# ---- block 1 ----
**Block 1: congestion heat map**

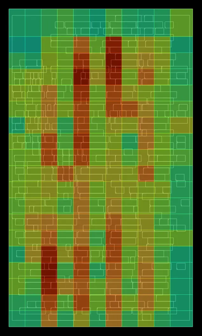
**Block 1: metal 2**

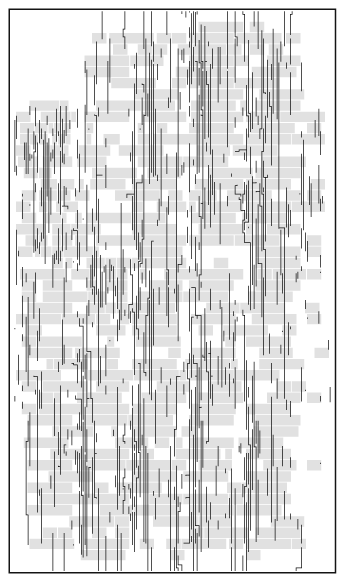
### config.mk
export PLATFORM = sky130hd
export DESIGN_NAME = elastic_buffer
export DESIGN_NICKNAME = d
export VERILOG_FILES = /design/src/rtl/elastic_buffer.sv
export SDC_FILE = /design/constraint.sdc
export NUM_CORES = 1
export LEC_CHECK = 0
export CAP_MARGIN = 20
export CORE_ASPECT_RATIO = 1.75
export CORE_UTILIZATION = 50
export CTS_BUF_LIST = sky130_fd_sc_hd__clkbuf_2
export DETAILED_ROUTE_END_ITERATION = 8
export HOLD_SLACK_MARGIN = 0.06
export PLACE_DENSITY = 0.7
export SKIP_LAST_GASP = 1
export SYNTH_ARGS = -nofsm -noshare
export SYNTH_HDL_FRONTEND = slang
export SYNTH_SLANG_ARGS = --single-unit
### constraint.sdc
create_clock -name clk -period 3.2 [get_ports clk]
set_clock_uncertainty 0.15 [all_clocks]
set_input_delay 0.64 -clock clk [delete_from_list [all_inputs] [get_ports clk]]
set_output_delay 0.64 -clock clk [all_outputs]
set_load 0.005 [all_outputs]
### src/rtl/elastic_buffer.sv
// elastic_buffer: DEPTH-entry valid/ready FIFO stage; ready_in comes from registered state only.
// Optional macro ELASTIC_BYPASS_EN adds a zero-latency path from data_in to data_out when empty.
module elastic_buffer #(
    parameter int DATA_WIDTH = 32,
    parameter int DEPTH      = 4,
    parameter int AF_LEVEL   = 3
) (
    input  logic                         clk,
    input  logic                         rst,
    input  logic                         valid_in,
    output logic                         ready_in,
    input  logic [DATA_WIDTH-1:0]        data_in,
    output logic                         valid_out,
    input  logic                         ready_out,
    output logic [DATA_WIDTH-1:0]        data_out,
    output logic [$clog2(DEPTH+1)-1:0]   level,
    output logic                         almost_full
);

    localparam int PTR_W = $clog2(DEPTH);
    localparam int CNT_W = $clog2(DEPTH+1);
    localparam logic [CNT_W-1:0] FULL_CNT = CNT_W'(DEPTH);
    localparam logic [CNT_W-1:0] AF_CNT   = CNT_W'(AF_LEVEL);

    if (DEPTH < 2 || (DEPTH & (DEPTH - 1)) != 0) begin : g_bad_depth
        $error("elastic_buffer: DEPTH must be a power of 2 and >= 2");
    end
    if (AF_LEVEL < 1 || AF_LEVEL > DEPTH) begin : g_bad_af
        $error("elastic_buffer: AF_LEVEL must be within 1..DEPTH");
    end

    logic [DATA_WIDTH-1:0] mem [DEPTH];
    logic [PTR_W-1:0]      wr_ptr;
    logic [PTR_W-1:0]      rd_ptr;
    logic [CNT_W-1:0]      count;
    logic                  stored;
    logic                  push;
    logic                  pop;
    logic                  wr_en;
    logic                  rd_en;

    assign stored   = (count != '0);
    assign ready_in = !rst && (count != FULL_CNT);
    assign push     = valid_in && ready_in;
    assign pop      = valid_out && ready_out;

`ifdef ELASTIC_BYPASS_EN
    logic bypass;

    // An empty buffer forwards the incoming beat directly; it is only stored if not taken.
    assign bypass    = !stored && valid_in;
    assign valid_out = !rst && (stored || valid_in);
    assign data_out  = bypass ? data_in : mem[rd_ptr];
    assign wr_en     = push && !(bypass && ready_out);
    assign rd_en     = pop && stored;
`else
    assign valid_out = !rst && stored;
    assign data_out  = mem[rd_ptr];
    assign wr_en     = push;
    assign rd_en     = pop;
`endif

    assign level       = rst ? '0 : count;
    assign almost_full = !rst && (count >= AF_CNT);

    always_ff @(posedge clk) begin
        if (rst) begin
            wr_ptr <= '0;
            rd_ptr <= '0;
            count  <= '0;
        end else begin
            if (wr_en) begin
                wr_ptr <= wr_ptr + PTR_W'(1);
            end
            if (rd_en) begin
                rd_ptr <= rd_ptr + PTR_W'(1);
            end
            case ({wr_en, rd_en})
                2'b10:   count <= count + CNT_W'(1);
                2'b01:   count <= count - CNT_W'(1);
                default: count <= count;
            endcase
        end
    end

    // Storage is deliberately left unreset; count gates whether any entry is visible.
    always_ff @(posedge clk) begin
        if (wr_en) begin
            mem[wr_ptr] <= data_in;
        end
    end

endmodule

==> metrics.cfg <==
[outcome]
status=completed

[detailed_routing]
drt_iter0_markers=84
vias_per_cell=5.35
wl_met3_um=383
ant_nets=0
remaining_drc_errors=0
first_pass_iters=4
dr_wl_met2_mm=4.72

[cells_and_area]
stdcell_count=460
final_nets=363
lay_top_cells=128 x edfxtp_1, 73 x clkdlybuf4s50_1, 32 x mux4_2

[final_timing]
setup_viol=0
finalCritPeriodShare_pct=95.5
rsz0062_at_grt=yes
hold_viol_final=0
worst_pin_slew_ps=410
slew-limit-headroom_pct=72.7

[critical_path]
crit_path_top_delay_cell=mux4_2
cp-end-kind=primary output
path_cells=buf_12, mux4_2, clkdlybuf4s50_1
crit_buf_inv=2
crit_cells=3
path_class=flop to primary output
crit_path_max_incr_delay_ps=510
crit_family=buffers and inverters

[logic_synthesis]
netlist.area_leader.share_pct=74.9
syn_nets=268
synth_area_leader_cell=edfxtp_1
common_cells=128 x edfxtp_1, 32 x mux4_2, 9 x dfxtp_1
syn_inst=226
synth_area_mm2=0.00513
ys.flops=137

[place]
dp_cells=426
dpl.hpwl_mm=5.31

[clock_tree]
post_cts_buffers=1
cts_tree=done
cts.path.max_buffers=2
cts.sinks=137
cts-root-buf=clkbuf_2
clk_latency_ps=640

[die]
dieHeight_um=136

[grt]
antenna_found_initial=1

[pwr]
p_leak_uw=0.00210

About 'congestion heat map' of block 1:
M3 GR Usage: 5.23%
share of the core filled with cells: 65.0%
total track usage: 17.8%
GR Util met2: 30.5%
met1 usage: 19.7%

About 'metal 2' of block 1:
- longest straight run: 41.3 µm
- share of all routed wire: 55%
DR vias: 2463
Total Wirelength: 8.52 mm

cell type report:
class / instances / area, µm²
Antenna cell: 1 / 2.50
Fill cell: 703 / 3470
Inverter: 8 / 30.0
Clock inverter: 15 / 246
Clock buffer: 17 / 85.1
Tap cell: 125 / 156
Timing Repair Buffer: 86 / 857
Multi-Input combinational cell: 71 / 1030
Sequential cell: 137 / 4030
cells by family after synthesis:
family / after synthesis / synth area share, %
DFF: 137 / 78.4
buffers and inverters: 18 / 1.61
and+or+nand+nor: 20 / 2.27
xor gates and xnor gates: 2 / 0.341
adders and majority gates: 6 / 1.61
muxes: 34 / 14.4
AOI/OAI and AO/OA: 9 / 1.34
per-stage QoR:
step	area, µm²	setup slack [ps]	setup TNS [ps]	hold WS [ps]	util, %
floorplan	5130	700	0	318	-
global placement	6090	116	0	341	61.5
detailed placement	6090	88.4	0	354	61.5
CTS	6430	26.1	0	370	64.9
global route	6440	-5.06	-5.26	362	65.0
finish	6440	144	0	381	65.0
power breakdown:
group          internal [µW]  switching [µW]  total [µW]
Sequential              2020            21.2        2040
Clock                    673             607        1280
Combinational            274             172         445
Total                   2970             800        3770

# ---- block 2 ----
## config.mk

```make
export PLATFORM = sky130hd
export DESIGN_NAME = smol_fetch_ctrl
export DESIGN_NICKNAME = d
export VERILOG_FILES = /design/src/rtl/smol_fetch_ctrl.sv
export SDC_FILE = /design/constraint.sdc
export NUM_CORES = 1
export LEC_CHECK = 0
export CORE_ASPECT_RATIO = 1.75
export CORE_MARGIN = 5
export CORE_UTILIZATION = 51
export DETAILED_ROUTE_END_ITERATION = 16
export PLACE_DENSITY = 0.86
export RECOVER_POWER = 25
export SYNTH_ARGS = -nofsm -noshare
export SYNTH_HDL_FRONTEND = slang
export SYNTH_SLANG_ARGS = --single-unit
```

## constraint.sdc

```tcl
create_clock -name clk -period 10.98 [get_ports clk]
set_input_delay 3.294 -clock clk [delete_from_list [all_inputs] [get_ports clk]]
set_output_delay 3.294 -clock clk [all_outputs]
set_load 0.05 [all_outputs]
```

## src/rtl/smol_fetch_ctrl.sv

```systemverilog
// smolCore instruction-fetch sequencer: owns the PC, issues one imem request at a time, hands words to decode.
// Optional misaligned-redirect fault checking is compiled in with SMOL_FETCH_MISALIGN_CHK_EN.
module smol_fetch_ctrl #(
  parameter logic [31:0] RESET_PC = 32'h0000_0000
) (
  input  logic        clk,
  input  logic        rst,
  output logic        imem_req_valid,
  input  logic        imem_req_ready,
  output logic [31:0] imem_req_addr,
  input  logic        imem_resp_valid,
  input  logic [31:0] imem_resp_data,
  input  logic        redirect_valid,
  input  logic [31:0] redirect_pc,
  input  logic        stall,
  output logic        if_valid,
  output logic [31:0] if_instr,
  output logic [31:0] if_pc,
  output logic        busy,
  output logic        fetch_fault
);

  typedef enum logic [2:0] {
    ST_REQ  = 3'd0,
    ST_WAIT = 3'd1,
    ST_KILL = 3'd2,
    ST_HOLD = 3'd3
`ifdef SMOL_FETCH_MISALIGN_CHK_EN
    , ST_FAULT = 3'd4
`endif
  } state_t;

  // ST_ERR aliases REQ when the check is compiled out; those paths are then unreachable.
`ifdef SMOL_FETCH_MISALIGN_CHK_EN
  localparam state_t ST_ERR = ST_FAULT;
`else
  localparam state_t ST_ERR = ST_REQ;
`endif

  state_t      state_r;
  state_t      state_nxt_s;
  logic [31:0] pc_r;
  logic [31:0] pc_nxt_s;
  logic [31:0] addr_r;
  logic        pend_r;
  logic        pend_nxt_s;
  logic        fpend_r;
  logic        fpend_nxt_s;
  logic        cap_s;
  logic        if_valid_r;
  logic [31:0] if_instr_r;
  logic [31:0] if_pc_r;
  logic        redir_ok_s;
  logic        redir_bad_s;
  logic        req_valid_s;
  logic        busy_s;

`ifdef SMOL_FETCH_MISALIGN_CHK_EN
  assign redir_bad_s = redirect_valid & (redirect_pc[1:0] != 2'b00);
  assign redir_ok_s  = redirect_valid & (redirect_pc[1:0] == 2'b00);
`else
  assign redir_bad_s = 1'b0;
  assign redir_ok_s  = redirect_valid;
`endif

  // State register.
  always_ff @(posedge clk) begin
    if (rst) begin
      state_r <= ST_REQ;
    end else begin
      state_r <= state_nxt_s;
    end
  end

  // Next-state and next-PC selection; redirect always beats the sequential +4.
  always_comb begin
    state_nxt_s = state_r;
    pend_nxt_s  = pend_r;
    fpend_nxt_s = fpend_r;
    cap_s       = 1'b0;
    if (redir_ok_s) begin
      pc_nxt_s = redirect_pc;
    end else begin
      pc_nxt_s = pc_r;
    end
    case (state_r)
      ST_REQ: begin
        if (imem_req_ready) begin
          pend_nxt_s = 1'b0;
          if (redirect_valid || pend_r) begin
            state_nxt_s = ST_KILL;
            fpend_nxt_s = redir_bad_s;
          end else begin
            state_nxt_s = ST_WAIT;
            fpend_nxt_s = 1'b0;
          end
        end else if (redir_bad_s) begin
          state_nxt_s = ST_ERR;
          pend_nxt_s  = 1'b0;
        end else if (redir_ok_s) begin
          pend_nxt_s = 1'b1;
        end else begin
          pend_nxt_s = pend_r;
        end
      end
      ST_WAIT: begin
        if (imem_resp_valid) begin
          if (redirect_valid) begin
            state_nxt_s = redir_bad_s ? ST_ERR : ST_REQ;
          end else begin
            cap_s       = 1'b1;
            state_nxt_s = ST_HOLD;
          end
        end else if (redirect_valid) begin
          state_nxt_s = ST_KILL;
          fpend_nxt_s = redir_bad_s;
        end else begin
          state_nxt_s = ST_WAIT;
        end
      end
      ST_KILL: begin
        if (imem_resp_valid) begin
          state_nxt_s = (fpend_r || redir_bad_s) ? ST_ERR : ST_REQ;
          fpend_nxt_s = 1'b0;
        end else begin
          fpend_nxt_s = fpend_r | redir_bad_s;
        end
      end
      ST_HOLD: begin
        if (redir_bad_s) begin
          state_nxt_s = ST_ERR;
        end else if (redir_ok_s) begin
          state_nxt_s = ST_REQ;
        end else if (!stall) begin
          state_nxt_s = ST_REQ;
          pc_nxt_s    = if_pc_r + 32'd4;
        end else begin
          state_nxt_s = ST_HOLD;
        end
      end
`ifdef SMOL_FETCH_MISALIGN_CHK_EN
      ST_FAULT: begin
        state_nxt_s = ST_FAULT;
      end
`endif
      default: begin
        state_nxt_s = ST_REQ;
      end
    endcase
  end

  // Output decode from the current state.
  always_comb begin
    req_valid_s = 1'b0;
    busy_s      = 1'b0;
    if ((state_r == ST_REQ) && !rst) begin
      req_valid_s = 1'b1;
    end else begin
      req_valid_s = 1'b0;
    end
    if ((state_r == ST_WAIT) || (state_r == ST_KILL)) begin
      busy_s = 1'b1;
    end else begin
      busy_s = 1'b0;
    end
  end

  // PC, request address and decode-side registers; addr_r latches only on entry to REQ.
  always_ff @(posedge clk) begin
    if (rst) begin
      pc_r       <= RESET_PC;
      addr_r     <= RESET_PC;
      pend_r     <= 1'b0;
      fpend_r    <= 1'b0;
      if_valid_r <= 1'b0;
      if_instr_r <= 32'h0000_0000;
      if_pc_r    <= 32'h0000_0000;
    end else begin
      pc_r    <= pc_nxt_s;
      pend_r  <= pend_nxt_s;
      fpend_r <= fpend_nxt_s;
      if ((state_nxt_s == ST_REQ) && (state_r != ST_REQ)) begin
        addr_r <= pc_nxt_s;
      end else begin
        addr_r <= addr_r;
      end
      if (cap_s) begin
        if_valid_r <= 1'b1;
        if_instr_r <= imem_resp_data;
        if_pc_r    <= addr_r;
      end else if ((state_r == ST_HOLD) && (state_nxt_s != ST_HOLD)) begin
        if_valid_r <= 1'b0;
      end else begin
        if_valid_r <= if_valid_r;
      end
    end
  end

`ifdef SMOL_FETCH_MISALIGN_CHK_EN
  logic fault_r;

  // Sticky fault flag, cleared only by reset.
  always_ff @(posedge clk) begin
    if (rst) begin
      fault_r <= 1'b0;
    end else if (state_nxt_s == ST_FAULT) begin
      fault_r <= 1'b1;
    end else begin
      fault_r <= fault_r;
    end
  end
  assign fetch_fault = fault_r;
`else
  assign fetch_fault = 1'b0;
`endif

  assign imem_req_valid = req_valid_s;
  assign imem_req_addr  = addr_r;
  assign busy           = busy_s;
  assign if_valid       = if_valid_r;
  assign if_instr       = if_instr_r;
  assign if_pc          = if_pc_r;

endmodule

```

**Block 2: logic cells by family**

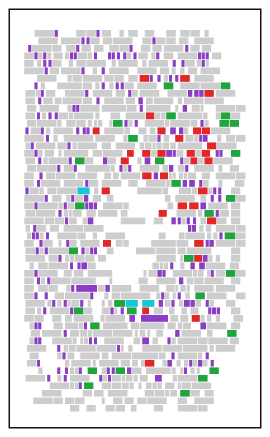
- fa/ha/maj cells: cyan (cells 3; most used ha_1)
- nand cells: purple (cells 207; most used nand2_1; where spread over the die)
- non-inverting ao/oa cells: red (cells 32; most used o31a_1)
- mux cells: green (cells 31; most used mux2i_1; where spread over the die)
logic share of the area: 36.2%
Non-Filler Instances: 991
Commonest Layout Cell: nand2_1

==> metrics.cfg <==
[logic_synthesis]
ys_cells=709
synth_chip_area_mm2=0.00582
async_reset_ff_share_pct=0
common_cells=164 x nand2_1, 133 x dfxtp_1, 100 x a21oi_1

[outcome]
violations=capacitance limit, slew limit
status=finished with violations

[final_timing]
finalMaxSlewViolations=89
finalCritPeriodShare_pct=77.3
setup_viol=0
setup_tns_ps=0
timing.hold.ws_ps=452

[critical_path]
reg2regPathDepth=5

[detailed_routing]
vias=5794
first_pass_iters=5
remaining_drc_errors=0

[clock_tree]
cts_resized=0
htreeDepth=4

[run]
drv_cap=1

[pwr]
power_uw=1200
max-vdd-ir-drop_mv=0.119

[die]
fp_util_pct=52.1
die_x_um=90.7
core_area_mm2=0.0112

[place]
dpl.hpwl_mm=11.8

[min_path]
hp-start=if_instr[31]

-- area by class of cell --
type                       instances  area, µm²
multi-input combinational        510       2930
tap                              132        165
fill                             861       3070
clock buffer                      19        443
sequential                       133       2660
timing repair buffer             172       1700
inverter                          12       45.0
clock inverter                    13        149
-- worst max-delay path, cell delays in order --
cell	delay, ps
clkbuf_1	1030
nor4_1	90
clkdlybuf4s50_1	760
-- sequential cells by signal, indices dropped and copies added (netlist names) --
name,count
if_instr,32
if_pc,32
if_valid,1
imem_req_addr,32
pc_r,32
pend_r,1
state_r,3
-- worst max-delay path by stage --
stage | startpoint | endpoint | slack (ps) | cells after the start
global route | rst | imem_req_valid | 2360 | 3
CTS | rst | imem_req_valid | 3100 | 3
floorplan | rst | imem_req_valid | 2590 | 3
finish | rst | imem_req_valid | 2500 | 3
detailed placement | rst | imem_req_valid | 3100 | 3
global placement | rst | imem_req_valid | 3070 | 3
-- routing by layer --
layer	GRT usage [%]	routed length, µm
met5	0	0
met2	46.1	9600
met3	7.80	1370
met1	24.9	6350
met4	16.9	772
-- power by group --
group          total, µW  switching, µW  internal [µW]
Clock                567            223            344
Combinational        125           71.9           53.3
Sequential           508           9.77            498

# ---- block 3 ----
**Block 3: where the registers sit**

Other sequential cells in the stronger gray, the rest of the logic in the fainter gray.
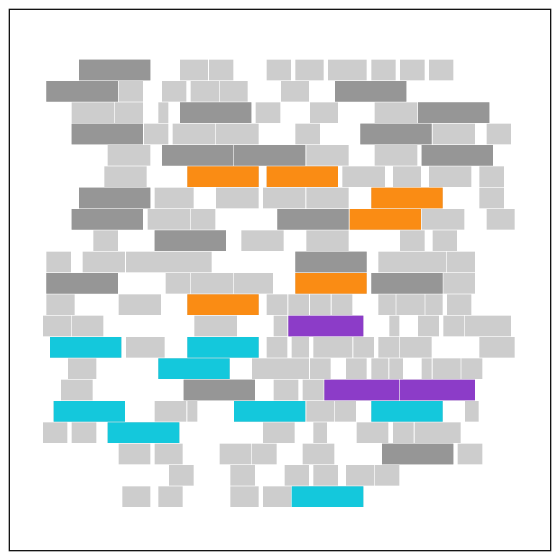
**Block 3: congestion heat map**

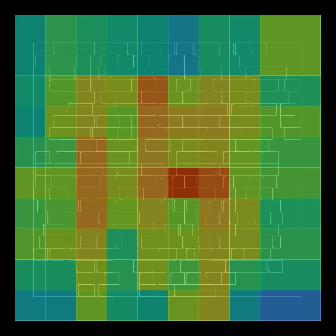
**Block 3: the metal 3 layer**

Scale bar: 20 µm.
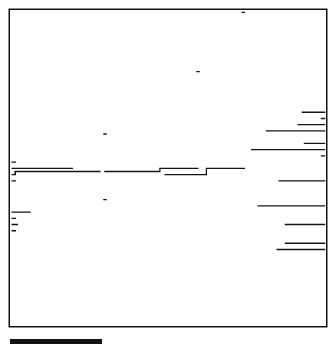
### src/rtl/uart_alu_interface_pkg.sv
// ============================================================================
// Module : uart_alu_interface_pkg
// Brief  : Shared state encoding, ALU opcodes and width defaults.
// Rev    : 1.0
// ============================================================================
`default_nettype none

package uart_alu_interface_pkg;

  localparam int NB_DATA_DEF = 8;
  localparam int NB_OP_DEF   = 6;

  localparam logic [2:0] ST_WAIT_A  = 3'd0;
  localparam logic [2:0] ST_WAIT_B  = 3'd1;
  localparam logic [2:0] ST_WAIT_OP = 3'd2;
  localparam logic [2:0] ST_COMPUTE = 3'd3;
  localparam logic [2:0] ST_SEND    = 3'd4;
  localparam logic [2:0] ST_WAIT_TX = 3'd5;

  typedef enum logic [2:0] {
    WAIT_A  = ST_WAIT_A,
    WAIT_B  = ST_WAIT_B,
    WAIT_OP = ST_WAIT_OP,
    COMPUTE = ST_COMPUTE,
    SEND    = ST_SEND,
    WAIT_TX = ST_WAIT_TX
  } state_t;

  localparam logic [NB_OP_DEF-1:0] OP_ADD = 6'd32;
  localparam logic [NB_OP_DEF-1:0] OP_SUB = 6'd34;
  localparam logic [NB_OP_DEF-1:0] OP_AND = 6'd36;
  localparam logic [NB_OP_DEF-1:0] OP_OR  = 6'd37;
  localparam logic [NB_OP_DEF-1:0] OP_XOR = 6'd38;
  localparam logic [NB_OP_DEF-1:0] OP_SRA = 6'd3;
  localparam logic [NB_OP_DEF-1:0] OP_SRL = 6'd2;
  localparam logic [NB_OP_DEF-1:0] OP_NOR = 6'd39;

endpackage

`default_nettype wire

### src/rtl/uart_alu_interface.sv
// ============================================================================
// Module : uart_alu_interface
// Brief  : Collects A, B, opcode from UART RX, drives the ALU, sends result.
// Rev    : 1.0
// ============================================================================
`default_nettype none

module uart_alu_interface
  import uart_alu_interface_pkg::*;
#(
  parameter int NB_DATA = NB_DATA_DEF,
  parameter int NB_OP   = NB_OP_DEF
) (
  input  logic               i_clock,
  input  logic               i_reset,
  input  logic [NB_DATA-1:0] i_rx_data,
  input  logic               i_rx_done,
  input  logic               i_tx_done,
  input  logic [NB_DATA-1:0] i_alu_result,
  output logic [NB_DATA-1:0] o_alu_data_a,
  output logic [NB_DATA-1:0] o_alu_data_b,
  output logic [NB_OP-1:0]   o_alu_op,
  output logic [NB_DATA-1:0] o_tx_data,
  output logic               o_tx_start,
  output logic               o_busy,
  output logic               o_rx_overrun
);

  state_t             r_state;
  logic [NB_DATA-1:0] r_data_a;
  logic [NB_DATA-1:0] r_data_b;
  logic [NB_OP-1:0]   r_op;
  logic [NB_DATA-1:0] r_tx_data;
  logic               r_tx_start;
  logic               r_busy;
  logic               r_rx_overrun;

  // Busy is registered alongside the state so it tracks COMPUTE/SEND/WAIT_TX
  // exactly without a decode path to the output.
  always_ff @(posedge i_clock or negedge i_reset) begin
    if (!i_reset) begin
      r_state      <= WAIT_A;
      r_data_a     <= '0;
      r_data_b     <= '0;
      r_op         <= '0;
      r_tx_data    <= '0;
      r_tx_start   <= 1'b0;
      r_busy       <= 1'b0;
      r_rx_overrun <= 1'b0;
    end else begin
      r_tx_start   <= 1'b0;
      r_rx_overrun <= 1'b0;
      case (r_state)
        WAIT_A: begin
          if (i_rx_done) begin
            r_data_a <= i_rx_data;
            r_state  <= WAIT_B;
          end
        end
        WAIT_B: begin
          if (i_rx_done) begin
            r_data_b <= i_rx_data;
            r_state  <= WAIT_OP;
          end
        end
        WAIT_OP: begin
          if (i_rx_done) begin
            r_op    <= i_rx_data[NB_OP-1:0];
            r_state <= COMPUTE;
            r_busy  <= 1'b1;
          end
        end
        COMPUTE: begin
          r_tx_data    <= i_alu_result;
          r_tx_start   <= 1'b1;
          r_rx_overrun <= i_rx_done;
          r_state      <= SEND;
        end
        SEND: begin
          r_rx_overrun <= i_rx_done;
          r_state      <= WAIT_TX;
        end
        WAIT_TX: begin
          r_rx_overrun <= i_rx_done;
          if (i_tx_done) begin
            r_state <= WAIT_A;
            r_busy  <= 1'b0;
          end
        end
        default: begin
          r_state <= WAIT_A;
          r_busy  <= 1'b0;
        end
      endcase
    end
  end

  assign o_alu_data_a = r_data_a;
  assign o_alu_data_b = r_data_b;
  assign o_alu_op     = r_op;
  assign o_tx_data    = r_tx_data;
  assign o_tx_start   = r_tx_start;
  assign o_busy       = r_busy;
  assign o_rx_overrun = r_rx_overrun;

endmodule

`default_nettype wire

### config.mk
export PLATFORM = sky130hd
export DESIGN_NAME = uart_alu_interface
export DESIGN_NICKNAME = d
export VERILOG_FILES = /design/src/rtl/uart_alu_interface_pkg.sv /design/src/rtl/uart_alu_interface.sv
export SDC_FILE = /design/constraint.sdc
export NUM_CORES = 1
export LEC_CHECK = 0
export CAP_MARGIN = 5
export CORE_MARGIN = 4
export CORE_UTILIZATION = 39
export CTS_CLUSTER_SIZE = 12
export DETAILED_ROUTE_END_ITERATION = 12
export PLACE_DENSITY = 0.74
export SLEW_MARGIN = 20
export SYNTH_ARGS = -nofsm -noshare
export SYNTH_HDL_FRONTEND = slang
export SYNTH_SLANG_ARGS = --single-unit
### constraint.sdc
create_clock -name i_clock -period 1.3 [get_ports i_clock]
set_input_delay 0.26 -clock i_clock [delete_from_list [all_inputs] [get_ports i_clock]]
set_output_delay 0.26 -clock i_clock [all_outputs]
set_load 0.02 [all_outputs]
==> metrics.cfg <==
[grt]
overflow=0

[die]
core_area_mm2=0.00344
rows=21
fp_util_pct=41.9

[logic_synthesis]
synth_area_mm2=0.00144
ys_sh_aoi_pct=1.91
synth_chip_area_mm2=0.00144
ys.flops=36
yosys_warnings=0
syn_nets=113
synthMuxAreaShare_pct=23.4

[final_timing]
finalCritPeriodShare_pct=110
setup_viol=31
worst_pin_slew_ps=441
setup_slack_ps=-126
period_needed_ps=1430
timing.hold.ws_ps=-1.64
hold_viol_final=5

[clock_tree]
cts.path.max_buffers=2
clk_latency_ps=280
cts-root-buf=clkbuf_8
cts_tree=done
post_cts_buffers=1
cts.sinks=36

[critical_path]
crit_path_top_delay_cell=and4bb_4
path_class=flop to flop
crit_path_max_incr_delay_ps=500
cp_max_fo=8
rrSetupSlack_ps=-130
reg2regPathDepth=2
crit_end=o_alu_data_b[7]

[cells_and_area]
drive_gt1_share_pct=34.8
n_antenna_cell=0
area_growth_pct=55.6

[place]
dpl.hpwl_mm=2.29

[detailed_routing]
routed_wl_mm=3.30
post_drt_wl_per_cell_um=16.2
wl_met3_um=177
ant_nets=0
first_pass_iters=2
vias=972

[pwr]
p_leak_uw=0.00105
pwr_density_cell_mw_per_mm2=2660
power_uw=5980

[run]
drv_cap=0
tool_warnings=29

[outcome]
violations=hold timing, setup timing
status=finished with violations

## Picture notes: 'where the registers sit' of block 3
- `o_alu_op`: orange (flops 6)
- `o_tx_data`: cyan (flops 8)
- `r_state`: purple (flops 3)
share of the core filled with cells: 65.3%
Seq area share: 40.3%
Seq. cell area: 905 µm²
Sequential Power: 2050 µW

## Picture notes: 'congestion heat map' of block 3
gr busiest metal: met2
GR Util met2: 24.8%
met1 usage: 20.6%
M3 GR Usage: 3.89%
total track usage: 16.0%

## Picture notes: 'the metal 3 layer' of block 3
- share of all routed wire: 5.4%
- main direction: horizontal
- wire length on this layer: 178 µm

synthesized netlist by cell type:
cell,number,area share [%]
a21boi_0,1,0.52
a311o_1,1,0.69
and4bb_2,2,1.7
nor2b_1,1,0.43
or4_1,1,0.52
nor4b_4,1,1.6
buf_6,1,0.78
buf_2,4,1.4
mux2_2,30,23
nand2_1,1,0.26
a21oi_1,1,0.35
and2_1,1,0.43
dfrtp_1,36,62
nand2b_1,2,0.87
nor3b_1,3,1.6
buf_4,1,0.52
o21ai_0,1,0.35
nor4b_1,1,0.61
inv_1,2,0.52
nand3b_1,2,1.0
cell type report:
class	count	area share, %
clock inverter	2	1.56
sequential	36	40.3
tap	46	2.56
timing repair buffer	63	25.9
multi-input combinational	49	26.1
inverter	2	0.334
clock buffer	6	3.23
flip-flops by register name, summed over array words and instances, names as in the netlist:
register and count:
o_alu_data_b 8, r_state 3, o_alu_data_a 8, o_tx_data 8, o_alu_op 6, o_tx_start 1
o_rx_overrun 1, o_busy 1
power by group:
group	internal (µW)	total, µW	leakage (µW)	switching [µW]
Sequential	1690	2050	0.000425	354
Clock	569	953	0.0000552	384
Combinational	1610	2980	0.000574	1370
Total	3880	5980	0.00105	2110

# ---- block 4 ----
**Block 4: the metal 3 layer**

Scale bar: 20 µm.
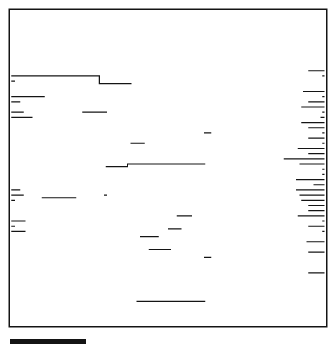
**Block 4: logic cells by family**

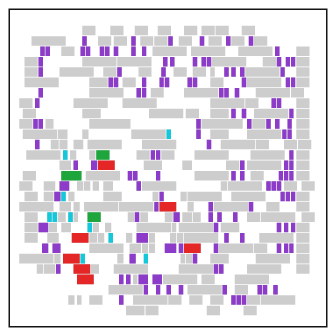
**Block 4: congestion heat map**

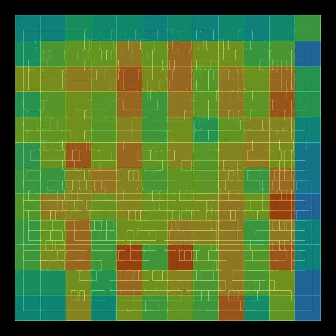
### config.mk
export PLATFORM = sky130hd
export DESIGN_NAME = ibuf_wr_ctrl
export DESIGN_NICKNAME = d
export VERILOG_FILES = /design/src/rtl/ibuf_wr_ctrl.sv
export SDC_FILE = /design/constraint.sdc
export NUM_CORES = 1
export LEC_CHECK = 0
export CORE_MARGIN = 2
export CORE_UTILIZATION = 40
export CTS_CLUSTER_SIZE = 30
export DETAILED_ROUTE_END_ITERATION = 6
export PLACE_DENSITY = 0.76
export RECOVER_POWER = 50
export SYNTH_ARGS = -nofsm -noshare
export SYNTH_HDL_FRONTEND = slang
export SYNTH_SLANG_ARGS = --single-unit
### constraint.sdc
create_clock -name clk -period 4.8 [get_ports clk]
set_input_delay 0.48 -clock clk [delete_from_list [all_inputs] [get_ports clk]]
set_output_delay 0.48 -clock clk [all_outputs]
set_load 0.02 [all_outputs]
### src/rtl/ibuf_wr_ctrl.sv
// ============================================================================
// Module      : ibuf_wr_ctrl
// Description : Takes the AXI read-data beats of the input-buffer bursts and
//               writes them into a row-banked line buffer of STRIDE+1 rows.
//               It holds each full block for the depthwise engine and flags
//               burst protocol errors. Optional macro IBUF_RRESP_CHK_EN also
//               treats a non-OKAY rresp as an error.
// Revision    : 1.0 - initial release
// ============================================================================
`default_nettype none

module ibuf_wr_ctrl #(
    parameter int  DW     = 32,
    parameter int  BUFW   = 32,
    parameter int  BURST  = 16,
    parameter int  STRIDE = 2,
    localparam int c_nrow = STRIDE + 1,
    localparam int c_aw   = $clog2(BUFW)
) (
    input  logic              clk,
    input  logic              rst_n,
    input  logic              start,
    input  logic [DW-1:0]     rdata,
    input  logic              rvalid,
    input  logic              rlast,
    input  logic [1:0]        rresp,
    output logic              rready,
    output logic              buf_we,
    output logic [c_nrow-1:0] buf_wsel,
    output logic [c_aw-1:0]   buf_waddr,
    output logic [DW-1:0]     buf_wdata,
    output logic              row_done,
    output logic              blk_full,
    input  logic              blk_release,
    output logic              err
);

    localparam int c_bw = (BURST > 1) ? $clog2(BURST) : 1;
    localparam int c_rw = $clog2(c_nrow);

    typedef enum logic [1:0] {
        S_IDLE = 2'd0,
        S_FILL = 2'd1,
        S_FULL = 2'd2,
        S_ERR  = 2'd3
    } state_t;

    state_t          r_state;
    logic [c_bw-1:0] r_beat_cnt;
    logic [c_aw-1:0] r_word_cnt;
    logic [c_rw-1:0] r_row_cnt;

    logic w_acc;
    logic w_last_beat;
    logic w_rlast_err;
    logic w_rresp_err;
    logic w_bad;
    logic w_good;
    logic w_row_end;
    logic w_blk_end;

    // ERR keeps rready high so the interconnect can drain the broken burst.
    assign rready      = (r_state == S_FILL) || (r_state == S_ERR);
    assign w_acc       = rvalid && (r_state == S_FILL);
    assign w_last_beat = (r_beat_cnt == c_bw'(BURST - 1));
    assign w_rlast_err = w_acc && (rlast != w_last_beat);

`ifdef IBUF_RRESP_CHK_EN
    assign w_rresp_err = w_acc && (rresp != 2'b00);
`else
    logic [1:0] w_rresp_unused;
    assign w_rresp_unused = rresp;
    assign w_rresp_err    = 1'b0;
`endif

    assign w_bad     = w_rlast_err || w_rresp_err;
    assign w_good    = w_acc && !w_bad;
    assign w_row_end = (r_word_cnt == c_aw'(BUFW - 1));
    assign w_blk_end = w_row_end && (r_row_cnt == c_rw'(c_nrow - 1));

    always_ff @(posedge clk or negedge rst_n) begin
        if (!rst_n) begin
            r_state    <= S_IDLE;
            r_beat_cnt <= '0;
            r_word_cnt <= '0;
            r_row_cnt  <= '0;
            buf_we     <= 1'b0;
            buf_wsel   <= '0;
            buf_waddr  <= '0;
            buf_wdata  <= '0;
            row_done   <= 1'b0;
            blk_full   <= 1'b0;
            err        <= 1'b0;
        end else begin
            buf_we   <= w_good;
            row_done <= w_good && w_row_end;

            if (w_good) begin
                buf_wdata  <= rdata;
                buf_waddr  <= r_word_cnt;
                buf_wsel   <= c_nrow'(1) << r_row_cnt;
                r_beat_cnt <= w_last_beat ? '0 : r_beat_cnt + c_bw'(1);
                r_word_cnt <= w_row_end ? '0 : r_word_cnt + c_aw'(1);
                if (w_row_end) begin
                    r_row_cnt <= w_blk_end ? '0 : r_row_cnt + c_rw'(1);
                end
            end

            case (r_state)
                S_IDLE: begin
                    if (start) begin
                        r_state    <= S_FILL;
                        r_beat_cnt <= '0;
                        r_word_cnt <= '0;
                        r_row_cnt  <= '0;
                        err        <= 1'b0;
                    end
                end
                S_FILL: begin
                    if (w_bad) begin
                        r_state    <= S_ERR;
                        r_beat_cnt <= '0;
                        err        <= 1'b1;
                    end else if (w_good && w_blk_end) begin
                        r_state  <= S_FULL;
                        blk_full <= 1'b1;
                    end
                end
                S_FULL: begin
                    if (blk_release) begin
                        r_state  <= S_FILL;
                        blk_full <= 1'b0;
                    end
                end
                S_ERR: begin
                    blk_full <= 1'b0;
                    if (start) begin
                        r_state    <= S_FILL;
                        r_beat_cnt <= '0;
                        r_word_cnt <= '0;
                        r_row_cnt  <= '0;
                        err        <= 1'b0;
                    end
                end
                default: r_state <= S_IDLE;
            endcase
        end
    end

endmodule

`default_nettype wire

==> metrics.cfg <==
[grt]
use_met1_pct=20.9

[logic_synthesis]
ys_sh_xor_pct=0.352
syn_nets=322
area_leaders=dfrtp_1 57%, nand2_1 19%, ha_1 3.5%
synth_chip_area_mm2=0.00249

[outcome]
status=finished with violations
violations=capacitance limit, slew limit

[min_path]
hold_class=flop to flop

[pwr]
p_leak_uw=0.00174
power_uw=2070

[clock_tree]
post_cts_buffers=0

[detailed_routing]
wl_met3_um=270
first_pass_iters=4
vias_per_cell=4.86

[critical_path]
crit_path_top_delay_cell=clkbuf_1
worstPathRequired_ps=4580

[final_timing]
timing.hold.ws_ps=466
finalMaxSlewViolations=58
setup_viol=0

[run]
drv_cap=1

About 'the metal 3 layer' of block 4:
- share of all routed wire: 5.0%
- nets with wire on the layer: 51
M3 GR Usage: 4.87%
DR vias: 2125
Total Wirelength: 5.44 mm

About 'logic cells by family' of block 4:
- inv cells: cyan (cells 10; most used inv_1)
- mux cells: green (cells 3; most used mux2i_1)
- fa/ha/maj cells: red (cells 7; most used ha_1; where lower left)
- nand cells: purple (cells 137; most used nand2_1; where spread over the die)
Commonest Layout Cell: nand2_1
logic share of the area: 26.9%
Non-Filler Instances: 437

About 'congestion heat map' of block 4:
share of the core filled with cells: 59.6%
gr busiest metal: met2

-- layout make-up --
type / instances / share of cell area, %
Tap cell: 75 / 2.64
Inverter: 10 / 1.06
Clock inverter: 6 / 2.33
Timing Repair Buffer: 84 / 23.3
Sequential cell: 57 / 40.2
Multi-Input combinational cell: 195 / 26.9
Clock buffer: 10 / 3.60
-- path summary, 6_finish.rpt --
kind | startpoint | to | slack, ps | depth (start not counted)
worst max-delay path | rst_n | buf_wdata[11] | 1900 | 2
max in group clk | r_state[1] | buf_wdata[18] | 2000 | 8
min in group asynchronous | rst_n | r_row_cnt[0] | 1230 | 2
worst min register to register | buf_wsel[1] | buf_wsel[1] | 470 | 2
worst max register to register | r_state[1] | buf_wdata[18] | 2000 | 8
worst min-delay path | buf_wsel[1] | buf_wsel[1] | 470 | 2
-- sequential cells by signal, indices dropped and copies added, names as in the netlist --
| signal | flops |
|---|---|
| r_row_cnt | 2 |
| buf_wdata | 32 |
| r_beat_cnt | 4 |
| buf_we | 1 |
| buf_wsel | 3 |
| buf_waddr | 5 |
| err | 1 |
| row_done | 1 |
| r_state | 2 |
| blk_full | 1 |
| r_word_cnt | 5 |

# ---- block 5 ----
<file path="src/rtl/jk_pkg.sv">
// Shared JK cell command encoding for the JK-based counter.
// The command bits are {j, k}, so they can be wired straight to a cell.
package jk_pkg;

   localparam int MAX_WIDTH = 16;

   typedef enum logic [1:0] {
      HOLD = 2'b00,
      RST  = 2'b01,
      SET  = 2'b10,
      TOG  = 2'b11
   } jk_mode_t;

   // Loads use set/reset so the loaded value does not depend on the current bit.
   // Counting uses only hold or toggle.
   function automatic jk_mode_t jk_mode(input logic cur, input logic nxt, input logic load);
      if (load)
         return nxt ? SET : RST;
      else if (cur != nxt)
         return TOG;
      else
         return HOLD;
   endfunction

endpackage

</file>
<file path="src/rtl/jk_cell.sv">
// Single JK flip-flop.
// It has a synchronous active-high reset to 0.
module jk_cell
   import jk_pkg::*;
(
   input  logic clk,
   input  logic rst,
   input  logic j,
   input  logic k,
   output logic q
);

   logic q_reg;

   always_ff @(posedge clk) begin
      if (rst) begin
         q_reg <= 1'b0;
      end else begin
         case (jk_mode_t'({j, k}))
            HOLD:    q_reg <= q_reg;
            RST:     q_reg <= 1'b0;
            SET:     q_reg <= 1'b1;
            TOG:     q_reg <= ~q_reg;
            default: q_reg <= q_reg;
         endcase
      end
   end

   assign q = q_reg;

endmodule

</file>
<file path="src/rtl/jk_counter.sv">
// Synchronous modulo-MODULUS counter built from WIDTH JK cells.
// Define JK_COUNTER_DOWN_EN to let the up port select the count direction.
module jk_counter
   import jk_pkg::*;
#(
   parameter int WIDTH   = 4,
   parameter int MODULUS = 10
) (
   input  logic             clk,
   input  logic             rst,
   input  logic             en,
   input  logic             up,
   input  logic             load,
   input  logic [WIDTH-1:0] load_val,
   input  logic             clr_ovf,
   output logic [WIDTH-1:0] q,
   output logic             tc,
   output logic             co,
   output logic             ovf
);

   localparam logic [WIDTH-1:0] MAX_Q = WIDTH'(MODULUS - 1);

   logic [WIDTH-1:0] q_reg;
   logic [WIDTH-1:0] q_next;
   logic             wrap_next;
   logic             ovf_reg;

   always_comb begin
      q_next    = q_reg;
      wrap_next = 1'b0;
      if (load) begin
         q_next = (load_val > MAX_Q) ? MAX_Q : load_val;
      end else if (en) begin
         // Out-of-range states recover to 0 on the next step.
         if (q_reg > MAX_Q) begin
            q_next = '0;
         end
`ifdef JK_COUNTER_DOWN_EN
         else if (!up) begin
            if (q_reg == '0) begin
               q_next    = MAX_Q;
               wrap_next = 1'b1;
            end else begin
               q_next = q_reg - WIDTH'(1);
            end
         end
`endif
         else if (q_reg == MAX_Q) begin
            q_next    = '0;
            wrap_next = 1'b1;
         end else begin
            q_next = q_reg + WIDTH'(1);
         end
      end
   end

   // Turn each bit's current-to-next transition into a JK command.
   // Then drive one cell per bit with that command.
   generate
      for (genvar gi = 0; gi < WIDTH; gi++) begin : g_bit
         logic [1:0] cmd_bits;
         assign cmd_bits = jk_mode(q_reg[gi], q_next[gi], load);

         jk_cell u_cell (
            .clk (clk),
            .rst (rst),
            .j   (cmd_bits[1]),
            .k   (cmd_bits[0]),
            .q   (q_reg[gi])
         );
      end
   endgenerate

   // A wrap in the same cycle as clr_ovf leaves ovf set.
   always_ff @(posedge clk) begin
      if (rst)
         ovf_reg <= 1'b0;
      else if (wrap_next)
         ovf_reg <= 1'b1;
      else if (clr_ovf)
         ovf_reg <= 1'b0;
   end

`ifdef JK_COUNTER_DOWN_EN
   assign tc = up ? (q_reg == MAX_Q) : (q_reg == '0);
`else
   logic unused_up;
   assign unused_up = up;
   assign tc        = (q_reg == MAX_Q);
`endif

   assign co  = en & tc;
   assign q   = q_reg;
   assign ovf = ovf_reg;

endmodule
</file>
<file path="config.mk">
export PLATFORM = sky130hd
export DESIGN_NAME = jk_counter
export DESIGN_NICKNAME = d
export VERILOG_FILES = /design/src/rtl/jk_pkg.sv /design/src/rtl/jk_cell.sv /design/src/rtl/jk_counter.sv
export SDC_FILE = /design/constraint.sdc
export NUM_CORES = 1
export LEC_CHECK = 0
export CORE_AREA = 2 2 39 41
export DETAILED_ROUTE_END_ITERATION = 8
export DIE_AREA = 0 0 41 43
export GPL_ROUTABILITY_DRIVEN = 0
export PLACE_DENSITY = 0.55
export RECOVER_POWER = 25
export SLEW_MARGIN = 25
export SYNTH_ARGS = -nofsm -noshare
export SYNTH_HDL_FRONTEND = slang
export SYNTH_SLANG_ARGS = --single-unit
</file>
<file path="constraint.sdc">
create_clock -name clk -period 1.42 [get_ports clk]
set_input_delay 0.284 -clock clk [delete_from_list [all_inputs] [get_ports clk]]
set_output_delay 0.284 -clock clk [all_outputs]
set_load 0.005 [all_outputs]
</file>
**Block 5: the metal 3 layer**

Scale bar: 10 µm.
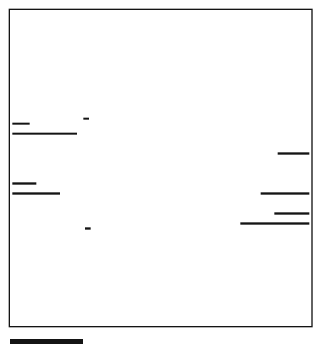
- nets with wire on the layer: 9
- longest straight run: 9.10 µm
- wire length on this layer: 44.2 µm
- share of all routed wire: 5.0%
- main direction: horizontal
DR vias: 369
Total Wirelength: 885 µm
M3 GR Usage: 1.57%

**Block 5: metal 2**

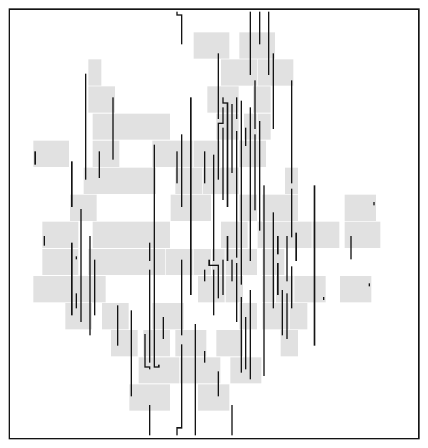
- share of all routed wire: 52%
- main direction: vertical
- nets with wire on the layer: 65
GR Util met2: 19.4%

==> metrics.cfg <==
[pwr]
power_uw=427
pwr_density_cell_mw_per_mm2=749

[final_timing]
setup_slack_ps=40.3
timing.hold.ws_ps=617

[clock_tree]
cts.sinks=5
htreeDepth=1
cts_resized=16

[logic_synthesis]
synth_area_um2=329
ys_cells=40
ys_sh_simple_pct=25.9
synth_area_leader_cell=dfxtp_1
syn_inst=40

[critical_path]
path_class=flop to primary output
cp_max_fo=2

[cells_and_area]
area_growth_pct=73.0
num-fill-cells=152
final_cell_area_um2=569

[outcome]
status=completed

[die]
dieHeight_um=43
die_area_mm2=0.00176
die_x_um=41

[place]
dp_slack_ps=-351

[grt]
antenna_found_initial=0

[area by class of cell]
type	instances	area share (%)
Clock buffer	4	4.62
Inverter	2	1.32
Multi-Input combinational cell	28	33.8
Sequential cell	5	18.2
Tap cell	16	3.52
Timing Repair Buffer	24	38.5
[stage by stage]
| step | utilization (%) | TNS (ps) |
|---|---|---|
| 2_1_floorplan | - | 0 |
| 3_3_place_gp | 38.2 | -550 |
| 3_5_place_dp | 38.2 | -580 |
| 4_1_cts | 40.8 | 0 |
| 5_1_grt | 41.1 | 0 |
| 6_report | 41.1 | 0 |
[worst paths after layout]
| check | startpoint | to | slack [ps] | depth (start not counted) |
|---|---|---|---|---|
| worst max-delay path | g_bit[1].u_cell.q | co | 40 | 3 |
| worst min-delay path | en | ovf | 620 | 3 |
| worst max register to register | g_bit[3].u_cell.q | g_bit[2].u_cell.q | 230 | 4 |
| worst min register to register | ovf | ovf | 630 | 2 |
[report_power, final]
part	internal (µW)	total (µW)	switching (µW)
Clock	106	161	54.6
Combinational	65.9	109	43.2
Sequential	150	157	6.80
[layer usage]
metal / GRT usage, % / part of all wire (%)
met5: 0 / 0
met4: 8.00 / 1.6
met3: 1.57 / 5.0
met2: 19.4 / 52
met1: 13.2 / 41

# ---- block 6 ----
## src/rtl/pwm_pkg.sv

```systemverilog
// pwm_pkg
// Definitions shared by the PWM generator and the PWM capture block.
//   PWM_CNT_W : default width of the period/duty counters. The generator and
//               the capture block both use it, so their widths match when
//               pwm_out is looped back into pwm_in.
//   state_t   : capture FSM encoding (IDLE, HIGH, LOW).
package pwm_pkg;

  localparam int PWM_CNT_W = 16;

  typedef enum logic [1:0] {
    IDLE = 2'd0,
    HIGH = 2'd1,
    LOW  = 2'd2
  } state_t;

endpackage

```

## src/rtl/sync_edge_det.sv

```systemverilog
// sync_edge_det
// Brings an asynchronous single-bit input into the clk domain and reports
// its edges. It is meant for any async input, not just PWM (IRQ lines etc).
// Ports:
//   clk   : system clock, rising edge
//   rst_n : asynchronous active-low reset, clears the whole chain
//   d_in  : asynchronous input
//   level : synchronised level of d_in
//   rise  : one-cycle pulse, level went 0 -> 1
//   fall  : one-cycle pulse, level went 1 -> 0
// SYNC_STAGES must be at least 2.
module sync_edge_det #(
  parameter int SYNC_STAGES = 2
) (
  input  logic clk,
  input  logic rst_n,
  input  logic d_in,
  output logic level,
  output logic rise,
  output logic fall
);

  logic [SYNC_STAGES-1:0] sync_chain;
  logic                   prev;

  always_ff @(posedge clk or negedge rst_n) begin
    if (!rst_n) begin
      sync_chain <= '0;
      prev       <= 1'b0;
    end else begin
      sync_chain <= {sync_chain[SYNC_STAGES-2:0], d_in};
      prev       <= sync_chain[SYNC_STAGES-1];
    end
  end

  // Edges compare the last synchroniser flop with one extra delayed copy.
  assign level = sync_chain[SYNC_STAGES-1];
  assign rise  = level & ~prev;
  assign fall  = ~level & prev;

endmodule

```

## src/rtl/pwm_capture.sv

```systemverilog
// pwm_capture
// Measures period and high time of an asynchronous PWM input in clk cycles.
// Ports:
//   clk        : system clock, rising edge
//   rst_n      : asynchronous active-low reset
//   pwm_in     : asynchronous PWM signal under measurement
//   enable     : 1 = measure, 0 = park in IDLE (results hold)
//   period_out : cycles between the last two rising edges
//   duty_out   : cycles pwm_in was high within that period
//   meas_valid : one-cycle strobe when period_out/duty_out update
//   timeout    : one-cycle strobe when no edge arrives for 2^CNT_W-1 cycles
//   level      : synchronised pwm_in, tells a timeout stuck-high from stuck-low
// meas_valid rises SYNC_STAGES+1 cycles after the pwm_in edge that closes a
// period.
module pwm_capture
  import pwm_pkg::*;
#(
  parameter int CNT_W       = PWM_CNT_W,
  parameter int SYNC_STAGES = 2
) (
  input  logic             clk,
  input  logic             rst_n,
  input  logic             pwm_in,
  input  logic             enable,
  output logic [CNT_W-1:0] period_out,
  output logic [CNT_W-1:0] duty_out,
  output logic             meas_valid,
  output logic             timeout,
  output logic             level
);

  localparam logic [CNT_W-1:0] CNT_MAX = {CNT_W{1'b1}};
  localparam logic [CNT_W-1:0] CNT_ONE = {{(CNT_W-1){1'b0}}, 1'b1};

  state_t           state;
  state_t           state_next;
  logic [CNT_W-1:0] cnt;
  logic [CNT_W-1:0] high_cnt;
  logic             rise;
  logic             fall;
  logic             saturated;
  logic             do_meas;
  logic             do_high;
  logic             do_timeout;

  sync_edge_det #(
    .SYNC_STAGES(SYNC_STAGES)
  ) u_sync (
    .clk  (clk),
    .rst_n(rst_n),
    .d_in (pwm_in),
    .level(level),
    .rise (rise),
    .fall (fall)
  );

  assign saturated = (cnt == CNT_MAX);

  always_ff @(posedge clk or negedge rst_n) begin
    if (!rst_n) state <= IDLE;
    else        state <= state_next;
  end

  // A rise closing a period beats saturation in LOW, so a period of exactly
  // 2^CNT_W-1 is still reported. In HIGH saturation beats a fall.
  always_comb begin
    state_next = state;
    if (!enable) begin
      state_next = IDLE;
    end else begin
      case (state)
        IDLE: if (rise) state_next = HIGH;
        HIGH: begin
          if (saturated)  state_next = IDLE;
          else if (fall)  state_next = LOW;
        end
        LOW: begin
          if (rise)           state_next = HIGH;
          else if (saturated) state_next = IDLE;
        end
        default: state_next = IDLE;
      endcase
    end
  end

  always_comb begin
    do_meas    = 1'b0;
    do_high    = 1'b0;
    do_timeout = 1'b0;
    if (enable) begin
      case (state)
        HIGH: begin
          do_timeout = saturated;
          do_high    = fall & ~saturated;
        end
        LOW: begin
          do_meas    = rise;
          do_timeout = saturated & ~rise;
        end
        default: ;
      endcase
    end
  end

  // cnt counts synchronised cycles since the last rise; it rests at 0 in IDLE
  // so no stale count can leak into a later measurement.
  always_ff @(posedge clk or negedge rst_n) begin
    if (!rst_n) begin
      cnt <= '0;
    end else if (!enable || do_timeout) begin
      cnt <= '0;
    end else if (rise) begin
      cnt <= CNT_ONE;
    end else if (state != IDLE) begin
      cnt <= cnt + CNT_ONE;
    end
  end

  always_ff @(posedge clk or negedge rst_n) begin
    if (!rst_n) begin
      high_cnt   <= '0;
      period_out <= '0;
      duty_out   <= '0;
      meas_valid <= 1'b0;
      timeout    <= 1'b0;
    end else begin
      meas_valid <= do_meas;
      timeout    <= do_timeout;
      if (do_high) high_cnt <= cnt;
      if (do_meas) begin
        period_out <= cnt;
        duty_out   <= high_cnt;
      end
    end
  end

endmodule

```

## config.mk

```make
export PLATFORM = sky130hd
export DESIGN_NAME = pwm_capture
export DESIGN_NICKNAME = d
export VERILOG_FILES = /design/src/rtl/pwm_pkg.sv /design/src/rtl/sync_edge_det.sv /design/src/rtl/pwm_capture.sv
export SDC_FILE = /design/constraint.sdc
export NUM_CORES = 1
export LEC_CHECK = 0
export CORE_ASPECT_RATIO = 0.5
export CORE_MARGIN = 1.5
export CORE_UTILIZATION = 25
export DETAILED_ROUTE_END_ITERATION = 8
export SYNTH_ARGS = -nofsm -noshare
export SYNTH_HDL_FRONTEND = slang
export SYNTH_HIERARCHICAL = 1
export SYNTH_SLANG_ARGS = --single-unit
```

## constraint.sdc

```tcl
create_clock -name clk -period 4.78 [get_ports clk]
set_input_delay 0.956 -clock clk [delete_from_list [all_inputs] [get_ports clk]]
set_output_delay 0.956 -clock clk [all_outputs]
set_load 0.005 [all_outputs]
```

==> metrics.cfg <==
[final_timing]
rsz0062_at_grt=no
period_needed_ps=2610
setup_tns_ps=0
slew-limit-headroom_pct=36.2

[pwr]
pwr_density_cell_mw_per_mm2=366

[critical_path]
r2r_end=cnt[12]
crit_path_max_incr_delay_ps=800
path_cells=ha_1, nand3_1, or4_1, o21ai_1, nor2_1
crit_path_top_delay_cell=o21ai_1
startpoint=cnt[1]
cp.arrival_ps=2770

[die]
rows=28

[place]
dp_cells=418

[grt]
grt_pass1_vias=1925
grt_pass1_wl_mm=9.65
antenna_found_initial=0

[detailed_routing]
ant_nets=0
remaining_drc_errors=0

[clock_tree]
cts_tree=done
clkTransAtPathRegs_ps=60
post_cts_buffers=0

[logic_synthesis]
flop_cell=dfrtp_1
synth_cell_type_count=35
ys_cells=224
top_cell=dfrtp_1

[cells_and_area]
num-fill-cells=1159
area_growth_pct=29.1
ff_count=71
buffers=40
lay_top_cells=71 x dfrtp_1, 37 x mux2_2, 37 x clkdlybuf4s50_1

[outcome]
status=completed

## metal layers
metal / GRT usage (%) / part of all wire [%]
met1: 12.2 / 46
met2: 16.1 / 50
met3: 2.86 / 2.5
met4: 4.49 / 1.7
met5: 0 / 0
## power breakdown
group	internal, µW	total, µW	switching (µW)
clock network	523	762	238
registers	608	615	6.31
logic	17.7	46.8	29.1
total	1150	1420	274
## logic make-up (layout without fill, tap and decap cells)
kind of cell / count (synthesis) / in the layout / share of synthesized area (%)
AND-OR/OR-AND: 14 / 14 / 3.07
multiplexers: 47 / 47 / 18.6
XOR/XNOR: 14 / 14 / 4.07
flip-flops: 71 / 71 / 58.9
AND/OR/NAND/NOR: 54 / 54 / 9.96
buffers and inverters: 19 / 64 / 3.24
adder cells (fa/ha/maj): 5 / 5 / 2.08
## sequential cells by signal, summed over array words and instances (netlist names)
register	flops
u_sync/prev	1
u_sync/sync_chain	2
duty_out	16
meas_valid	1
period_out	16
high_cnt	16
timeout	1
cnt	16
state	2
## worst max-delay path: cells and delay by family (launching register included)
family,cells,cell delay [ps]
AND-OR/OR-AND,1,800
AND/OR/NAND/NOR,3,980
flip-flops,1,430
adder cells (fa/ha/maj),1,230
**Block 6: logic cells by family**

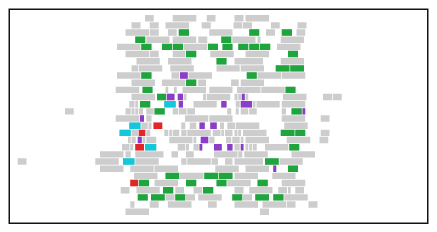
- fa/ha/maj cells: cyan (cells 5; most used ha_1)
- non-inverting ao/oa cells: red (cells 4; most used a32o_1)
- mux cells: green (cells 47; most used mux2_2)
- nand cells: purple (cells 18; most used nand2_1; where center)

**Block 6: congestion heat map**

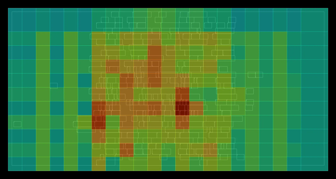
total track usage: 9.88%
met1 usage: 12.2%
DR WL/cell: 13.3 µm

**Block 6: the metal 3 layer**

Scale bar: 50 µm.
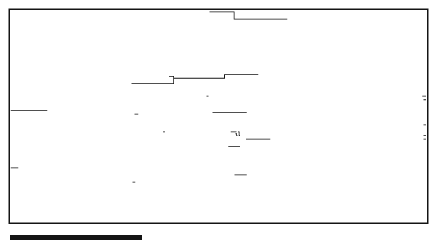
- longest straight run: 20.0 µm
- share of all routed wire: 2.5%
- nets with wire on the layer: 13
- main direction: horizontal
M3 GR Usage: 2.86%
DR vias: 1825
Total Wirelength: 5.75 mm


# ---- block 7 ----
**Block 7: where the registers sit**

Other sequential cells in the stronger gray, the rest of the logic in the fainter gray.
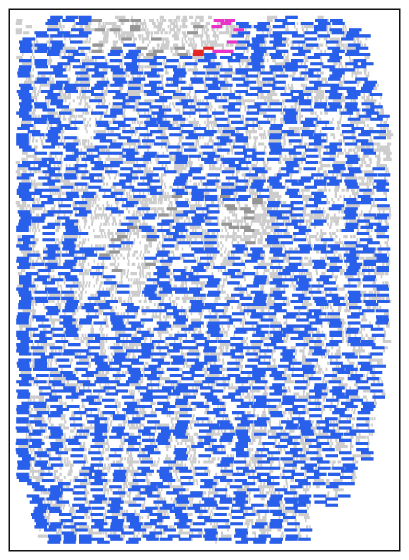
**Block 7: congestion heat map**

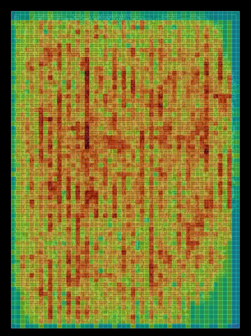
**Block 7: metal 2**

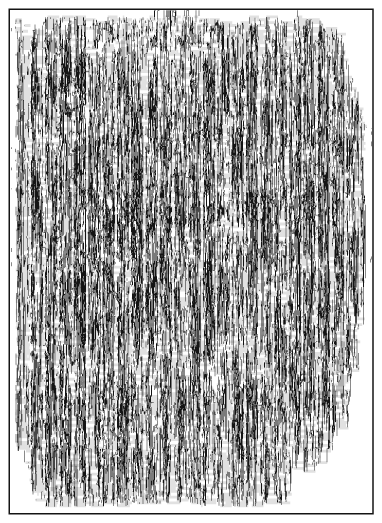
$ cat src/rtl/adc_sample_capture_if.sv
// Readout port of the capture buffer: the reader presents a logical index,
// the capture block returns the sample one clock later.
interface adc_sample_capture_if #(
  parameter int AW = 8
);
  logic          rd_en;
  logic [AW-1:0] rd_addr;
  logic [7:0]    rd_data;

  modport master (output rd_en, output rd_addr, input rd_data);
  modport slave  (input rd_en, input rd_addr, output rd_data);
endinterface

$ cat src/rtl/adc_sample_capture.sv
// Triggered ADC acquisition: samples on each divided-clock rising edge into a
// circular buffer and freezes a DEPTH-sample record around a level/slope trigger.
module adc_sample_capture #(
  parameter int DEPTH = 256,
  parameter int AW    = 8,
  parameter int PRE   = 64
) (
  input  logic                  clk50,
  input  logic                  rst_n,
  input  logic                  adc_clk,
  input  logic [7:0]            adc_data,
  input  logic                  arm,
  input  logic [7:0]            trig_level,
  input  logic                  trig_slope,
  input  logic                  force_trig,
  adc_sample_capture_if.slave   rd,
  output logic                  busy,
  output logic                  done,
  output logic                  triggered,
  output logic [AW-1:0]         trig_addr,
  output logic [2:0]            state_dbg
);

  typedef enum logic [2:0] {
    ST_IDLE = 3'd0,
    ST_PRE  = 3'd1,
    ST_WAIT = 3'd2,
    ST_POST = 3'd3,
    ST_DONE = 3'd4
  } state_t;

  localparam logic [AW-1:0] PRE_A     = AW'(PRE);
  localparam logic [AW-1:0] PRE_LAST  = AW'(PRE - 1);
  localparam logic [AW-1:0] POST_LAST = AW'(DEPTH - PRE - 2);

  state_t        state, state_n;
  logic          adc_clk_d;
  logic          strobe;
  logic [7:0]    prev;
  logic          prev_valid;
  logic          hit;
  logic [AW-1:0] wr_ptr;
  logic [AW-1:0] pre_cnt;
  logic [AW-1:0] post_cnt;
  logic          wr_en;
  logic          do_arm;
  logic          take_trig;
  logic [AW-1:0] rd_phys;
  logic [7:0]    rd_data_q;
  logic [7:0]    mem [DEPTH];

  assign strobe = adc_clk & ~adc_clk_d;

  assign hit = prev_valid &&
               (trig_slope ? ((prev > trig_level) && (adc_data <= trig_level))
                           : ((prev < trig_level) && (adc_data >= trig_level)));

  always_ff @(posedge clk50 or negedge rst_n) begin
    if (!rst_n) state <= ST_IDLE;
    else        state <= state_n;
  end

  always_comb begin
    state_n   = state;
    wr_en     = 1'b0;
    do_arm    = 1'b0;
    take_trig = 1'b0;
    case (state)
      ST_IDLE, ST_DONE: begin
        // arm outranks a coincident strobe, so that sample is never written
        if (arm) begin
          do_arm  = 1'b1;
          state_n = ST_PRE;
        end
      end
      ST_PRE: begin
        if (strobe) begin
          wr_en = 1'b1;
          if (pre_cnt == PRE_LAST) state_n = ST_WAIT;
        end
      end
      ST_WAIT: begin
        if (strobe) begin
          wr_en = 1'b1;
          if (hit || force_trig) begin
            take_trig = 1'b1;
            state_n   = ST_POST;
          end
        end
      end
      ST_POST: begin
        if (strobe) begin
          wr_en = 1'b1;
          if (post_cnt == POST_LAST) state_n = ST_DONE;
        end
      end
      default: state_n = ST_IDLE;
    endcase
  end

  always_ff @(posedge clk50 or negedge rst_n) begin
    if (!rst_n) begin
      adc_clk_d  <= 1'b1;
      prev       <= '0;
      prev_valid <= 1'b0;
      wr_ptr     <= '0;
      pre_cnt    <= '0;
      post_cnt   <= '0;
      trig_addr  <= '0;
      triggered  <= 1'b0;
    end else begin
      adc_clk_d <= adc_clk;
      if (strobe) prev <= adc_data;
      if (do_arm)      prev_valid <= 1'b0;
      else if (strobe) prev_valid <= 1'b1;
      if (do_arm) begin
        wr_ptr    <= '0;
        pre_cnt   <= '0;
        triggered <= 1'b0;
      end else begin
        if (wr_en) wr_ptr <= wr_ptr + AW'(1);
        if (wr_en && state == ST_PRE) pre_cnt <= pre_cnt + AW'(1);
        if (take_trig) begin
          trig_addr <= wr_ptr;
          triggered <= 1'b1;
          post_cnt  <= '0;
        end else if (wr_en && state == ST_POST) begin
          post_cnt <= post_cnt + AW'(1);
        end
      end
    end
  end

  always_ff @(posedge clk50) begin
    if (wr_en) mem[wr_ptr] <= adc_data;
  end

  // rd_en is a bare request with no back-pressure: rd_data is valid exactly one
  // cycle after rd_en and holds its value while rd_en stays low.
  assign rd_phys = trig_addr - PRE_A + rd.rd_addr;

  always_ff @(posedge clk50 or negedge rst_n) begin
    if (!rst_n)        rd_data_q <= '0;
    else if (rd.rd_en) rd_data_q <= mem[rd_phys];
  end

  assign rd.rd_data = rd_data_q;
  assign busy       = (state == ST_PRE) || (state == ST_WAIT) || (state == ST_POST);
  assign done       = (state == ST_DONE);
  assign state_dbg  = state;

endmodule
$ cat src/flat_wrapper.sv
// flat-port wrapper written by rule: the top's interface ports become plain ports
module adc_sample_capture_flat 
#(
  parameter int DEPTH = 256,
  parameter int AW    = 8,
  parameter int PRE   = 64
)
  (clk50, rst_n, adc_clk, adc_data, arm, trig_level, trig_slope, force_trig, busy, done, triggered, trig_addr, state_dbg, rd_rd_en, rd_rd_addr, rd_rd_data);
  adc_sample_capture_if #(.AW(AW)) rd_i ();
  input  logic clk50;
  input  logic rst_n;
  input  logic adc_clk;
  input  logic [7:0] adc_data;
  input  logic arm;
  input  logic [7:0] trig_level;
  input  logic trig_slope;
  input  logic force_trig;
  output logic busy;
  output logic done;
  output logic triggered;
  output logic [AW-1:0] trig_addr;
  output logic [2:0] state_dbg;
  input wire logic [$bits(rd_i.rd_en)-1:0] rd_rd_en;
  input wire logic [$bits(rd_i.rd_addr)-1:0] rd_rd_addr;
  output wire logic [$bits(rd_i.rd_data)-1:0] rd_rd_data;
  assign rd_i.rd_en = rd_rd_en;
  assign rd_i.rd_addr = rd_rd_addr;
  assign rd_rd_data = rd_i.rd_data;
  adc_sample_capture #(.DEPTH(DEPTH), .AW(AW), .PRE(PRE)) u_core (.clk50(clk50), .rst_n(rst_n), .adc_clk(adc_clk), .adc_data(adc_data), .arm(arm), .trig_level(trig_level), .trig_slope(trig_slope), .force_trig(force_trig), .rd(rd_i), .busy(busy), .done(done), .triggered(triggered), .trig_addr(trig_addr), .state_dbg(state_dbg));
endmodule
$ cat config.mk
export PLATFORM = sky130hd
export DESIGN_NAME = adc_sample_capture_flat
export DESIGN_NICKNAME = d
export VERILOG_FILES = /design/src/rtl/adc_sample_capture_if.sv /design/src/rtl/adc_sample_capture.sv /design/src/flat_wrapper.sv
export SDC_FILE = /design/constraint.sdc
export NUM_CORES = 2
export LEC_CHECK = 0
export ABC_AREA = 1
export CAP_MARGIN = 40
export CELL_PAD_IN_SITES_DETAIL_PLACEMENT = 0
export CELL_PAD_IN_SITES_GLOBAL_PLACEMENT = 1
export CORE_ASPECT_RATIO = 1.4
export CORE_MARGIN = 5
export CORE_UTILIZATION = 56
export CTS_CLUSTER_DIAMETER = 100
export DETAILED_ROUTE_END_ITERATION = 8
export PLACE_DENSITY_LB_ADDON = 0.12
export SLEW_MARGIN = 20
export SYNTH_ARGS = -nofsm -noshare
export SYNTH_HDL_FRONTEND = slang
export SYNTH_SLANG_ARGS = --single-unit
$ cat constraint.sdc
create_clock -name clk50 -period 7.96 [get_ports clk50]
set_input_delay 1.99 -clock clk50 [delete_from_list [all_inputs] [get_ports clk50]]
set_output_delay 1.99 -clock clk50 [all_outputs]
set_load 0.03 [all_outputs]
==> metrics.cfg <==
[clock_tree]
cts_resized=0
cts.path.max_buffers=3
cts.sinks=2102

[die]
rows=171
die_area_mm2=0.163
core_area_mm2=0.155
die_x_um=343

[pwr]
p_clk_uw=9260
switchingPower_uw=13300
clkPwrFrac_pct=27.2
pwr_density_cell_mw_per_mm2=356

[final_timing]
setup_viol=0
rsz0062_at_grt=no
finalMaxSlewViolations=0
period_needed_ps=5650
worst_pin_slew_ps=1120

[logic_synthesis]
ys_seq_share_pct=72.5
syn_inst=7513
synth_area_mm2=0.0867

[min_path]
hold_path_end=u_core.prev[3]
hp-start=u_core.prev[3]

[run]
tool_warnings=91

[cells_and_area]
lay_top_count=nand2_1
stdcell_count=9658
ff_count=2102

[place]
gp_congestion=0.870
numPortBuffers=52

[detailed_routing]
remaining_drc_errors=0
post_drt_wl_per_cell_um=25.4
dr_wl_met2_mm=120

[outcome]
status=completed

[grt]
grt.busiest_layer=met2
grt_pass1_vias=54397
antenna_found_initial=10

Notes on 'where the registers sit' of block 7 above:
- `u_core.state_dbg`: red (flops 3)
- `u_core.mem`: blue (flops 2048; where spread over the die)
- `u_core.pre_cnt`: magenta (flops 8; where top center)
Seq area share: 65.7%
Sequential Power: 12400 µW
share of the core filled with cells: 61.8%

Notes on 'congestion heat map' of block 7 above:
M3 GR Usage: 4.98%
met1 usage: 40.7%
total track usage: 29.9%

Notes on 'metal 2' of block 7 above:
- nets with wire on the layer: 5341
- longest straight run: 126 µm
- main direction: vertical
- share of all routed wire: 49%
GR Util met2: 48.8%
DR vias: 57470
Total Wirelength: 245 mm

==> critical path: stages <==
cell and delay (ps):
clkdlybuf4s50_1 400, ha_1 310, ha_4 130, inv_1 50, fa_4 1150, inv_8 220
buf_16 280, buf_12 360, nand3_1 110, nand3_1 90, nand3_1 130, nand3_1 170
nand3_1 330, nand3_1 190, nand3_1 120, nand2_1 60
==> sequential cells by signal, summed over array words and instances (netlist names) <==
register and cells:
u_core.post_cnt 8, u_core.adc_clk_d 1, u_core.prev 8, u_core.triggered 1, u_core.pre_cnt 8, u_core.state_dbg 3
u_core.trig_addr 8, u_core.wr_ptr 8, u_core.mem 2048, u_core.prev_valid 1, u_core.rd.rd_data 8
==> how the worst max path moves through the flow <==
stage	cells past startpoint	slack, ps	startpoint	end
after global placement	14	1660	rd_rd_addr[1]	u_core.rd.rd_data[7]
after floorplan	15	3670	rd_rd_addr[1]	u_core.rd.rd_data[4]
after global routing	16	2360	rd_rd_addr[1]	u_core.rd.rd_data[3]
final	16	2310	rd_rd_addr[1]	u_core.rd.rd_data[3]
after detailed placement	16	1680	rd_rd_addr[1]	u_core.rd.rd_data[3]
after CTS	16	2570	rd_rd_addr[1]	u_core.rd.rd_data[3]

# ---- block 8 ----
**Block 8: logic cells by family**

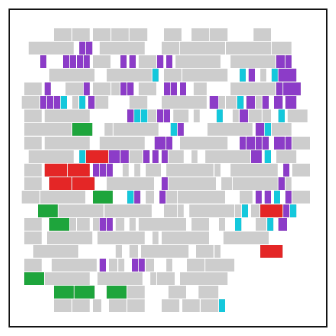
**Block 8: metal 2**

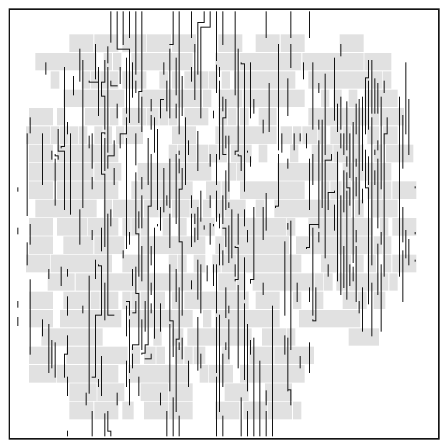
**src/rtl/jtbubl_snd_comm_if.sv**
```systemverilog
// Main CPU bus into the sound mailbox register window.
interface jtbubl_snd_comm_if;
   logic       cs;
   logic [1:0] addr;
   logic       wr_n;
   logic       rd_n;
   logic [7:0] din;
   logic [7:0] dout;

   modport master (output cs, addr, wr_n, rd_n, din, input dout);
   modport slave  (input cs, addr, wr_n, rd_n, din, output dout);
endinterface

```
**src/rtl/jtbubl_snd_comm.sv**
```systemverilog
// Main-CPU-side sound mailbox: command latch with strobe, reply capture,
// handshake status, reply interrupt and sound subsystem reset control.
module jtbubl_snd_comm #(
   parameter int RST_CNT = 16,
   parameter bit INT_DEF = 1'b0
) (
   input  logic               clk,
   input  logic               rstn,
   jtbubl_snd_comm_if.slave   bus,
   output logic [7:0]         snd_latch,
   output logic               snd_stb,
   input  logic               snd_flag,
   input  logic [7:0]         main_latch,
   input  logic               main_stb,
   output logic               main_flag,
   output logic               main_int_n,
   output logic               snd_rstn
);
   localparam logic [7:0] RST_LD = 8'(RST_CNT);

   logic       wr_q, rd_q, stb_q;
   logic       srst, int_en;
   logic [7:0] reply, cnt;

   logic       wr_act, rd_act, wr_edge, rd_edge, stb_edge, clr;
   logic       srst_nxt, int_en_nxt, flag_nxt;
   logic [7:0] cnt_nxt, rd_mux;

   // Edge detection, register-map decode and next-state of the control bits.
   // srst forces the flag low with priority; a capture beats a clear.
   always_comb begin
      wr_act     = bus.cs & ~bus.wr_n;
      rd_act     = bus.cs & ~bus.rd_n;
      wr_edge    = wr_act & ~wr_q;
      rd_edge    = rd_act & ~rd_q;
      stb_edge   = main_stb & ~stb_q;
      srst_nxt   = srst;
      int_en_nxt = int_en;
      if (wr_edge && bus.addr == 2'd2) begin
         srst_nxt   = bus.din[0];
         int_en_nxt = bus.din[1];
      end
      clr = (wr_edge && bus.addr == 2'd3) || (rd_edge && bus.addr == 2'd0);
      flag_nxt = main_flag;
      if (clr)      flag_nxt = 1'b0;
      if (stb_edge) flag_nxt = 1'b1;
      if (srst_nxt) flag_nxt = 1'b0;
      cnt_nxt = (cnt == 8'd0) ? 8'd0 : cnt - 8'd1;
      case (bus.addr)
         2'd0:    rd_mux = reply;
         2'd1:    rd_mux = {5'b0, int_en, main_flag, snd_flag};
         2'd2:    rd_mux = {6'b0, int_en, srst};
         default: rd_mux = 8'hff;
      endcase
   end

   // State registers; edge registers reset to the active level so a strobe
   // held through reset release is not taken as a new access.
   always_ff @(posedge clk or negedge rstn) begin
      if (!rstn) begin
         wr_q       <= 1'b1;
         rd_q       <= 1'b1;
         stb_q      <= 1'b1;
         snd_latch  <= 8'd0;
         snd_stb    <= 1'b0;
         bus.dout   <= 8'hff;
         main_flag  <= 1'b0;
         main_int_n <= 1'b1;
         snd_rstn   <= 1'b0;
         srst       <= 1'b0;
         int_en     <= INT_DEF;
         reply      <= 8'd0;
         cnt        <= RST_LD;
      end else begin
         wr_q       <= wr_act;
         rd_q       <= rd_act;
         stb_q      <= main_stb;
         snd_stb    <= wr_edge && bus.addr == 2'd0;
         if (wr_edge && bus.addr == 2'd0) snd_latch <= bus.din;
         if (rd_act) bus.dout <= rd_mux;
         if (stb_edge) reply <= main_latch;
         main_flag  <= flag_nxt;
         main_int_n <= ~(main_flag & int_en);
         srst       <= srst_nxt;
         int_en     <= int_en_nxt;
         cnt        <= cnt_nxt;
         snd_rstn   <= (cnt_nxt == 8'd0) && !srst_nxt;
      end
   end
endmodule
```
**src/flat_wrapper.sv**
```systemverilog
// flat-port wrapper written by rule: the top's interface ports become plain ports
module jtbubl_snd_comm_flat 
#(
   parameter int RST_CNT = 16,
   parameter bit INT_DEF = 1'b0
)
  (clk, rstn, snd_latch, snd_stb, snd_flag, main_latch, main_stb, main_flag, main_int_n, snd_rstn, bus_cs, bus_addr, bus_wr_n, bus_rd_n, bus_din, bus_dout);
  jtbubl_snd_comm_if bus_i ();
  input  logic clk;
  input  logic rstn;
  output logic [7:0] snd_latch;
  output logic snd_stb;
  input  logic snd_flag;
  input  logic [7:0] main_latch;
  input  logic main_stb;
  output logic main_flag;
  output logic main_int_n;
  output logic snd_rstn;
  input wire logic [$bits(bus_i.cs)-1:0] bus_cs;
  input wire logic [$bits(bus_i.addr)-1:0] bus_addr;
  input wire logic [$bits(bus_i.wr_n)-1:0] bus_wr_n;
  input wire logic [$bits(bus_i.rd_n)-1:0] bus_rd_n;
  input wire logic [$bits(bus_i.din)-1:0] bus_din;
  output wire logic [$bits(bus_i.dout)-1:0] bus_dout;
  assign bus_i.cs = bus_cs;
  assign bus_i.addr = bus_addr;
  assign bus_i.wr_n = bus_wr_n;
  assign bus_i.rd_n = bus_rd_n;
  assign bus_i.din = bus_din;
  assign bus_dout = bus_i.dout;
  jtbubl_snd_comm #(.RST_CNT(RST_CNT), .INT_DEF(INT_DEF)) u_core (.clk(clk), .rstn(rstn), .bus(bus_i), .snd_latch(snd_latch), .snd_stb(snd_stb), .snd_flag(snd_flag), .main_latch(main_latch), .main_stb(main_stb), .main_flag(main_flag), .main_int_n(main_int_n), .snd_rstn(snd_rstn));
endmodule
```
**config.mk**
```make
export PLATFORM = sky130hd
export DESIGN_NAME = jtbubl_snd_comm_flat
export DESIGN_NICKNAME = d
export VERILOG_FILES = /design/src/rtl/jtbubl_snd_comm_if.sv /design/src/rtl/jtbubl_snd_comm.sv /design/src/flat_wrapper.sv
export SDC_FILE = /design/constraint.sdc
export NUM_CORES = 1
export LEC_CHECK = 0
export ABC_AREA = 1
export CORE_MARGIN = 2
export CORE_UTILIZATION = 53
export CTS_CLUSTER_DIAMETER = 40
export DETAILED_ROUTE_END_ITERATION = 12
export MAX_ROUTING_LAYER = met4
export PLACE_DENSITY = 0.85
export SYNTH_ARGS = -nofsm -noshare
export SYNTH_HDL_FRONTEND = slang
export SYNTH_SLANG_ARGS = --single-unit
```
**constraint.sdc**
```tcl
create_clock -name clk -period 2.6 [get_ports clk]
set_input_delay 0.52 -clock clk [delete_from_list [all_inputs] [get_ports clk]]
set_output_delay 0.52 -clock clk [all_outputs]
set_load 0.02 [all_outputs]
```
==> metrics.cfg <==
[die]
die_x_um=63.4
fp_util_pct=55.6
dieHeight_um=63.4

[final_timing]
finalMaxSlewViolations=0
worst_pin_slew_ps=849
fmax_ghz=0.498
period_needed_ps=2010
setup_tns_ps=0

[logic_synthesis]
area_leaders=dfrtp_1 37%, dfstp_2 18%, nand2_1 11%
ys_cells=194
async_reset_ff_share_pct=100
ys_sh_simple_pct=25.1
ys_sh_xor_pct=0
postSynthAreaPerCell_um2=9.64
top_cell=nand2_1

[detailed_routing]
post_drt_wl_per_cell_um=12.4
drt_iter0_markers=55
ant_nets=0
vias_per_cell=4.99

[cells_and_area]
num-fill-cells=287
buf_share_pct=18.1
ff_count=41
lay_top_cells=55 x nand2_1, 43 x clkdlybuf4s50_1, 28 x dfrtp_1
final_nets=276
final_cell_area_mm2=0.00241
finish.utilization_pct=71.6
regArea_mm2=0.00104
nClkBuffers=8
area_growth_pct=28.7

[clock_tree]
htreeDepth=2
cts.path.max_buffers=2
cts.sinks=41
cts_tree=done
cts_hold_buf=0
clkTransAtPathRegs_ps=100

[critical_path]
rrSetupSlack_ps=1100
worstPathRequired_ps=2080
crit_family=buffers and inverters
crit_buf_inv=1
path_class=flop to primary output

[pwr]
switchingPower_uw=392
power_uw=1400
combPwrFrac_pct=24.1
p_sw_share_pct=27.9
power_frac_seq_pct=55.5

[place]
numPortBuffers=44

[run]
drv_cap=0
tool_warnings=31

[outcome]
status=completed

## Picture notes: 'logic cells by family' of block 8
- fa/ha/maj cells: red (cells 7; most used ha_1)
- mux cells: green (cells 8; most used mux2_2)
- nand cells: purple (cells 71; most used nand2_1)
- inv cells: cyan (cells 21; most used inv_1)

## Picture notes: 'metal 2' of block 8
- wire length on this layer: 1930 µm
- main direction: vertical
- share of all routed wire: 53%
DR vias: 1451
Total Wirelength: 3.61 mm
GR Util met2: 35.1%

[how the worst max path moves through the flow]
stage / start / endpoint / slack, ps / cells after the start
floorplan: bus_addr[0] / u_core.bus.dout[3] / 1240 / 6
global placement: bus_addr[0] / u_core.snd_latch[5] / 570 / 7
detailed placement: bus_addr[1] / u_core.bus.dout[6] / 490 / 6
CTS: u_core.bus.dout[2] / bus_dout[2] / 580 / 1
global route: u_core.bus.dout[2] / bus_dout[2] / 560 / 1
finish: u_core.bus.dout[0] / bus_dout[0] / 590 / 1
[worst reg2reg max path, cell delays in order (launching register included)]
cell     delay (ps)
dfrtp_1         400
inv_2           110
ha_1            270
inv_1            60
nand2_1          70
nand2_1          50
o31ai_1         230
nand3_1         130
nor2_2          120
[routing by layer]
| layer | vias to the layer above | wire (µm) | GRT usage, % |
|---|---|---|---|
| met2 | 31 | 1930 | 35.1 |
| li1 | 718 | - | - |
| met3 | 8 | 123 | 3.75 |
| met4 | 0 | 48 | 6.52 |
| met5 | - | 0 | - |
| met1 | 694 | 1510 | 25.2 |

# ---- block 9 ----
[src/rtl/hex_field_overlay_pkg.sv]
// Shared widths, the field type and the nibble-select helper
// for the hex field overlay.
package hex_overlay_pkg;

    localparam int FIELD_W = 32;
    localparam int DIGITS  = 8;
    localparam int GLYPHS  = 16;
    localparam int NIB_W   = 4;

    typedef logic [FIELD_W-1:0] field_t;

    // dx = 0 selects the most significant hex digit
    function automatic logic [NIB_W-1:0] get_nib(
        input field_t     f,
        input logic [2:0] dx
    );
        field_t s;
        s = f >> {3'd7 - dx, 2'b00};
        return s[NIB_W-1:0];
    endfunction

endpackage

[src/rtl/hex_field_overlay_if.sv]
// Field write bus: strobe, field index and 32-bit value.
// Master is the system writer, slave is the overlay.
interface hex_field_overlay_if
    import hex_overlay_pkg::*;
#(
    parameter int NUM_FIELDS = 8
);

    localparam int AW = $clog2(NUM_FIELDS);

    logic          wr_en;
    logic [AW-1:0] wr_addr;
    field_t        wr_data;

    modport master (output wr_en, wr_addr, wr_data);
    modport slave  (input  wr_en, wr_addr, wr_data);

endinterface

[src/rtl/hex_field_overlay_bank.sv]
// Double-buffered field bank: shadow/active/pending arrays,
// vsync rising-edge commit and an active-bank read port.
module hex_field_bank
    import hex_overlay_pkg::*;
#(
    parameter int NUM_FIELDS = 8
) (
    input  logic                          clk,
    input  logic                          reset,
    hex_field_overlay_if.slave            wr,
    input  logic                          vsync_i,
    input  logic [$clog2(NUM_FIELDS)-1:0] rd_addr_i,
    output field_t                        rd_data_o,
    output logic                          commit_o
);

    field_t                shadow_q [NUM_FIELDS];
    field_t                active_q [NUM_FIELDS];
    logic [NUM_FIELDS-1:0] pending_q;
    logic                  vsync_q;
    logic                  commit_q;
    logic                  rise;
    logic                  wr_ok;

    assign rise  = vsync_i & ~vsync_q;
    assign wr_ok = wr.wr_en && (int'(wr.wr_addr) < NUM_FIELDS);

    // Commit pending fields on vsync rise; a same-cycle write
    // lands in shadow after the copy and re-arms pending.
    always_ff @(posedge clk) begin
        if (reset) begin
            for (int i = 0; i < NUM_FIELDS; i++) begin
                shadow_q[i] <= '0;
                active_q[i] <= '0;
            end
            pending_q <= '0;
            vsync_q   <= 1'b1;
            commit_q  <= 1'b0;
        end else begin
            vsync_q  <= vsync_i;
            commit_q <= rise;
            for (int i = 0; i < NUM_FIELDS; i++) begin
                if (rise && pending_q[i]) begin
                    active_q[i]  <= shadow_q[i];
                    pending_q[i] <= 1'b0;
                end
            end
            if (wr_ok) begin
                shadow_q[wr.wr_addr]  <= wr.wr_data;
                pending_q[wr.wr_addr] <= 1'b1;
            end
        end
    end

    assign rd_data_o = (int'(rd_addr_i) < NUM_FIELDS)
                     ? active_q[rd_addr_i] : '0;
    assign commit_o  = commit_q;

endmodule

[src/rtl/hex_field_overlay.sv]
// Maps glyph-engine cell coordinates and glyph pixels to one
// overlay pixel, rendering each field as 8 hex digits per row.
module hex_field_overlay
    import hex_overlay_pkg::*;
#(
    parameter int NUM_FIELDS = 8,
    parameter int ROW0       = 2,
    parameter int COL0       = 4
) (
    input  logic              clk,
    input  logic              reset,
    hex_field_overlay_if.slave wr,
    input  logic              vsync,
    input  logic              blank,
    input  logic [7:0]        char_x,
    input  logic [7:0]        char_y,
    input  logic [GLYPHS-1:0] char_data,
    output logic              pix_on,
    output logic              box_on,
    output logic              blank_out,
    output logic              commit
);

    localparam int AW = $clog2(NUM_FIELDS);

    logic [8:0]       dy;
    logic [8:0]       dx;
    logic             hit;
    field_t           rd_data;

    logic             hit_q, hit_d;
    logic [NIB_W-1:0] nib_q, nib_d;
    logic             blank_q, blank_d;
    logic             pix_q, pix_d;
    logic             box_q, box_d;
    logic             blk_q, blk_d;

    // 9-bit differences so cells left of / above the box wrap high
    assign dy  = {1'b0, char_y} - 9'(ROW0);
    assign dx  = {1'b0, char_x} - 9'(COL0);
    assign hit = (dy < 9'(NUM_FIELDS)) && (dx < 9'(DIGITS));

    hex_field_bank #(
        .NUM_FIELDS (NUM_FIELDS)
    ) u_bank (
        .clk       (clk),
        .reset     (reset),
        .wr        (wr),
        .vsync_i   (vsync),
        .rd_addr_i (dy[AW-1:0]),
        .rd_data_o (rd_data),
        .commit_o  (commit)
    );

    // Stage 1 picks the digit; stage 2 looks it up in char_data
    always_comb begin
        hit_d   = hit;
        nib_d   = get_nib(rd_data, dx[2:0]);
        blank_d = blank;
        pix_d   = hit_q & char_data[nib_q] & ~blank_q;
        box_d   = hit_q & ~blank_q;
        blk_d   = blank_q;
    end

    // Two-stage pixel pipeline registers
    always_ff @(posedge clk) begin
        if (reset) begin
            hit_q   <= 1'b0;
            nib_q   <= '0;
            blank_q <= 1'b1;
            pix_q   <= 1'b0;
            box_q   <= 1'b0;
            blk_q   <= 1'b1;
        end else begin
            hit_q   <= hit_d;
            nib_q   <= nib_d;
            blank_q <= blank_d;
            pix_q   <= pix_d;
            box_q   <= box_d;
            blk_q   <= blk_d;
        end
    end

    assign pix_on    = pix_q;
    assign box_on    = box_q;
    assign blank_out = blk_q;

endmodule

[src/flat_wrapper.sv]
// flat-port wrapper written by rule: the top's interface ports become plain ports
module hex_field_overlay_flat import hex_overlay_pkg::*;
#(
    parameter int NUM_FIELDS = 8,
    parameter int ROW0       = 2,
    parameter int COL0       = 4
)
  (clk, reset, vsync, blank, char_x, char_y, char_data, pix_on, box_on, blank_out, commit, wr_wr_en, wr_wr_addr, wr_wr_data);
  hex_field_overlay_if #(.NUM_FIELDS(NUM_FIELDS)) wr_i ();
  input  logic clk;
  input  logic reset;
  input  logic vsync;
  input  logic blank;
  input  logic [7:0] char_x;
  input  logic [7:0] char_y;
  input  logic [GLYPHS-1:0] char_data;
  output logic pix_on;
  output logic box_on;
  output logic blank_out;
  output logic commit;
  input wire logic [$bits(wr_i.wr_en)-1:0] wr_wr_en;
  input wire logic [$bits(wr_i.wr_addr)-1:0] wr_wr_addr;
  input wire logic [$bits(wr_i.wr_data)-1:0] wr_wr_data;
  assign wr_i.wr_en = wr_wr_en;
  assign wr_i.wr_addr = wr_wr_addr;
  assign wr_i.wr_data = wr_wr_data;
  hex_field_overlay #(.NUM_FIELDS(NUM_FIELDS), .ROW0(ROW0), .COL0(COL0)) u_core (.clk(clk), .reset(reset), .wr(wr_i), .vsync(vsync), .blank(blank), .char_x(char_x), .char_y(char_y), .char_data(char_data), .pix_on(pix_on), .box_on(box_on), .blank_out(blank_out), .commit(commit));
endmodule
[config.mk]
export PLATFORM = sky130hd
export DESIGN_NAME = hex_field_overlay_flat
export DESIGN_NICKNAME = d
export VERILOG_FILES = /design/src/rtl/hex_field_overlay_pkg.sv /design/src/rtl/hex_field_overlay_if.sv /design/src/rtl/hex_field_overlay_bank.sv /design/src/rtl/hex_field_overlay.sv /design/src/flat_wrapper.sv
export SDC_FILE = /design/constraint.sdc
export NUM_CORES = 1
export LEC_CHECK = 0
export CAP_MARGIN = 25
export CORE_ASPECT_RATIO = 1.4
export CORE_MARGIN = 1
export CORE_UTILIZATION = 45
export DETAILED_ROUTE_END_ITERATION = 6
export DONT_BUFFER_PORTS = 1
export SLEW_MARGIN = 10
export SYNTH_ARGS = -nofsm -noshare
export SYNTH_HDL_FRONTEND = slang
export SYNTH_SLANG_ARGS = --single-unit
[constraint.sdc]
create_clock -name clk -period 2.9 [get_ports clk]
set_clock_uncertainty 0.1 [all_clocks]
set_input_delay 0.29 -clock clk [delete_from_list [all_inputs] [get_ports clk]]
set_output_delay 0.29 -clock clk [all_outputs]
set_load 0.01 [all_outputs]
**Block 9: where the registers sit**

Other sequential cells in the stronger gray, the rest of the logic in the fainter gray.
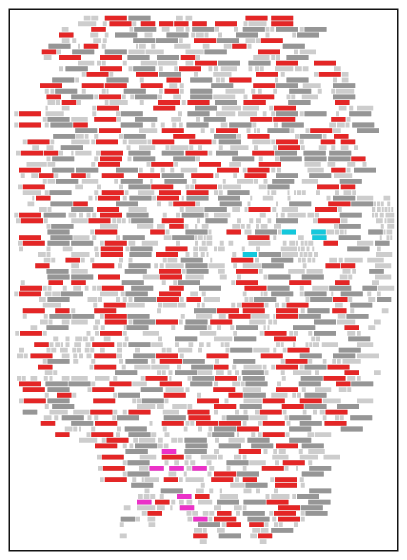
- `u_core.nib_q`: cyan (flops 4; where middle right)
- `u_core.u_bank.pending_q`: magenta (flops 8; where bottom center)
- `u_core.u_bank.shadow_q`: red (flops 256; where spread over the die)
Sequential Power: 8690 µW
share of the core filled with cells: 52.0%

**Block 9: metal 2**

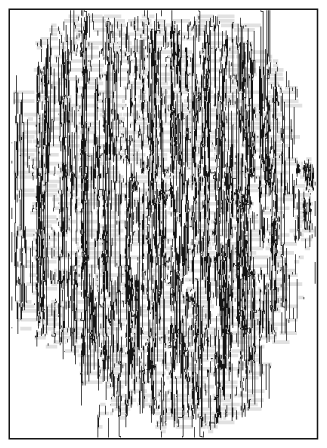
- nets with wire on the layer: 1232
- main direction: vertical
- longest straight run: 103 µm
- share of all routed wire: 54%
Total Wirelength: 55.0 mm
DR vias: 11657
GR Util met2: 42.8%

==> metrics.cfg <==
[outcome]
status=completed

[critical_path]
startpoint=u_core.u_bank.active_q[5][0]
r2r_start=u_core.u_bank.active_q[5][0]
cp_max_fo=1
crit_path_top_delay_cell=dlygate4sd3_1
worstPathRequired_ps=3260
reg2regPathDepth=7

[cells_and_area]
lay_top_count=edfxtp_1
nClkBuffers=74
final_nets=1477
logic_gate_count=723
top_regs=u_core.u_bank.active_q x256, u_core.u_bank.shadow_q x256, u_core.u_bank.pending_q x8
regArea_mm2=0.0151

[grt]
grt.busiest_layer=met2
grt_max_degree=83
overflow=0
use_met1_pct=26.9
antenna_found_initial=2
globalRouteTotalUtil_pct=22.8

[logic_synthesis]
synth_chip_area_mm2=0.0216
edf_count=448
postSynthAreaPerCell_um2=15.9
area_leaders=edfxtp_1 62%, dfxtp_1 7.7%, mux4_2 6.9%
syn_inst=1356
ys_sh_aoi_pct=1.50

[clock_tree]
cts.path.max_buffers=3

[die]
core_area_mm2=0.0472

[detailed_routing]
m1WireLength_mm=21.2
ant_nets=0
top_layer=met4
remaining_drc_errors=0
wl_met3_mm=2.89
dr_wl_met2_mm=29.5

[pwr]
p_int_uw=12600
p_sw_share_pct=21.4
pwr_density_cell_mw_per_mm2=654
maxPowerGroup=sequential cells

[run]
tool_warnings=26

[min_path]
hp-start=char_y[1]
hold_class=input pin to flop

[final_timing]
finalMaxSlewViolations=0
worst_pin_slew_ps=615
setup_viol=0
setup_slack_ps=109
timing.hold.ws_ps=34.0
fmax_ghz=0.358
rsz0062_at_grt=no

[place]
numPortBuffers=0

==> repair_timing <==
item,in CTS,in global routing
endpoints found under the hold margin,341,0
buffers inserted,0,0
setup endpoints to repair,0,1
hold buffers,48,0
gates resized,0,3
==> synthesized netlist by cell type (all sizes together) (2+ instances only) <==
cell / count
edfxtp: 448
mux4: 71
or2: 11
inv: 6
nor2: 15
o21ai: 6
o41ai: 2
a21o: 16
nor3: 12
nor2b: 70
o22ai: 8
a31oi: 2
a211oi: 2
and3: 192
nand3b: 2
clkbuf: 74
buf: 21
nand2: 13
and4: 2
and2: 193
nand2b: 7
dfxtp: 83
a22oi: 4
a21oi: 6
mux2i: 7
mux2: 65
ha: 2
nand3: 9
==> worst paths after layout <==
kind	to	slack [ps]
setup / recovery	u_core.nib_q[0]	110
hold / removal	u_core.nib_q[2]	30
setup reg to reg	u_core.nib_q[0]	110
hold reg to reg	u_core.box_on	320
==> per-stage QoR <==
step	std cells	cell area, µm²	util (%)	total power, µW
floorplan	1356	21600	-	9330
global placement	1927	22400	47.5	9600
detailed placement	1927	22400	47.5	9620
CTS	2069	24500	52.0	16100
global route	2069	24500	52.0	16500
finish	2069	24500	52.0	16000

# ---- block 10 ----
File: src/rtl/int_to_flop.sv
// int_to_flop: converts a 16-bit two's-complement integer to the 13-bit {sign, mant[7:0], exp[3:0]} float word.
// Latency: 3 + (15 - p) cycles for nonzero input (p = magnitude MSB position), 3 for zero; +1 for nonzero with FLOP_ROUND_EN.
// Backpressure: in_ready is high only in IDLE; the result is held in DONE until out_ready. Optional macro: FLOP_ROUND_EN.
module int_to_flop (
  input  logic        clk,
  input  logic        reset,
  input  logic        in_valid,
  output logic        in_ready,
  input  logic [15:0] din,
  output logic        out_valid,
  input  logic        out_ready,
  output logic [12:0] dout
);

`ifdef FLOP_ROUND_EN
  typedef enum logic [2:0] {IDLE, ABS, NORM, ROUND, DONE} state_t;
`else
  typedef enum logic [2:0] {IDLE, ABS, NORM, DONE} state_t;
`endif

  state_t      state;
  logic [15:0] dinReg;
  logic        sign;
  logic [15:0] mag;
  logic [3:0]  exponent;
  logic        outValid;
  logic [12:0] doutReg;

`ifdef FLOP_ROUND_EN
  logic [7:0]  mant;
  logic [8:0]  mantSum;
  logic [7:0]  roundMant;
  logic [3:0]  roundExp;

  // Round half-up on the first discarded bit; a mantissa carry renormalizes into the exponent.
  // p=15 only occurs for mag=16'h8000, whose bit 7 is clear, so the exponent can never wrap.
  always_comb begin
    mantSum   = {1'b0, mant} + {8'd0, mag[7]};
    roundMant = mantSum[7:0];
    roundExp  = exponent;
    if (mantSum[8]) begin
      roundMant = 8'h80;
      roundExp  = exponent + 4'd1;
    end
  end
`endif

  assign in_ready  = (state == IDLE);
  assign out_valid = outValid;
  assign dout      = doutReg;

  // Conversion sequencer: accept, take magnitude, shift left until the MSB reaches bit 15, then present.
  always_ff @(posedge clk or posedge reset) begin
    if (reset) begin
      state    <= IDLE;
      dinReg   <= 16'd0;
      sign     <= 1'b0;
      mag      <= 16'd0;
      exponent <= 4'd0;
      outValid <= 1'b0;
      doutReg  <= 13'd0;
`ifdef FLOP_ROUND_EN
      mant     <= 8'd0;
`endif
    end else begin
      case (state)
        IDLE: begin
          if (in_valid) begin
            dinReg <= din;
            sign   <= din[15];
            state  <= ABS;
          end
        end
        ABS: begin
          // -32768 negates to itself, which read as unsigned is exactly 16'h8000.
          mag      <= sign ? (16'd0 - dinReg) : dinReg;
          exponent <= 4'd15;
          state    <= NORM;
        end
        NORM: begin
          if (mag == 16'd0) begin
            sign     <= 1'b0;
            exponent <= 4'd0;
            doutReg  <= 13'd0;
            outValid <= 1'b1;
            state    <= DONE;
`ifdef FLOP_ROUND_EN
            mant     <= 8'd0;
`endif
          end else if (mag[15]) begin
`ifdef FLOP_ROUND_EN
            mant     <= mag[15:8];
            state    <= ROUND;
`else
            doutReg  <= {sign, mag[15:8], exponent};
            outValid <= 1'b1;
            state    <= DONE;
`endif
          end else begin
            mag      <= mag << 1;
            exponent <= exponent - 4'd1;
          end
        end
`ifdef FLOP_ROUND_EN
        ROUND: begin
          mant     <= roundMant;
          exponent <= roundExp;
          doutReg  <= {sign, roundMant, roundExp};
          outValid <= 1'b1;
          state    <= DONE;
        end
`endif
        DONE: begin
          if (out_ready) begin
            outValid <= 1'b0;
            state    <= IDLE;
          end
        end
        default: state <= IDLE;
      endcase
    end
  end

endmodule
File: config.mk
export PLATFORM = sky130hd
export DESIGN_NAME = int_to_flop
export DESIGN_NICKNAME = d
export VERILOG_FILES = /design/src/rtl/int_to_flop.sv
export SDC_FILE = /design/constraint.sdc
export NUM_CORES = 1
export LEC_CHECK = 0
export CAP_MARGIN = 15
export CORE_UTILIZATION = 45
export DETAILED_ROUTE_END_ITERATION = 10
export PLACE_DENSITY = 0.72
export SLEW_MARGIN = 5
export SYNTH_ARGS = -nofsm -noshare
export SYNTH_HDL_FRONTEND = slang
export SYNTH_SLANG_ARGS = --single-unit
File: constraint.sdc
create_clock -name clk -period 1.71 [get_ports clk]
set_input_delay 0.2565 -clock clk [delete_from_list [all_inputs] [get_ports clk]]
set_output_delay 0.2565 -clock clk [all_outputs]
set_load 0.05 [all_outputs]
**Block 10: metal 2**

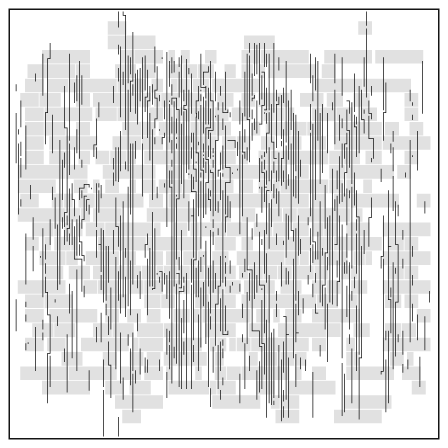
- main direction: vertical
- longest straight run: 38.1 µm
- nets with wire on the layer: 344
GR Util met2: 39.4%
DR vias: 2578
Total Wirelength: 7.81 mm

**Block 10: congestion heat map**

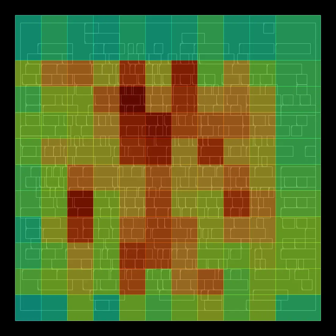
DR WL/cell: 17.5 µm
share of the core filled with cells: 68.0%

**Block 10: where the registers sit**

Other sequential cells in the stronger gray, the rest of the logic in the fainter gray.
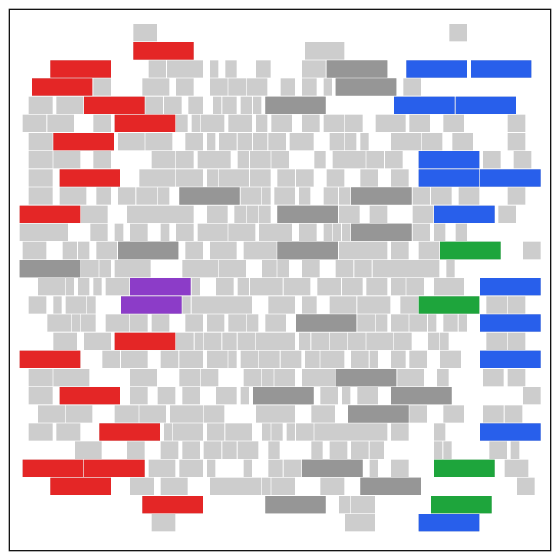
- `dinReg`: red (flops 16)
- `state`: purple (flops 2)
- `dout`: blue (flops 13)
- `exponent`: green (flops 4)
- not colored: 18
Seq. cell area: 0.00133 mm²
Seq area share: 32.8%
Sequential Power: 2270 µW

==> metrics.cfg <==
[logic_synthesis]
flop_cell=dfrtp_1
common_cells=53 x dfrtp_1, 18 x mux2_2, 17 x nor3_1
postSynthAreaPerCell_um2=10.3
top_logic_kind=AND-OR/OR-AND gates
synthMuxAreaShare_pct=8.30
ys_sh_simple_pct=16.3
syn_nets=298
ys_cells=272
netlist.area_leader.share_pct=47.3
ys.flops=53
edf_count=0
ys_seq_share_pct=47.3
adder_share_pct=2.68
synth_cell_type_count=48
synth_chip_area_mm2=0.00280
yosys_warnings=0

[place]
placed_cell_area_mm2=0.00367
gp_congestion=0.942
dp_cells=431
dp_slack_ps=-99.4

[cells_and_area]
num-fill-cells=475
final_cell_area_mm2=0.00405
inverters_excl_clock=14
biggestCellCategory=logic gates
buffers=108
logic_gate_count=187
n_antenna_cell=0
sh_comb_area_pct=38.6

[outcome]
status=finished with violations
violations=setup timing

[clock_tree]
cts_resized=15
cts_hold_buf=0
cts-root-buf=clkbuf_8
cts_buffers=5
post_cts_buffers=3
clkTransAtPathRegs_ps=100
cts_tree=done

[critical_path]
path_cells=or4_4, buf_6, o21ai_1, xor2_1, o21ai_0
worstPathRequired_ps=1910
crit_family=simple AND/OR/NAND/NOR gates
crit_buf_inv=1
cp_max_fo=4

[pwr]
pwr_density_cell_mw_per_mm2=2110

[die]
core_area_mm2=0.00596
ios=35
fp_util_pct=47.1

[final_timing]
rsz0062_at_grt=yes
setup_slack_ps=-44.4
setup_tns_ps=-64.1
setup_viol=4
finalCritPeriodShare_pct=103
timing.hold.ws_ps=288

[detailed_routing]
vias_per_cell=5.79
first_pass_iters=5
drt_iter0_markers=249
remaining_drc_errors=0

[run]
drv_cap=0

[grt]
grt_pass1_wl_mm=12.0
globalRouteTotalUtil_pct=24.3
antenna_found_initial=0

sequential cells by signal, indices dropped and copies added (netlist names):
signal / cells
sign: 1
mag: 16
exponent: 4
out_valid: 1
dout: 13
dinReg: 16
state: 2
path summary, 6_finish.rpt:
kind,from,endpoint,slack [ps],depth (start not counted)
worst max-delay path,dinReg[7],mag[8],-40,5
worst min-delay path,reset,dout[0],290,3
worst max register to register,dinReg[7],mag[8],-40,5
worst min register to register,dout[0],dout[0],510,1
max in group asynchronous,reset,state[0],1030,3
min in group clk,dout[0],dout[0],510,1
layer usage:
metal  vias up  global-route usage, %  routed length, µm
li1       1217                      -                  -
met1      1233                   32.8               3360
met2       111                   39.4               3830
met3        17                   4.04                460
met4         0                   8.21                154
met5         -                      0                  0
power breakdown:
group / internal [µW] / switching (µW)
sequential: 1860 / 406
combinational: 2560 / 2850
clock: 439 / 441
total: 4860 / 3700
worst register-to-register path, stage by stage (launching register included):
cell and delay, ps:
dfrtp_1 400, or4_4 600, buf_6 160, o21ai_1 210, xor2_1 200, o21ai_0 90

# ---- block 11 ----
==> src/rtl/imem_loader.sv <==
// Instruction-memory loader: takes a byte stream (16-bit word-count header, then
// big-endian program words) and writes each word at BASE_ADDR + 4*k, holding the CPU.
module imem_loader #(
  parameter int unsigned DEPTH_WORDS = 256,
  parameter logic [31:0] BASE_ADDR   = '0
) (
  input  logic        clk,
  input  logic        reset,
  input  logic        start,
  input  logic        in_valid,
  input  logic [7:0]  in_byte,
  output logic        in_ready,
  output logic        mem_we,
  output logic [31:0] mem_addr,
  output logic [31:0] mem_wdata,
  output logic        cpu_hold,
  output logic        busy,
  output logic        done,
  output logic        err
);

  typedef enum logic [2:0] {
    S_IDLE, S_LEN_HI, S_LEN_LO, S_DATA, S_WRITE, S_DONE, S_ERROR
  } state_t;

  state_t      state_q, state_d;
  logic [15:0] count_q, count_d;
  logic [15:0] word_cnt_q, word_cnt_d;
  logic [1:0]  byte_cnt_q, byte_cnt_d;
  logic [23:0] word_q, word_d;
  logic        in_ready_q, in_ready_d;
  logic        mem_we_q, mem_we_d;
  logic [31:0] mem_addr_q, mem_addr_d;
  logic [31:0] mem_wdata_q, mem_wdata_d;
  logic        cpu_hold_q, cpu_hold_d;
  logic        busy_q, busy_d;
  logic        done_q, done_d;
  logic        err_q, err_d;

  logic        accept;
  logic [15:0] hdr;

  assign accept = in_valid & in_ready_q;
  assign hdr    = {count_q[15:8], in_byte};

  always_comb begin
    state_d     = state_q;
    count_d     = count_q;
    word_cnt_d  = word_cnt_q;
    byte_cnt_d  = byte_cnt_q;
    word_d      = word_q;
    in_ready_d  = in_ready_q;
    mem_we_d    = 1'b0;
    mem_addr_d  = mem_addr_q;
    mem_wdata_d = mem_wdata_q;
    cpu_hold_d  = cpu_hold_q;
    busy_d      = busy_q;
    done_d      = 1'b0;
    err_d       = err_q;
    // Outputs are computed for the state being entered so every port comes from a flop.
    case (state_q)
      S_IDLE: begin
        if (start) begin
          state_d    = S_LEN_HI;
          err_d      = 1'b0;
          cpu_hold_d = 1'b1;
          busy_d     = 1'b1;
          in_ready_d = 1'b1;
          byte_cnt_d = '0;
          word_cnt_d = '0;
          count_d    = '0;
        end
      end
      S_LEN_HI: begin
        if (accept) begin
          count_d[15:8] = in_byte;
          state_d       = S_LEN_LO;
        end
      end
      S_LEN_LO: begin
        if (accept) begin
          count_d = hdr;
          if (hdr == 16'd0) begin
            state_d    = S_DONE;
            done_d     = 1'b1;
            in_ready_d = 1'b0;
          end else if (32'(hdr) > DEPTH_WORDS) begin
            state_d    = S_ERROR;
            err_d      = 1'b1;
            in_ready_d = 1'b0;
            cpu_hold_d = 1'b0;
          end else begin
            state_d = S_DATA;
          end
        end
      end
      S_DATA: begin
        if (accept) begin
          byte_cnt_d = byte_cnt_q + 2'd1;
          word_d     = {word_q[15:0], in_byte};
          if (byte_cnt_q == 2'd3) begin
            state_d     = S_WRITE;
            in_ready_d  = 1'b0;
            mem_we_d    = 1'b1;
            mem_wdata_d = {word_q, in_byte};
            mem_addr_d  = BASE_ADDR + (32'(word_cnt_q) << 2);
          end
        end
      end
      S_WRITE: begin
        word_cnt_d = word_cnt_q + 16'd1;
        if ((word_cnt_q + 16'd1) < count_q) begin
          state_d    = S_DATA;
          in_ready_d = 1'b1;
        end else begin
          state_d = S_DONE;
          done_d  = 1'b1;
        end
      end
      S_DONE: begin
        state_d    = S_IDLE;
        cpu_hold_d = 1'b0;
        busy_d     = 1'b0;
      end
      S_ERROR: begin
        state_d = S_IDLE;
        busy_d  = 1'b0;
      end
      default: begin
        state_d    = S_IDLE;
        in_ready_d = 1'b0;
        cpu_hold_d = 1'b0;
        busy_d     = 1'b0;
      end
    endcase
  end

  always_ff @(posedge clk) begin
    if (reset) begin
      state_q     <= S_IDLE;
      count_q     <= '0;
      word_cnt_q  <= '0;
      byte_cnt_q  <= '0;
      word_q      <= '0;
      in_ready_q  <= 1'b0;
      mem_we_q    <= 1'b0;
      mem_addr_q  <= BASE_ADDR;
      mem_wdata_q <= '0;
      cpu_hold_q  <= 1'b0;
      busy_q      <= 1'b0;
      done_q      <= 1'b0;
      err_q       <= 1'b0;
    end else begin
      state_q     <= state_d;
      count_q     <= count_d;
      word_cnt_q  <= word_cnt_d;
      byte_cnt_q  <= byte_cnt_d;
      word_q      <= word_d;
      in_ready_q  <= in_ready_d;
      mem_we_q    <= mem_we_d;
      mem_addr_q  <= mem_addr_d;
      mem_wdata_q <= mem_wdata_d;
      cpu_hold_q  <= cpu_hold_d;
      busy_q      <= busy_d;
      done_q      <= done_d;
      err_q       <= err_d;
    end
  end

  assign in_ready  = in_ready_q;
  assign mem_we    = mem_we_q;
  assign mem_addr  = mem_addr_q;
  assign mem_wdata = mem_wdata_q;
  assign cpu_hold  = cpu_hold_q;
  assign busy      = busy_q;
  assign done      = done_q;
  assign err       = err_q;

endmodule

==> config.mk <==
export PLATFORM = sky130hd
export DESIGN_NAME = imem_loader
export DESIGN_NICKNAME = d
export VERILOG_FILES = /design/src/rtl/imem_loader.sv
export SDC_FILE = /design/constraint.sdc
export NUM_CORES = 1
export LEC_CHECK = 0
export CORE_ASPECT_RATIO = 0.9
export CORE_MARGIN = 8
export CORE_UTILIZATION = 55
export CTS_CLUSTER_DIAMETER = 200
export DETAILED_ROUTE_END_ITERATION = 8
export PLACE_DENSITY_LB_ADDON = 0.05
export SLEW_MARGIN = 20
export SYNTH_ARGS = -nofsm -noshare
export SYNTH_HDL_FRONTEND = slang
export SYNTH_SLANG_ARGS = --single-unit
==> constraint.sdc <==
create_clock -name clk -period 7.9 [get_ports clk]
set_input_delay 0.79 -clock clk [delete_from_list [all_inputs] [get_ports clk]]
set_output_delay 0.79 -clock clk [all_outputs]
set_load 0.03 [all_outputs]
**Block 11: where the registers sit**

Other sequential cells in the stronger gray, the rest of the logic in the fainter gray.
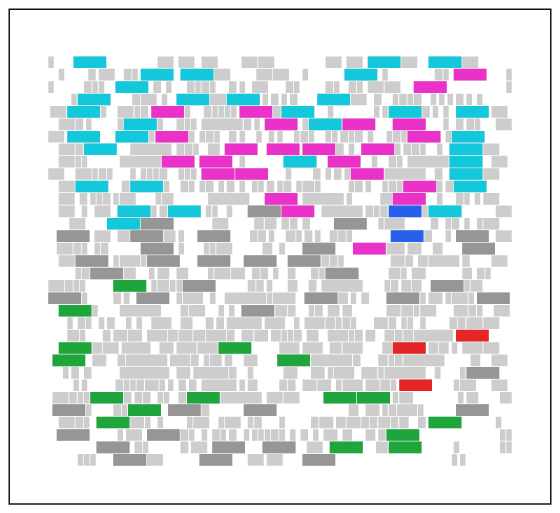
- `word_cnt_q`: green (flops 16)
- `mem_wdata`: cyan (flops 32)
- `word_q`: magenta (flops 24)
- `state_q`: red (flops 3)
- `byte_cnt_q`: blue (flops 2)
Sequential Power: 609 µW
Seq area share: 36.7%
share of the core filled with cells: 68.8%
Seq. cell area: 0.00230 mm²

==> metrics.cfg <==
[final_timing]
setup_tns_ps=0
setup_viol=0

[critical_path]
rrSetupSlack_ps=4700
r2r_start=word_cnt_q[0]

[die]
rows=33
dieHeight_um=108
die_area_mm2=0.0128

[pwr]
switchingPower_uw=389
pwr_density_cell_mw_per_mm2=231

[detailed_routing]
remaining_drc_errors=0
dr_wl_met2_mm=5.75

[logic_synthesis]
netlist.area_leader.share_pct=44.5
area_leaders=dfxtp_1 45%, nand2_1 13%, a21oi_1 9.6%
async_reset_ff_share_pct=0

[grt]
overflow=0
use_met1_pct=26.5
grt_max_degree=107

[outcome]
status=completed

[cells_and_area]
area_growth_pct=21.4

[registers in the layout, summed over array words and instances (netlist names), 2 cells and up]
name,count
byte_cnt_q,2
count_q,16
mem_addr,16
mem_wdata,32
state_q,3
word_cnt_q,16
word_q,24
[cells by family (layout without fill, tap and decap cells)]
family                   count (synthesis)  count (layout)  share of synthesized area, %
flip-flops                             115             115                          44.5
AND/OR/NAND/NOR                        272             272                          24.2
multiplexers                             4               4                         0.774
XOR/XNOR                                14              14                          2.37
other                                    1              16                        0.0725
AND-OR/OR-AND                          147             147                          16.5
buffers and inverters                   72             118                          7.16
adder cells (fa/ha/maj)                 18              18                          4.36
[cells in the mapped netlist, types with 6 or more instances]
| cell type | number |
|---|---|
| nand2_1 | 175 |
| a22oi_1 | 6 |
| nor3_1 | 14 |
| o21ai_0 | 9 |
| nor2_1 | 30 |
| ha_1 | 18 |
| dfxtp_1 | 115 |
| buf_2 | 8 |
| xnor2_1 | 6 |
| xor2_1 | 8 |
| inv_1 | 19 |
| a21oi_1 | 99 |
| buf_4 | 18 |
| nand3_1 | 16 |
| clkbuf_1 | 24 |

# ---- block 12 ----
**Block 12: where the registers sit**

Other sequential cells in the stronger gray, the rest of the logic in the fainter gray.
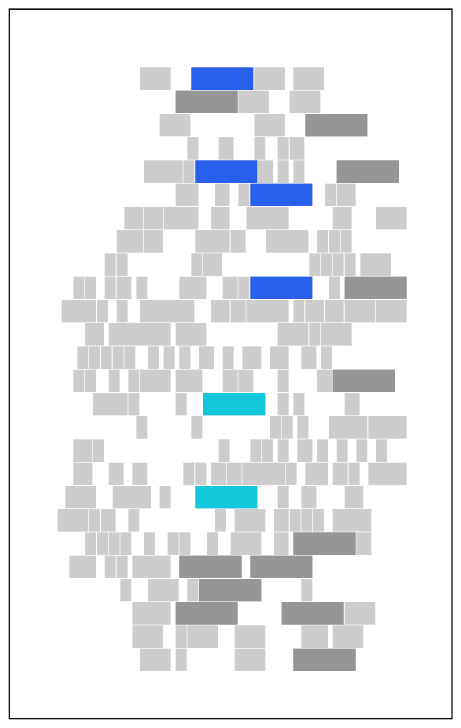
**Block 12: the metal 3 layer**

Scale bar: 20 µm.
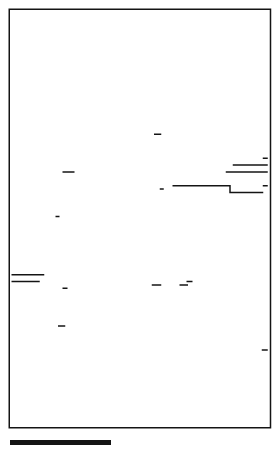
$ cat src/rtl/sr_latch_ctrl.sv
// rtl/sr_latch_ctrl.sv - round-robin sequencer driving clean s/r pulses into one sr_latch
module sr_latch_ctrl #(
    parameter int N       = 4,
    parameter int PULSE_W = 2,
    parameter int GAP     = 1
) (
    input  logic         clk,
    input  logic         rst,
    input  logic [N-1:0] set_req,
    input  logic [N-1:0] clr_req,
    input  logic         q_fb,
    output logic         s,
    output logic         r,
    output logic [N-1:0] gnt,
    output logic         busy,
    output logic         done,
    output logic         skipped,
    output logic [N-1:0] conflict
);

    localparam int IW   = (N > 1) ? $clog2(N) : 1;
    localparam int MAXC = (PULSE_W > GAP) ? PULSE_W : GAP;
    localparam int CW   = (MAXC > 1) ? $clog2(MAXC) : 1;

    typedef enum logic [1:0] {
        ST_IDLE,
        ST_PULSE,
        ST_GAP,
        ST_ACK
    } state_t;

    state_t        state;
    logic [IW-1:0] ptr;
    logic [IW-1:0] win_idx;
    logic [IW-1:0] cand;
    logic          win_found;
    logic [N-1:0]  elig;
    logic [CW-1:0] cnt;

    // A requester asking for both set and clear at once is ignored; only a clean single request competes
    assign elig = set_req ^ clr_req;

    // Round-robin search: first eligible requester after the last winner, wrapping modulo N
    always_comb begin
        win_found = 1'b0;
        win_idx   = '0;
        cand      = '0;
        for (int off = 1; off <= N; off++) begin
            cand = IW'((int'(ptr) + off) % N);
            if (!win_found && elig[cand]) begin
                win_found = 1'b1;
                win_idx   = cand;
            end
        end
    end

    // Sequencer: arbitrate in IDLE, pulse s or r, hold a quiet gap, then acknowledge for one cycle
    always_ff @(posedge clk) begin
        if (rst) begin
            state    <= ST_IDLE;
            ptr      <= IW'(N - 1);
            cnt      <= '0;
            s        <= 1'b0;
            r        <= 1'b0;
            gnt      <= '0;
            busy     <= 1'b0;
            done     <= 1'b0;
            skipped  <= 1'b0;
            conflict <= '0;
        end else begin
            conflict <= set_req & clr_req;
            done     <= 1'b0;
            skipped  <= 1'b0;
            case (state)
                ST_IDLE: begin
                    if (win_found) begin
                        ptr  <= win_idx;
                        gnt  <= N'(1) << win_idx;
                        busy <= 1'b1;
                        cnt  <= '0;
                        // Latch already holds the requested value: acknowledge without pulsing
                        if (set_req[win_idx] == q_fb) begin
                            state   <= ST_ACK;
                            done    <= 1'b1;
                            skipped <= 1'b1;
                        end else begin
                            state <= ST_PULSE;
                            s     <= set_req[win_idx];
                            r     <= ~set_req[win_idx];
                        end
                    end
                end
                ST_PULSE: begin
                    if (cnt == CW'(PULSE_W - 1)) begin
                        s     <= 1'b0;
                        r     <= 1'b0;
                        cnt   <= '0;
                        state <= ST_GAP;
                    end else begin
                        cnt <= cnt + 1'b1;
                    end
                end
                ST_GAP: begin
                    if (cnt == CW'(GAP - 1)) begin
                        cnt   <= '0;
                        done  <= 1'b1;
                        state <= ST_ACK;
                    end else begin
                        cnt <= cnt + 1'b1;
                    end
                end
                ST_ACK: begin
                    gnt   <= '0;
                    busy  <= 1'b0;
                    state <= ST_IDLE;
                end
                default: state <= ST_IDLE;
            endcase
        end
    end

endmodule

$ cat config.mk
export PLATFORM = sky130hd
export DESIGN_NAME = sr_latch_ctrl
export DESIGN_NICKNAME = d
export VERILOG_FILES = /design/src/rtl/sr_latch_ctrl.sv
export SDC_FILE = /design/constraint.sdc
export NUM_CORES = 1
export LEC_CHECK = 0
export ABC_AREA = 1
export ABC_CLOCK_PERIOD_IN_PS = 4470
export CORE_ASPECT_RATIO = 1.75
export CORE_MARGIN = 5
export CORE_UTILIZATION = 40
export CTS_CLUSTER_DIAMETER = 120
export CTS_CLUSTER_SIZE = 40
export DETAILED_ROUTE_END_ITERATION = 6
export GPL_ROUTABILITY_DRIVEN = 1
export PLACE_DENSITY = 0.65
export SLEW_MARGIN = 20
export SYNTH_ARGS = -nofsm -noshare
export SYNTH_HDL_FRONTEND = slang
export SYNTH_SLANG_ARGS = --single-unit
$ cat constraint.sdc
create_clock -name clk -period 4.47 [get_ports clk]
set_input_delay 1.341 -clock clk [delete_from_list [all_inputs] [get_ports clk]]
set_output_delay 1.341 -clock clk [all_outputs]
set_load 0.05 [all_outputs]
==> metrics.cfg <==
[critical_path]
rrSetupSlack_ps=2220
r2r_end=s
crit_family=simple AND/OR/NAND/NOR gates
startpoint=set_req[0]
crit_path_max_incr_delay_ps=430
r2r_start=ptr[0]
cp_max_fo=5
worstPathRequired_ps=4620

[logic_synthesis]
syn_inst=174
synth_area_mm2=0.00121
flop_cell=dfxtp_1
top_cell=nand2_1
synthMuxAreaShare_pct=0
edf_count=0
ys_sh_simple_pct=40.2
area_leaders=dfxtp_1 30%, nand2_1 15%, ha_1 8.3%
synth_cell_type_count=25
ys_seq_share_pct=29.7
synth_area_leader_cell=dfxtp_1
synth_chip_area_mm2=0.00121
async_reset_ff_share_pct=0

[pwr]
pwr_density_cell_mw_per_mm2=838
p_sw_share_pct=54.3
p_leak_uw=0.000732
p_int_uw=582
power_frac_seq_pct=20.3
power_uw=1270
combPwrFrac_pct=69.4

[cells_and_area]
clock_area_share_pct=3.63
final_nets=219
area_growth_pct=25.2
logic_gate_count=126
buffers=23
nClkBuffers=4
stdcell_count=227

[final_timing]
setup_tns_ps=0
fmax_ghz=0.292
setup_viol=0
slew-limit-headroom_pct=65.8
hold_viol_final=0

[min_path]
holdPathStages=2
hold_path_end=gnt[1]
hp-start=gnt[1]
hold_class=flop to flop

[place]
dp_cells=223
dpl.hpwl_mm=2.35
numPortBuffers=23
gp_congestion=0.848

[clock_tree]
cts.path.max_buffers=2
clkTransAtPathRegs_ps=70
cts_buffers=3

[die]
die_area_mm2=0.00428
ios=24
rows=26
core_area_mm2=0.00293

[detailed_routing]
vias_per_cell=4.93
remaining_drc_errors=0
first_pass_iters=4

[run]
drv_cap=0

[outcome]
status=completed

Notes on 'where the registers sit' of block 12 above:
- `ptr`: cyan (flops 2)
- `gnt`: blue (flops 4; where top center)
- not colored: 12

Notes on 'the metal 3 layer' of block 12 above:
- wire length on this layer: 57.0 µm
- share of all routed wire: 2.1%
- main direction: horizontal
- longest straight run: 11.3 µm
DR vias: 1119
Total Wirelength: 2.78 mm
M3 GR Usage: 1.79%

## state kept, by name (all words and copies together) (netlist names)
signal and flops:
skipped 1, s 1, done 1, state 2, cnt 1, conflict 4, gnt 4, r 1
ptr 2, busy 1
## cells by family after synthesis
kind of cell	count (synthesis)
AND-OR/OR-AND	24
flip-flops	18
AND/OR/NAND/NOR	94
buffers and inverters	30
adder cells (fa/ha/maj)	8
## power groups by stage
stage	Sequential (µW)	Combinational [µW]	Clock [µW]
6_report	258	882	132
5_1_grt	267	984	142
4_1_cts	257	888	136
3_5_place_dp	261	884	0
3_3_place_gp	259	873	0
2_1_floorplan	358	598	0
## metrics by stage
stage	worst slack, ps	util (%)	hold WS, ps
2_1_floorplan	1450	-	456
6_report	1040	51.8	471
4_1_cts	1020	51.8	473
3_5_place_dp	753	50.0	462
3_3_place_gp	786	50.0	454
5_1_grt	796	51.8	505
## per-layer routing
layer,global-route usage (%),vias to the layer above,wire (µm)
met2,28.5,18,1590
met3,1.79,9,57
met5,0,-,0
met1,14.0,496,1020
met4,7.88,0,106
li1,-,596,-

# ---- block 13 ----
--- src/rtl/button_panel_ctrl.sv ---
// rtl/button_panel_ctrl.sv - illuminated button panel: lit mask, lowest-index select, sparkle blink.
// Optional idle-round timeout enabled by defining BUTTON_PANEL_TIMEOUT_EN.
module button_panel_ctrl #(
  parameter int N_BTN       = 8,
  parameter int BLINK_CNT   = 12500000,
  parameter int TIMEOUT_CNT = 500000000,
  localparam int IDX_W      = $clog2(N_BTN)
) (
  input  logic             i_clk,
  input  logic             i_rst_n,
  input  logic             i_load,
  input  logic [N_BTN-1:0] i_mask,
  input  logic [N_BTN-1:0] i_select,
  output logic [N_BTN-1:0] o_exist,
  output logic             o_sparkle,
  output logic             o_valid,
  output logic [IDX_W-1:0] o_index,
  input  logic             i_ready,
  output logic             o_timeout
);

  localparam int BL_W = $clog2(BLINK_CNT + 1);
  localparam logic [BL_W-1:0]  BL_LAST = BL_W'(BLINK_CNT - 1);
  localparam logic [N_BTN-1:0] ONE     = N_BTN'(1);

  typedef enum logic [1:0] {S_IDLE, S_ARMED, S_REPORT} state_t;

  state_t           state;
  logic [BL_W-1:0]  blink_cnt;
  logic [N_BTN-1:0] cand;
  logic [N_BTN-1:0] cand_lsb;
  logic [IDX_W-1:0] winner;

  if (N_BTN < 2 || N_BTN > 32 || BLINK_CNT < 1 || TIMEOUT_CNT < 1) begin : g_bad_param
    $error("button_panel_ctrl: parameter out of range");
  end

  // cand_lsb isolates the lowest requesting lit button by two's-complement.
  always_comb begin
    cand     = i_select & o_exist;
    cand_lsb = cand & (~cand + ONE);
    winner   = '0;
    for (int i = N_BTN - 1; i >= 0; i--) begin
      if (cand[i]) winner = IDX_W'(i);
    end
  end

  always_ff @(posedge i_clk or negedge i_rst_n) begin
    if (!i_rst_n) begin
      blink_cnt <= '0;
      o_sparkle <= 1'b0;
    end else if (i_load) begin
      blink_cnt <= '0;
      o_sparkle <= 1'b1;
    end else if (blink_cnt == BL_LAST) begin
      blink_cnt <= '0;
      o_sparkle <= ~o_sparkle;
    end else begin
      blink_cnt <= blink_cnt + 1'b1;
    end
  end

`ifdef BUTTON_PANEL_TIMEOUT_EN
  localparam int TO_W = $clog2(TIMEOUT_CNT + 1);
  localparam logic [TO_W-1:0] TO_LAST = TO_W'(TIMEOUT_CNT - 1);
  logic [TO_W-1:0] idle_cnt;
`else
  assign o_timeout = 1'b0;
`endif

  always_ff @(posedge i_clk or negedge i_rst_n) begin
    if (!i_rst_n) begin
      state   <= S_IDLE;
      o_exist <= '0;
      o_valid <= 1'b0;
      o_index <= '0;
`ifdef BUTTON_PANEL_TIMEOUT_EN
      idle_cnt  <= '0;
      o_timeout <= 1'b0;
`endif
    end else begin
`ifdef BUTTON_PANEL_TIMEOUT_EN
      o_timeout <= 1'b0;
`endif
      // A load overrides any select, transfer or timeout in the same cycle.
      if (i_load) begin
        o_exist <= i_mask;
        o_valid <= 1'b0;
        state   <= (i_mask != '0) ? S_ARMED : S_IDLE;
`ifdef BUTTON_PANEL_TIMEOUT_EN
        idle_cnt <= '0;
`endif
      end else begin
        case (state)
          S_ARMED: begin
            if (cand != '0) begin
              o_exist <= o_exist & ~cand_lsb;
              o_index <= winner;
              o_valid <= 1'b1;
              state   <= S_REPORT;
`ifdef BUTTON_PANEL_TIMEOUT_EN
              idle_cnt <= '0;
            end else if (idle_cnt == TO_LAST) begin
              o_timeout <= 1'b1;
              o_exist   <= '0;
              state     <= S_IDLE;
              idle_cnt  <= '0;
            end else begin
              idle_cnt <= idle_cnt + 1'b1;
`endif
            end
          end
          S_REPORT: begin
            if (i_ready) begin
              o_valid <= 1'b0;
              state   <= (o_exist != '0) ? S_ARMED : S_IDLE;
`ifdef BUTTON_PANEL_TIMEOUT_EN
              idle_cnt <= '0;
`endif
            end
          end
          default: ;
        endcase
      end
    end
  end

endmodule
--- config.mk ---
export PLATFORM = sky130hd
export DESIGN_NAME = button_panel_ctrl
export DESIGN_NICKNAME = d
export VERILOG_FILES = /design/src/rtl/button_panel_ctrl.sv
export SDC_FILE = /design/constraint.sdc
export NUM_CORES = 1
export LEC_CHECK = 0
export ABC_CLOCK_PERIOD_IN_PS = 4500
export CELL_PAD_IN_SITES_DETAIL_PLACEMENT = 2
export CELL_PAD_IN_SITES_GLOBAL_PLACEMENT = 2
export CORE_ASPECT_RATIO = 0.5
export CORE_MARGIN = 5
export CORE_UTILIZATION = 35
export DETAILED_ROUTE_END_ITERATION = 6
export PLACE_DENSITY_LB_ADDON = 0.05
export SLEW_MARGIN = 15
export SYNTH_ARGS = -nofsm -noshare
export SYNTH_HDL_FRONTEND = slang
export SYNTH_SLANG_ARGS = --single-unit
--- constraint.sdc ---
create_clock -name i_clk -period 4.5 [get_ports i_clk]
set_input_delay 0.45 -clock i_clk [delete_from_list [all_inputs] [get_ports i_clk]]
set_output_delay 0.45 -clock i_clk [all_outputs]
set_load 0.02 [all_outputs]
**Block 13: metal 2**

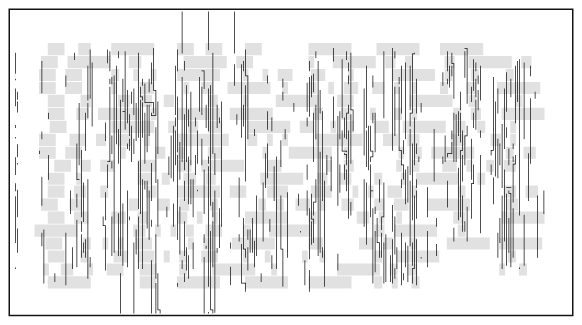
- nets with wire on the layer: 257
- share of all routed wire: 47%
- wire length on this layer: 2930 µm
- main direction: vertical
- longest straight run: 40.8 µm

==> metrics.cfg <==
[detailed_routing]
m1WireLength_mm=3.00

[min_path]
hold_class=input pin to asynchronous set/reset pin

[grt]
antenna_found_initial=0
use_met1_pct=23.1
grt.busiest_layer=met2

[outcome]
status=completed

[critical_path]
crit_family=AND-OR/OR-AND gates
cp-end-kind=flop

[final_timing]
hold_viol_final=0
setup_tns_ps=0
finalCritPeriodShare_pct=54.9

[cells_and_area]
num-fill-cells=614
lay_top_count=dfrtp_1
seq_area_share_pct=36.9
nClkBuffers=7
drive_gt1_share_pct=7.48
buffers=33
final_nets=274

[place]
dpl.hpwl_mm=4.43
dp_cells=319

[logic_synthesis]
ys_cells=220
synth_chip_area_mm2=0.00204

[die]
dieHeight_um=64.0

[clock_tree]
post_cts_buffers=0
cts_buffers=5

**Block 13: where the registers sit**

Other sequential cells in the stronger gray, the rest of the logic in the fainter gray.
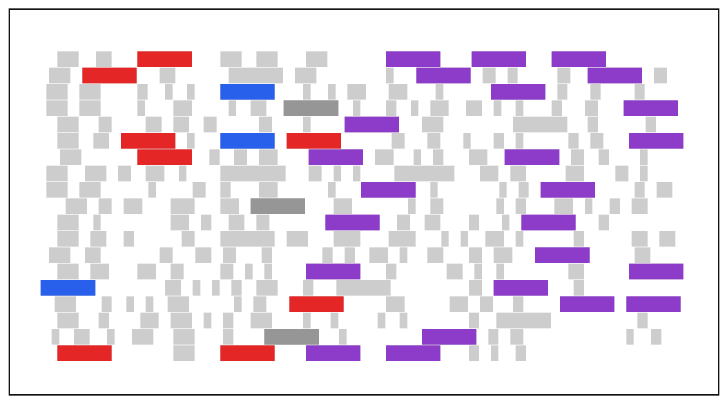
- `o_index`: blue (flops 3)
- `o_exist`: red (flops 8)
- `blink_cnt`: purple (flops 24)
- not colored: 3

cells by family (layout without fill, tap and decap cells):
kind of cell               Yosys count  count (layout)  synth area share [%]
other                                1               1                 0.184
xor gates and xnor gates            11              11                  4.73
muxes                                2               2                  1.04
DFF                                 38              38                  46.7
buffers and inverters               17              51                  3.81
AOI/OAI and AO/OA                   54              54                  17.7
and+or+nand+nor                     96              96                  25.2
adders and majority gates            1               1                 0.614
synthesized netlist by cell type:
cell type	n
o31a_1	1
a221oi_1	1
nor2_1	20
or2_2	1
o41ai_4	1
or3_2	2
a41oi_1	1
xor2_1	2
buf_6	1
a21o_1	4
buf_2	2
mux2_2	1
a21oi_1	15
ha_1	1
xnor2_1	9
and2_1	4
nand2b_1	3
nand4_1	6
mux2i_1	1
nor3_1	2
or4b_2	1
and3b_1	1
inv_1	10
or3_1	7
buf_4	1
and3_2	1
o21ai_0	15
dfrtp_1	38
a211oi_1	1
nand2_1	21
nand4_2	1
a31o_2	3
or4_1	5
and4_1	2
nor4_1	7
a311oi_1	3
nor2b_1	2
conb_1	1
nor4b_1	1
a21boi_0	3
buf_1	1
clkbuf_1	2
nand3_1	9
a22oi_1	4
o31ai_1	2


==> notes/layouts.md <==
Pictures saved along the way, in no particular order.

The metal 3 layer.
(a)
Scale bar: 20 µm.
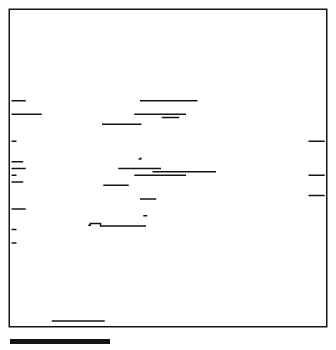
(b)
Scale bar: 20 µm.
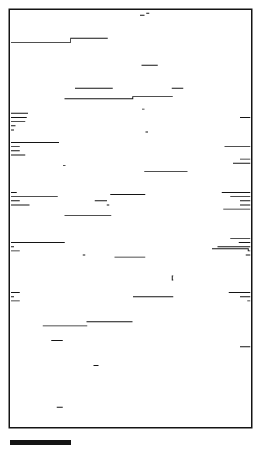
(c)
Scale bar: 100 µm.
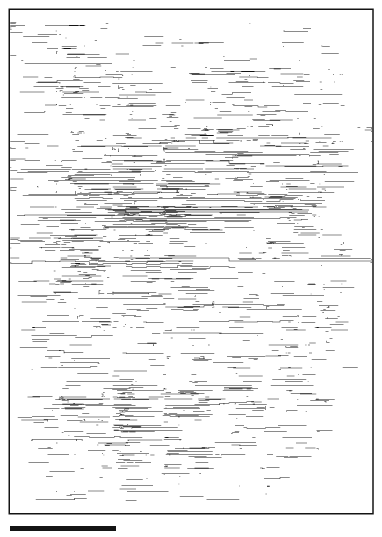
(d)
Scale bar: 20 µm.
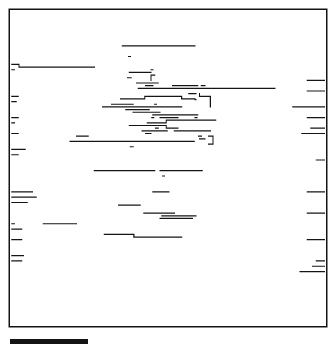
(e)
Scale bar: 20 µm.
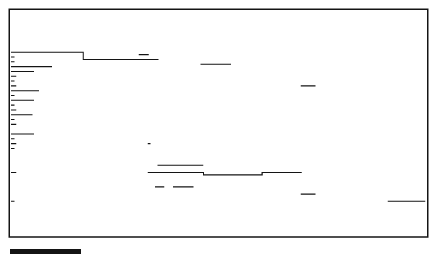
(f)
Scale bar: 20 µm.
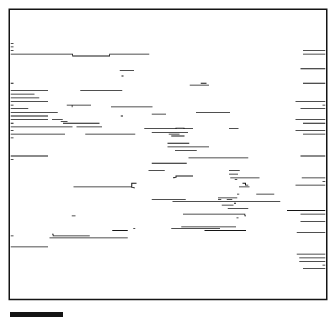
(f): block 11
(e): block 13
(c): block 7
(a): block 8
(d): block 10
(b): block 1
The one with the largest die is (c).

Key to (c):
- share of all routed wire: 8.0%
- nets with wire on the layer: 537
- longest straight run: 190 µm
- main direction: horizontal


==> layout pictures side by side <==
Where the registers sit.
Other sequential cells in the stronger gray, the rest of the logic in the fainter gray.
image #1
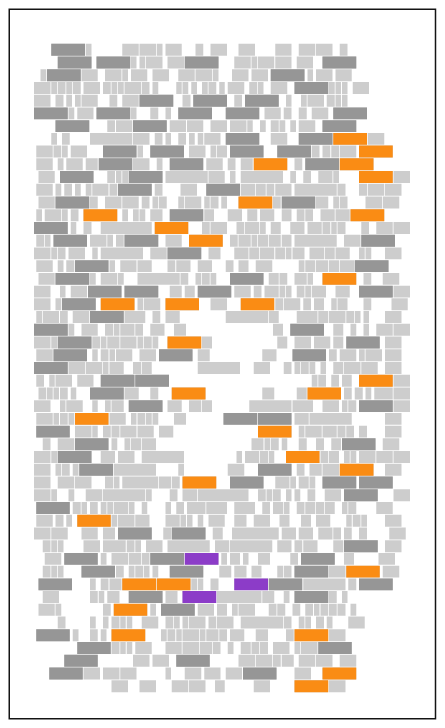
image #2
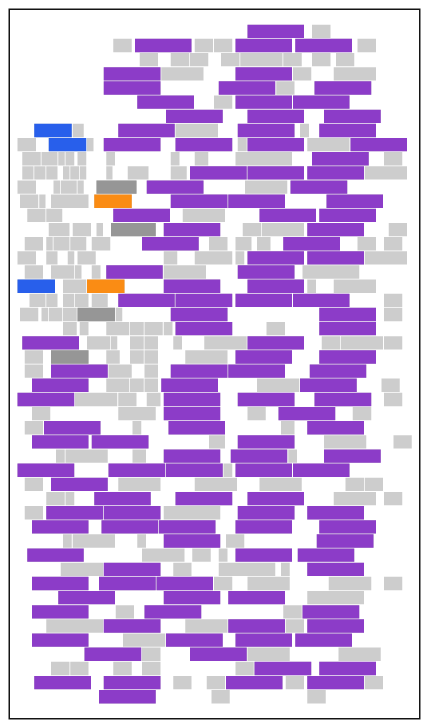
image #3
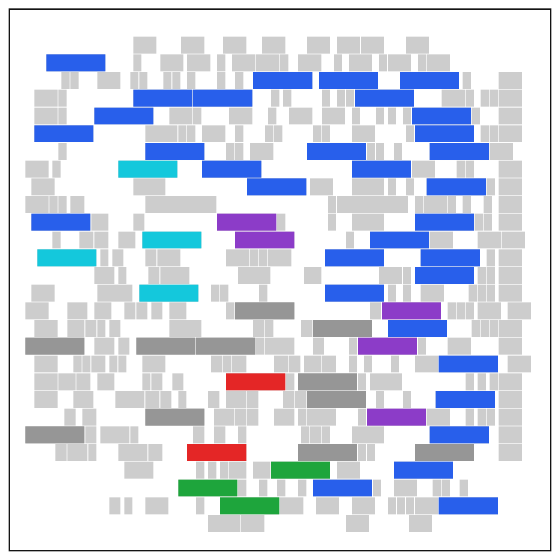
image #4
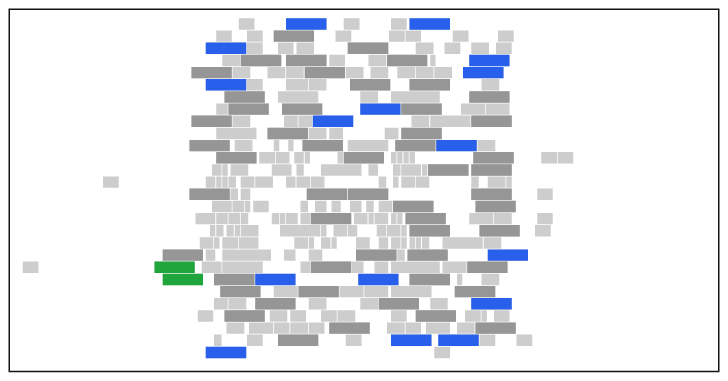
block 6 -> image #4
block 2 -> image #1
block 1 -> image #2
block 4 -> image #3

Key to image #3:
- `r_row_cnt`: red (flops 2)
- `buf_waddr`: purple (flops 5)
- `buf_wdata`: blue (flops 32; where spread over the die)
- `buf_wsel`: green (flops 3)
- `r_beat_cnt`: cyan (flops 4; where middle left)
- not colored: 11

Power is estimated from default activity; no workload was simulated.
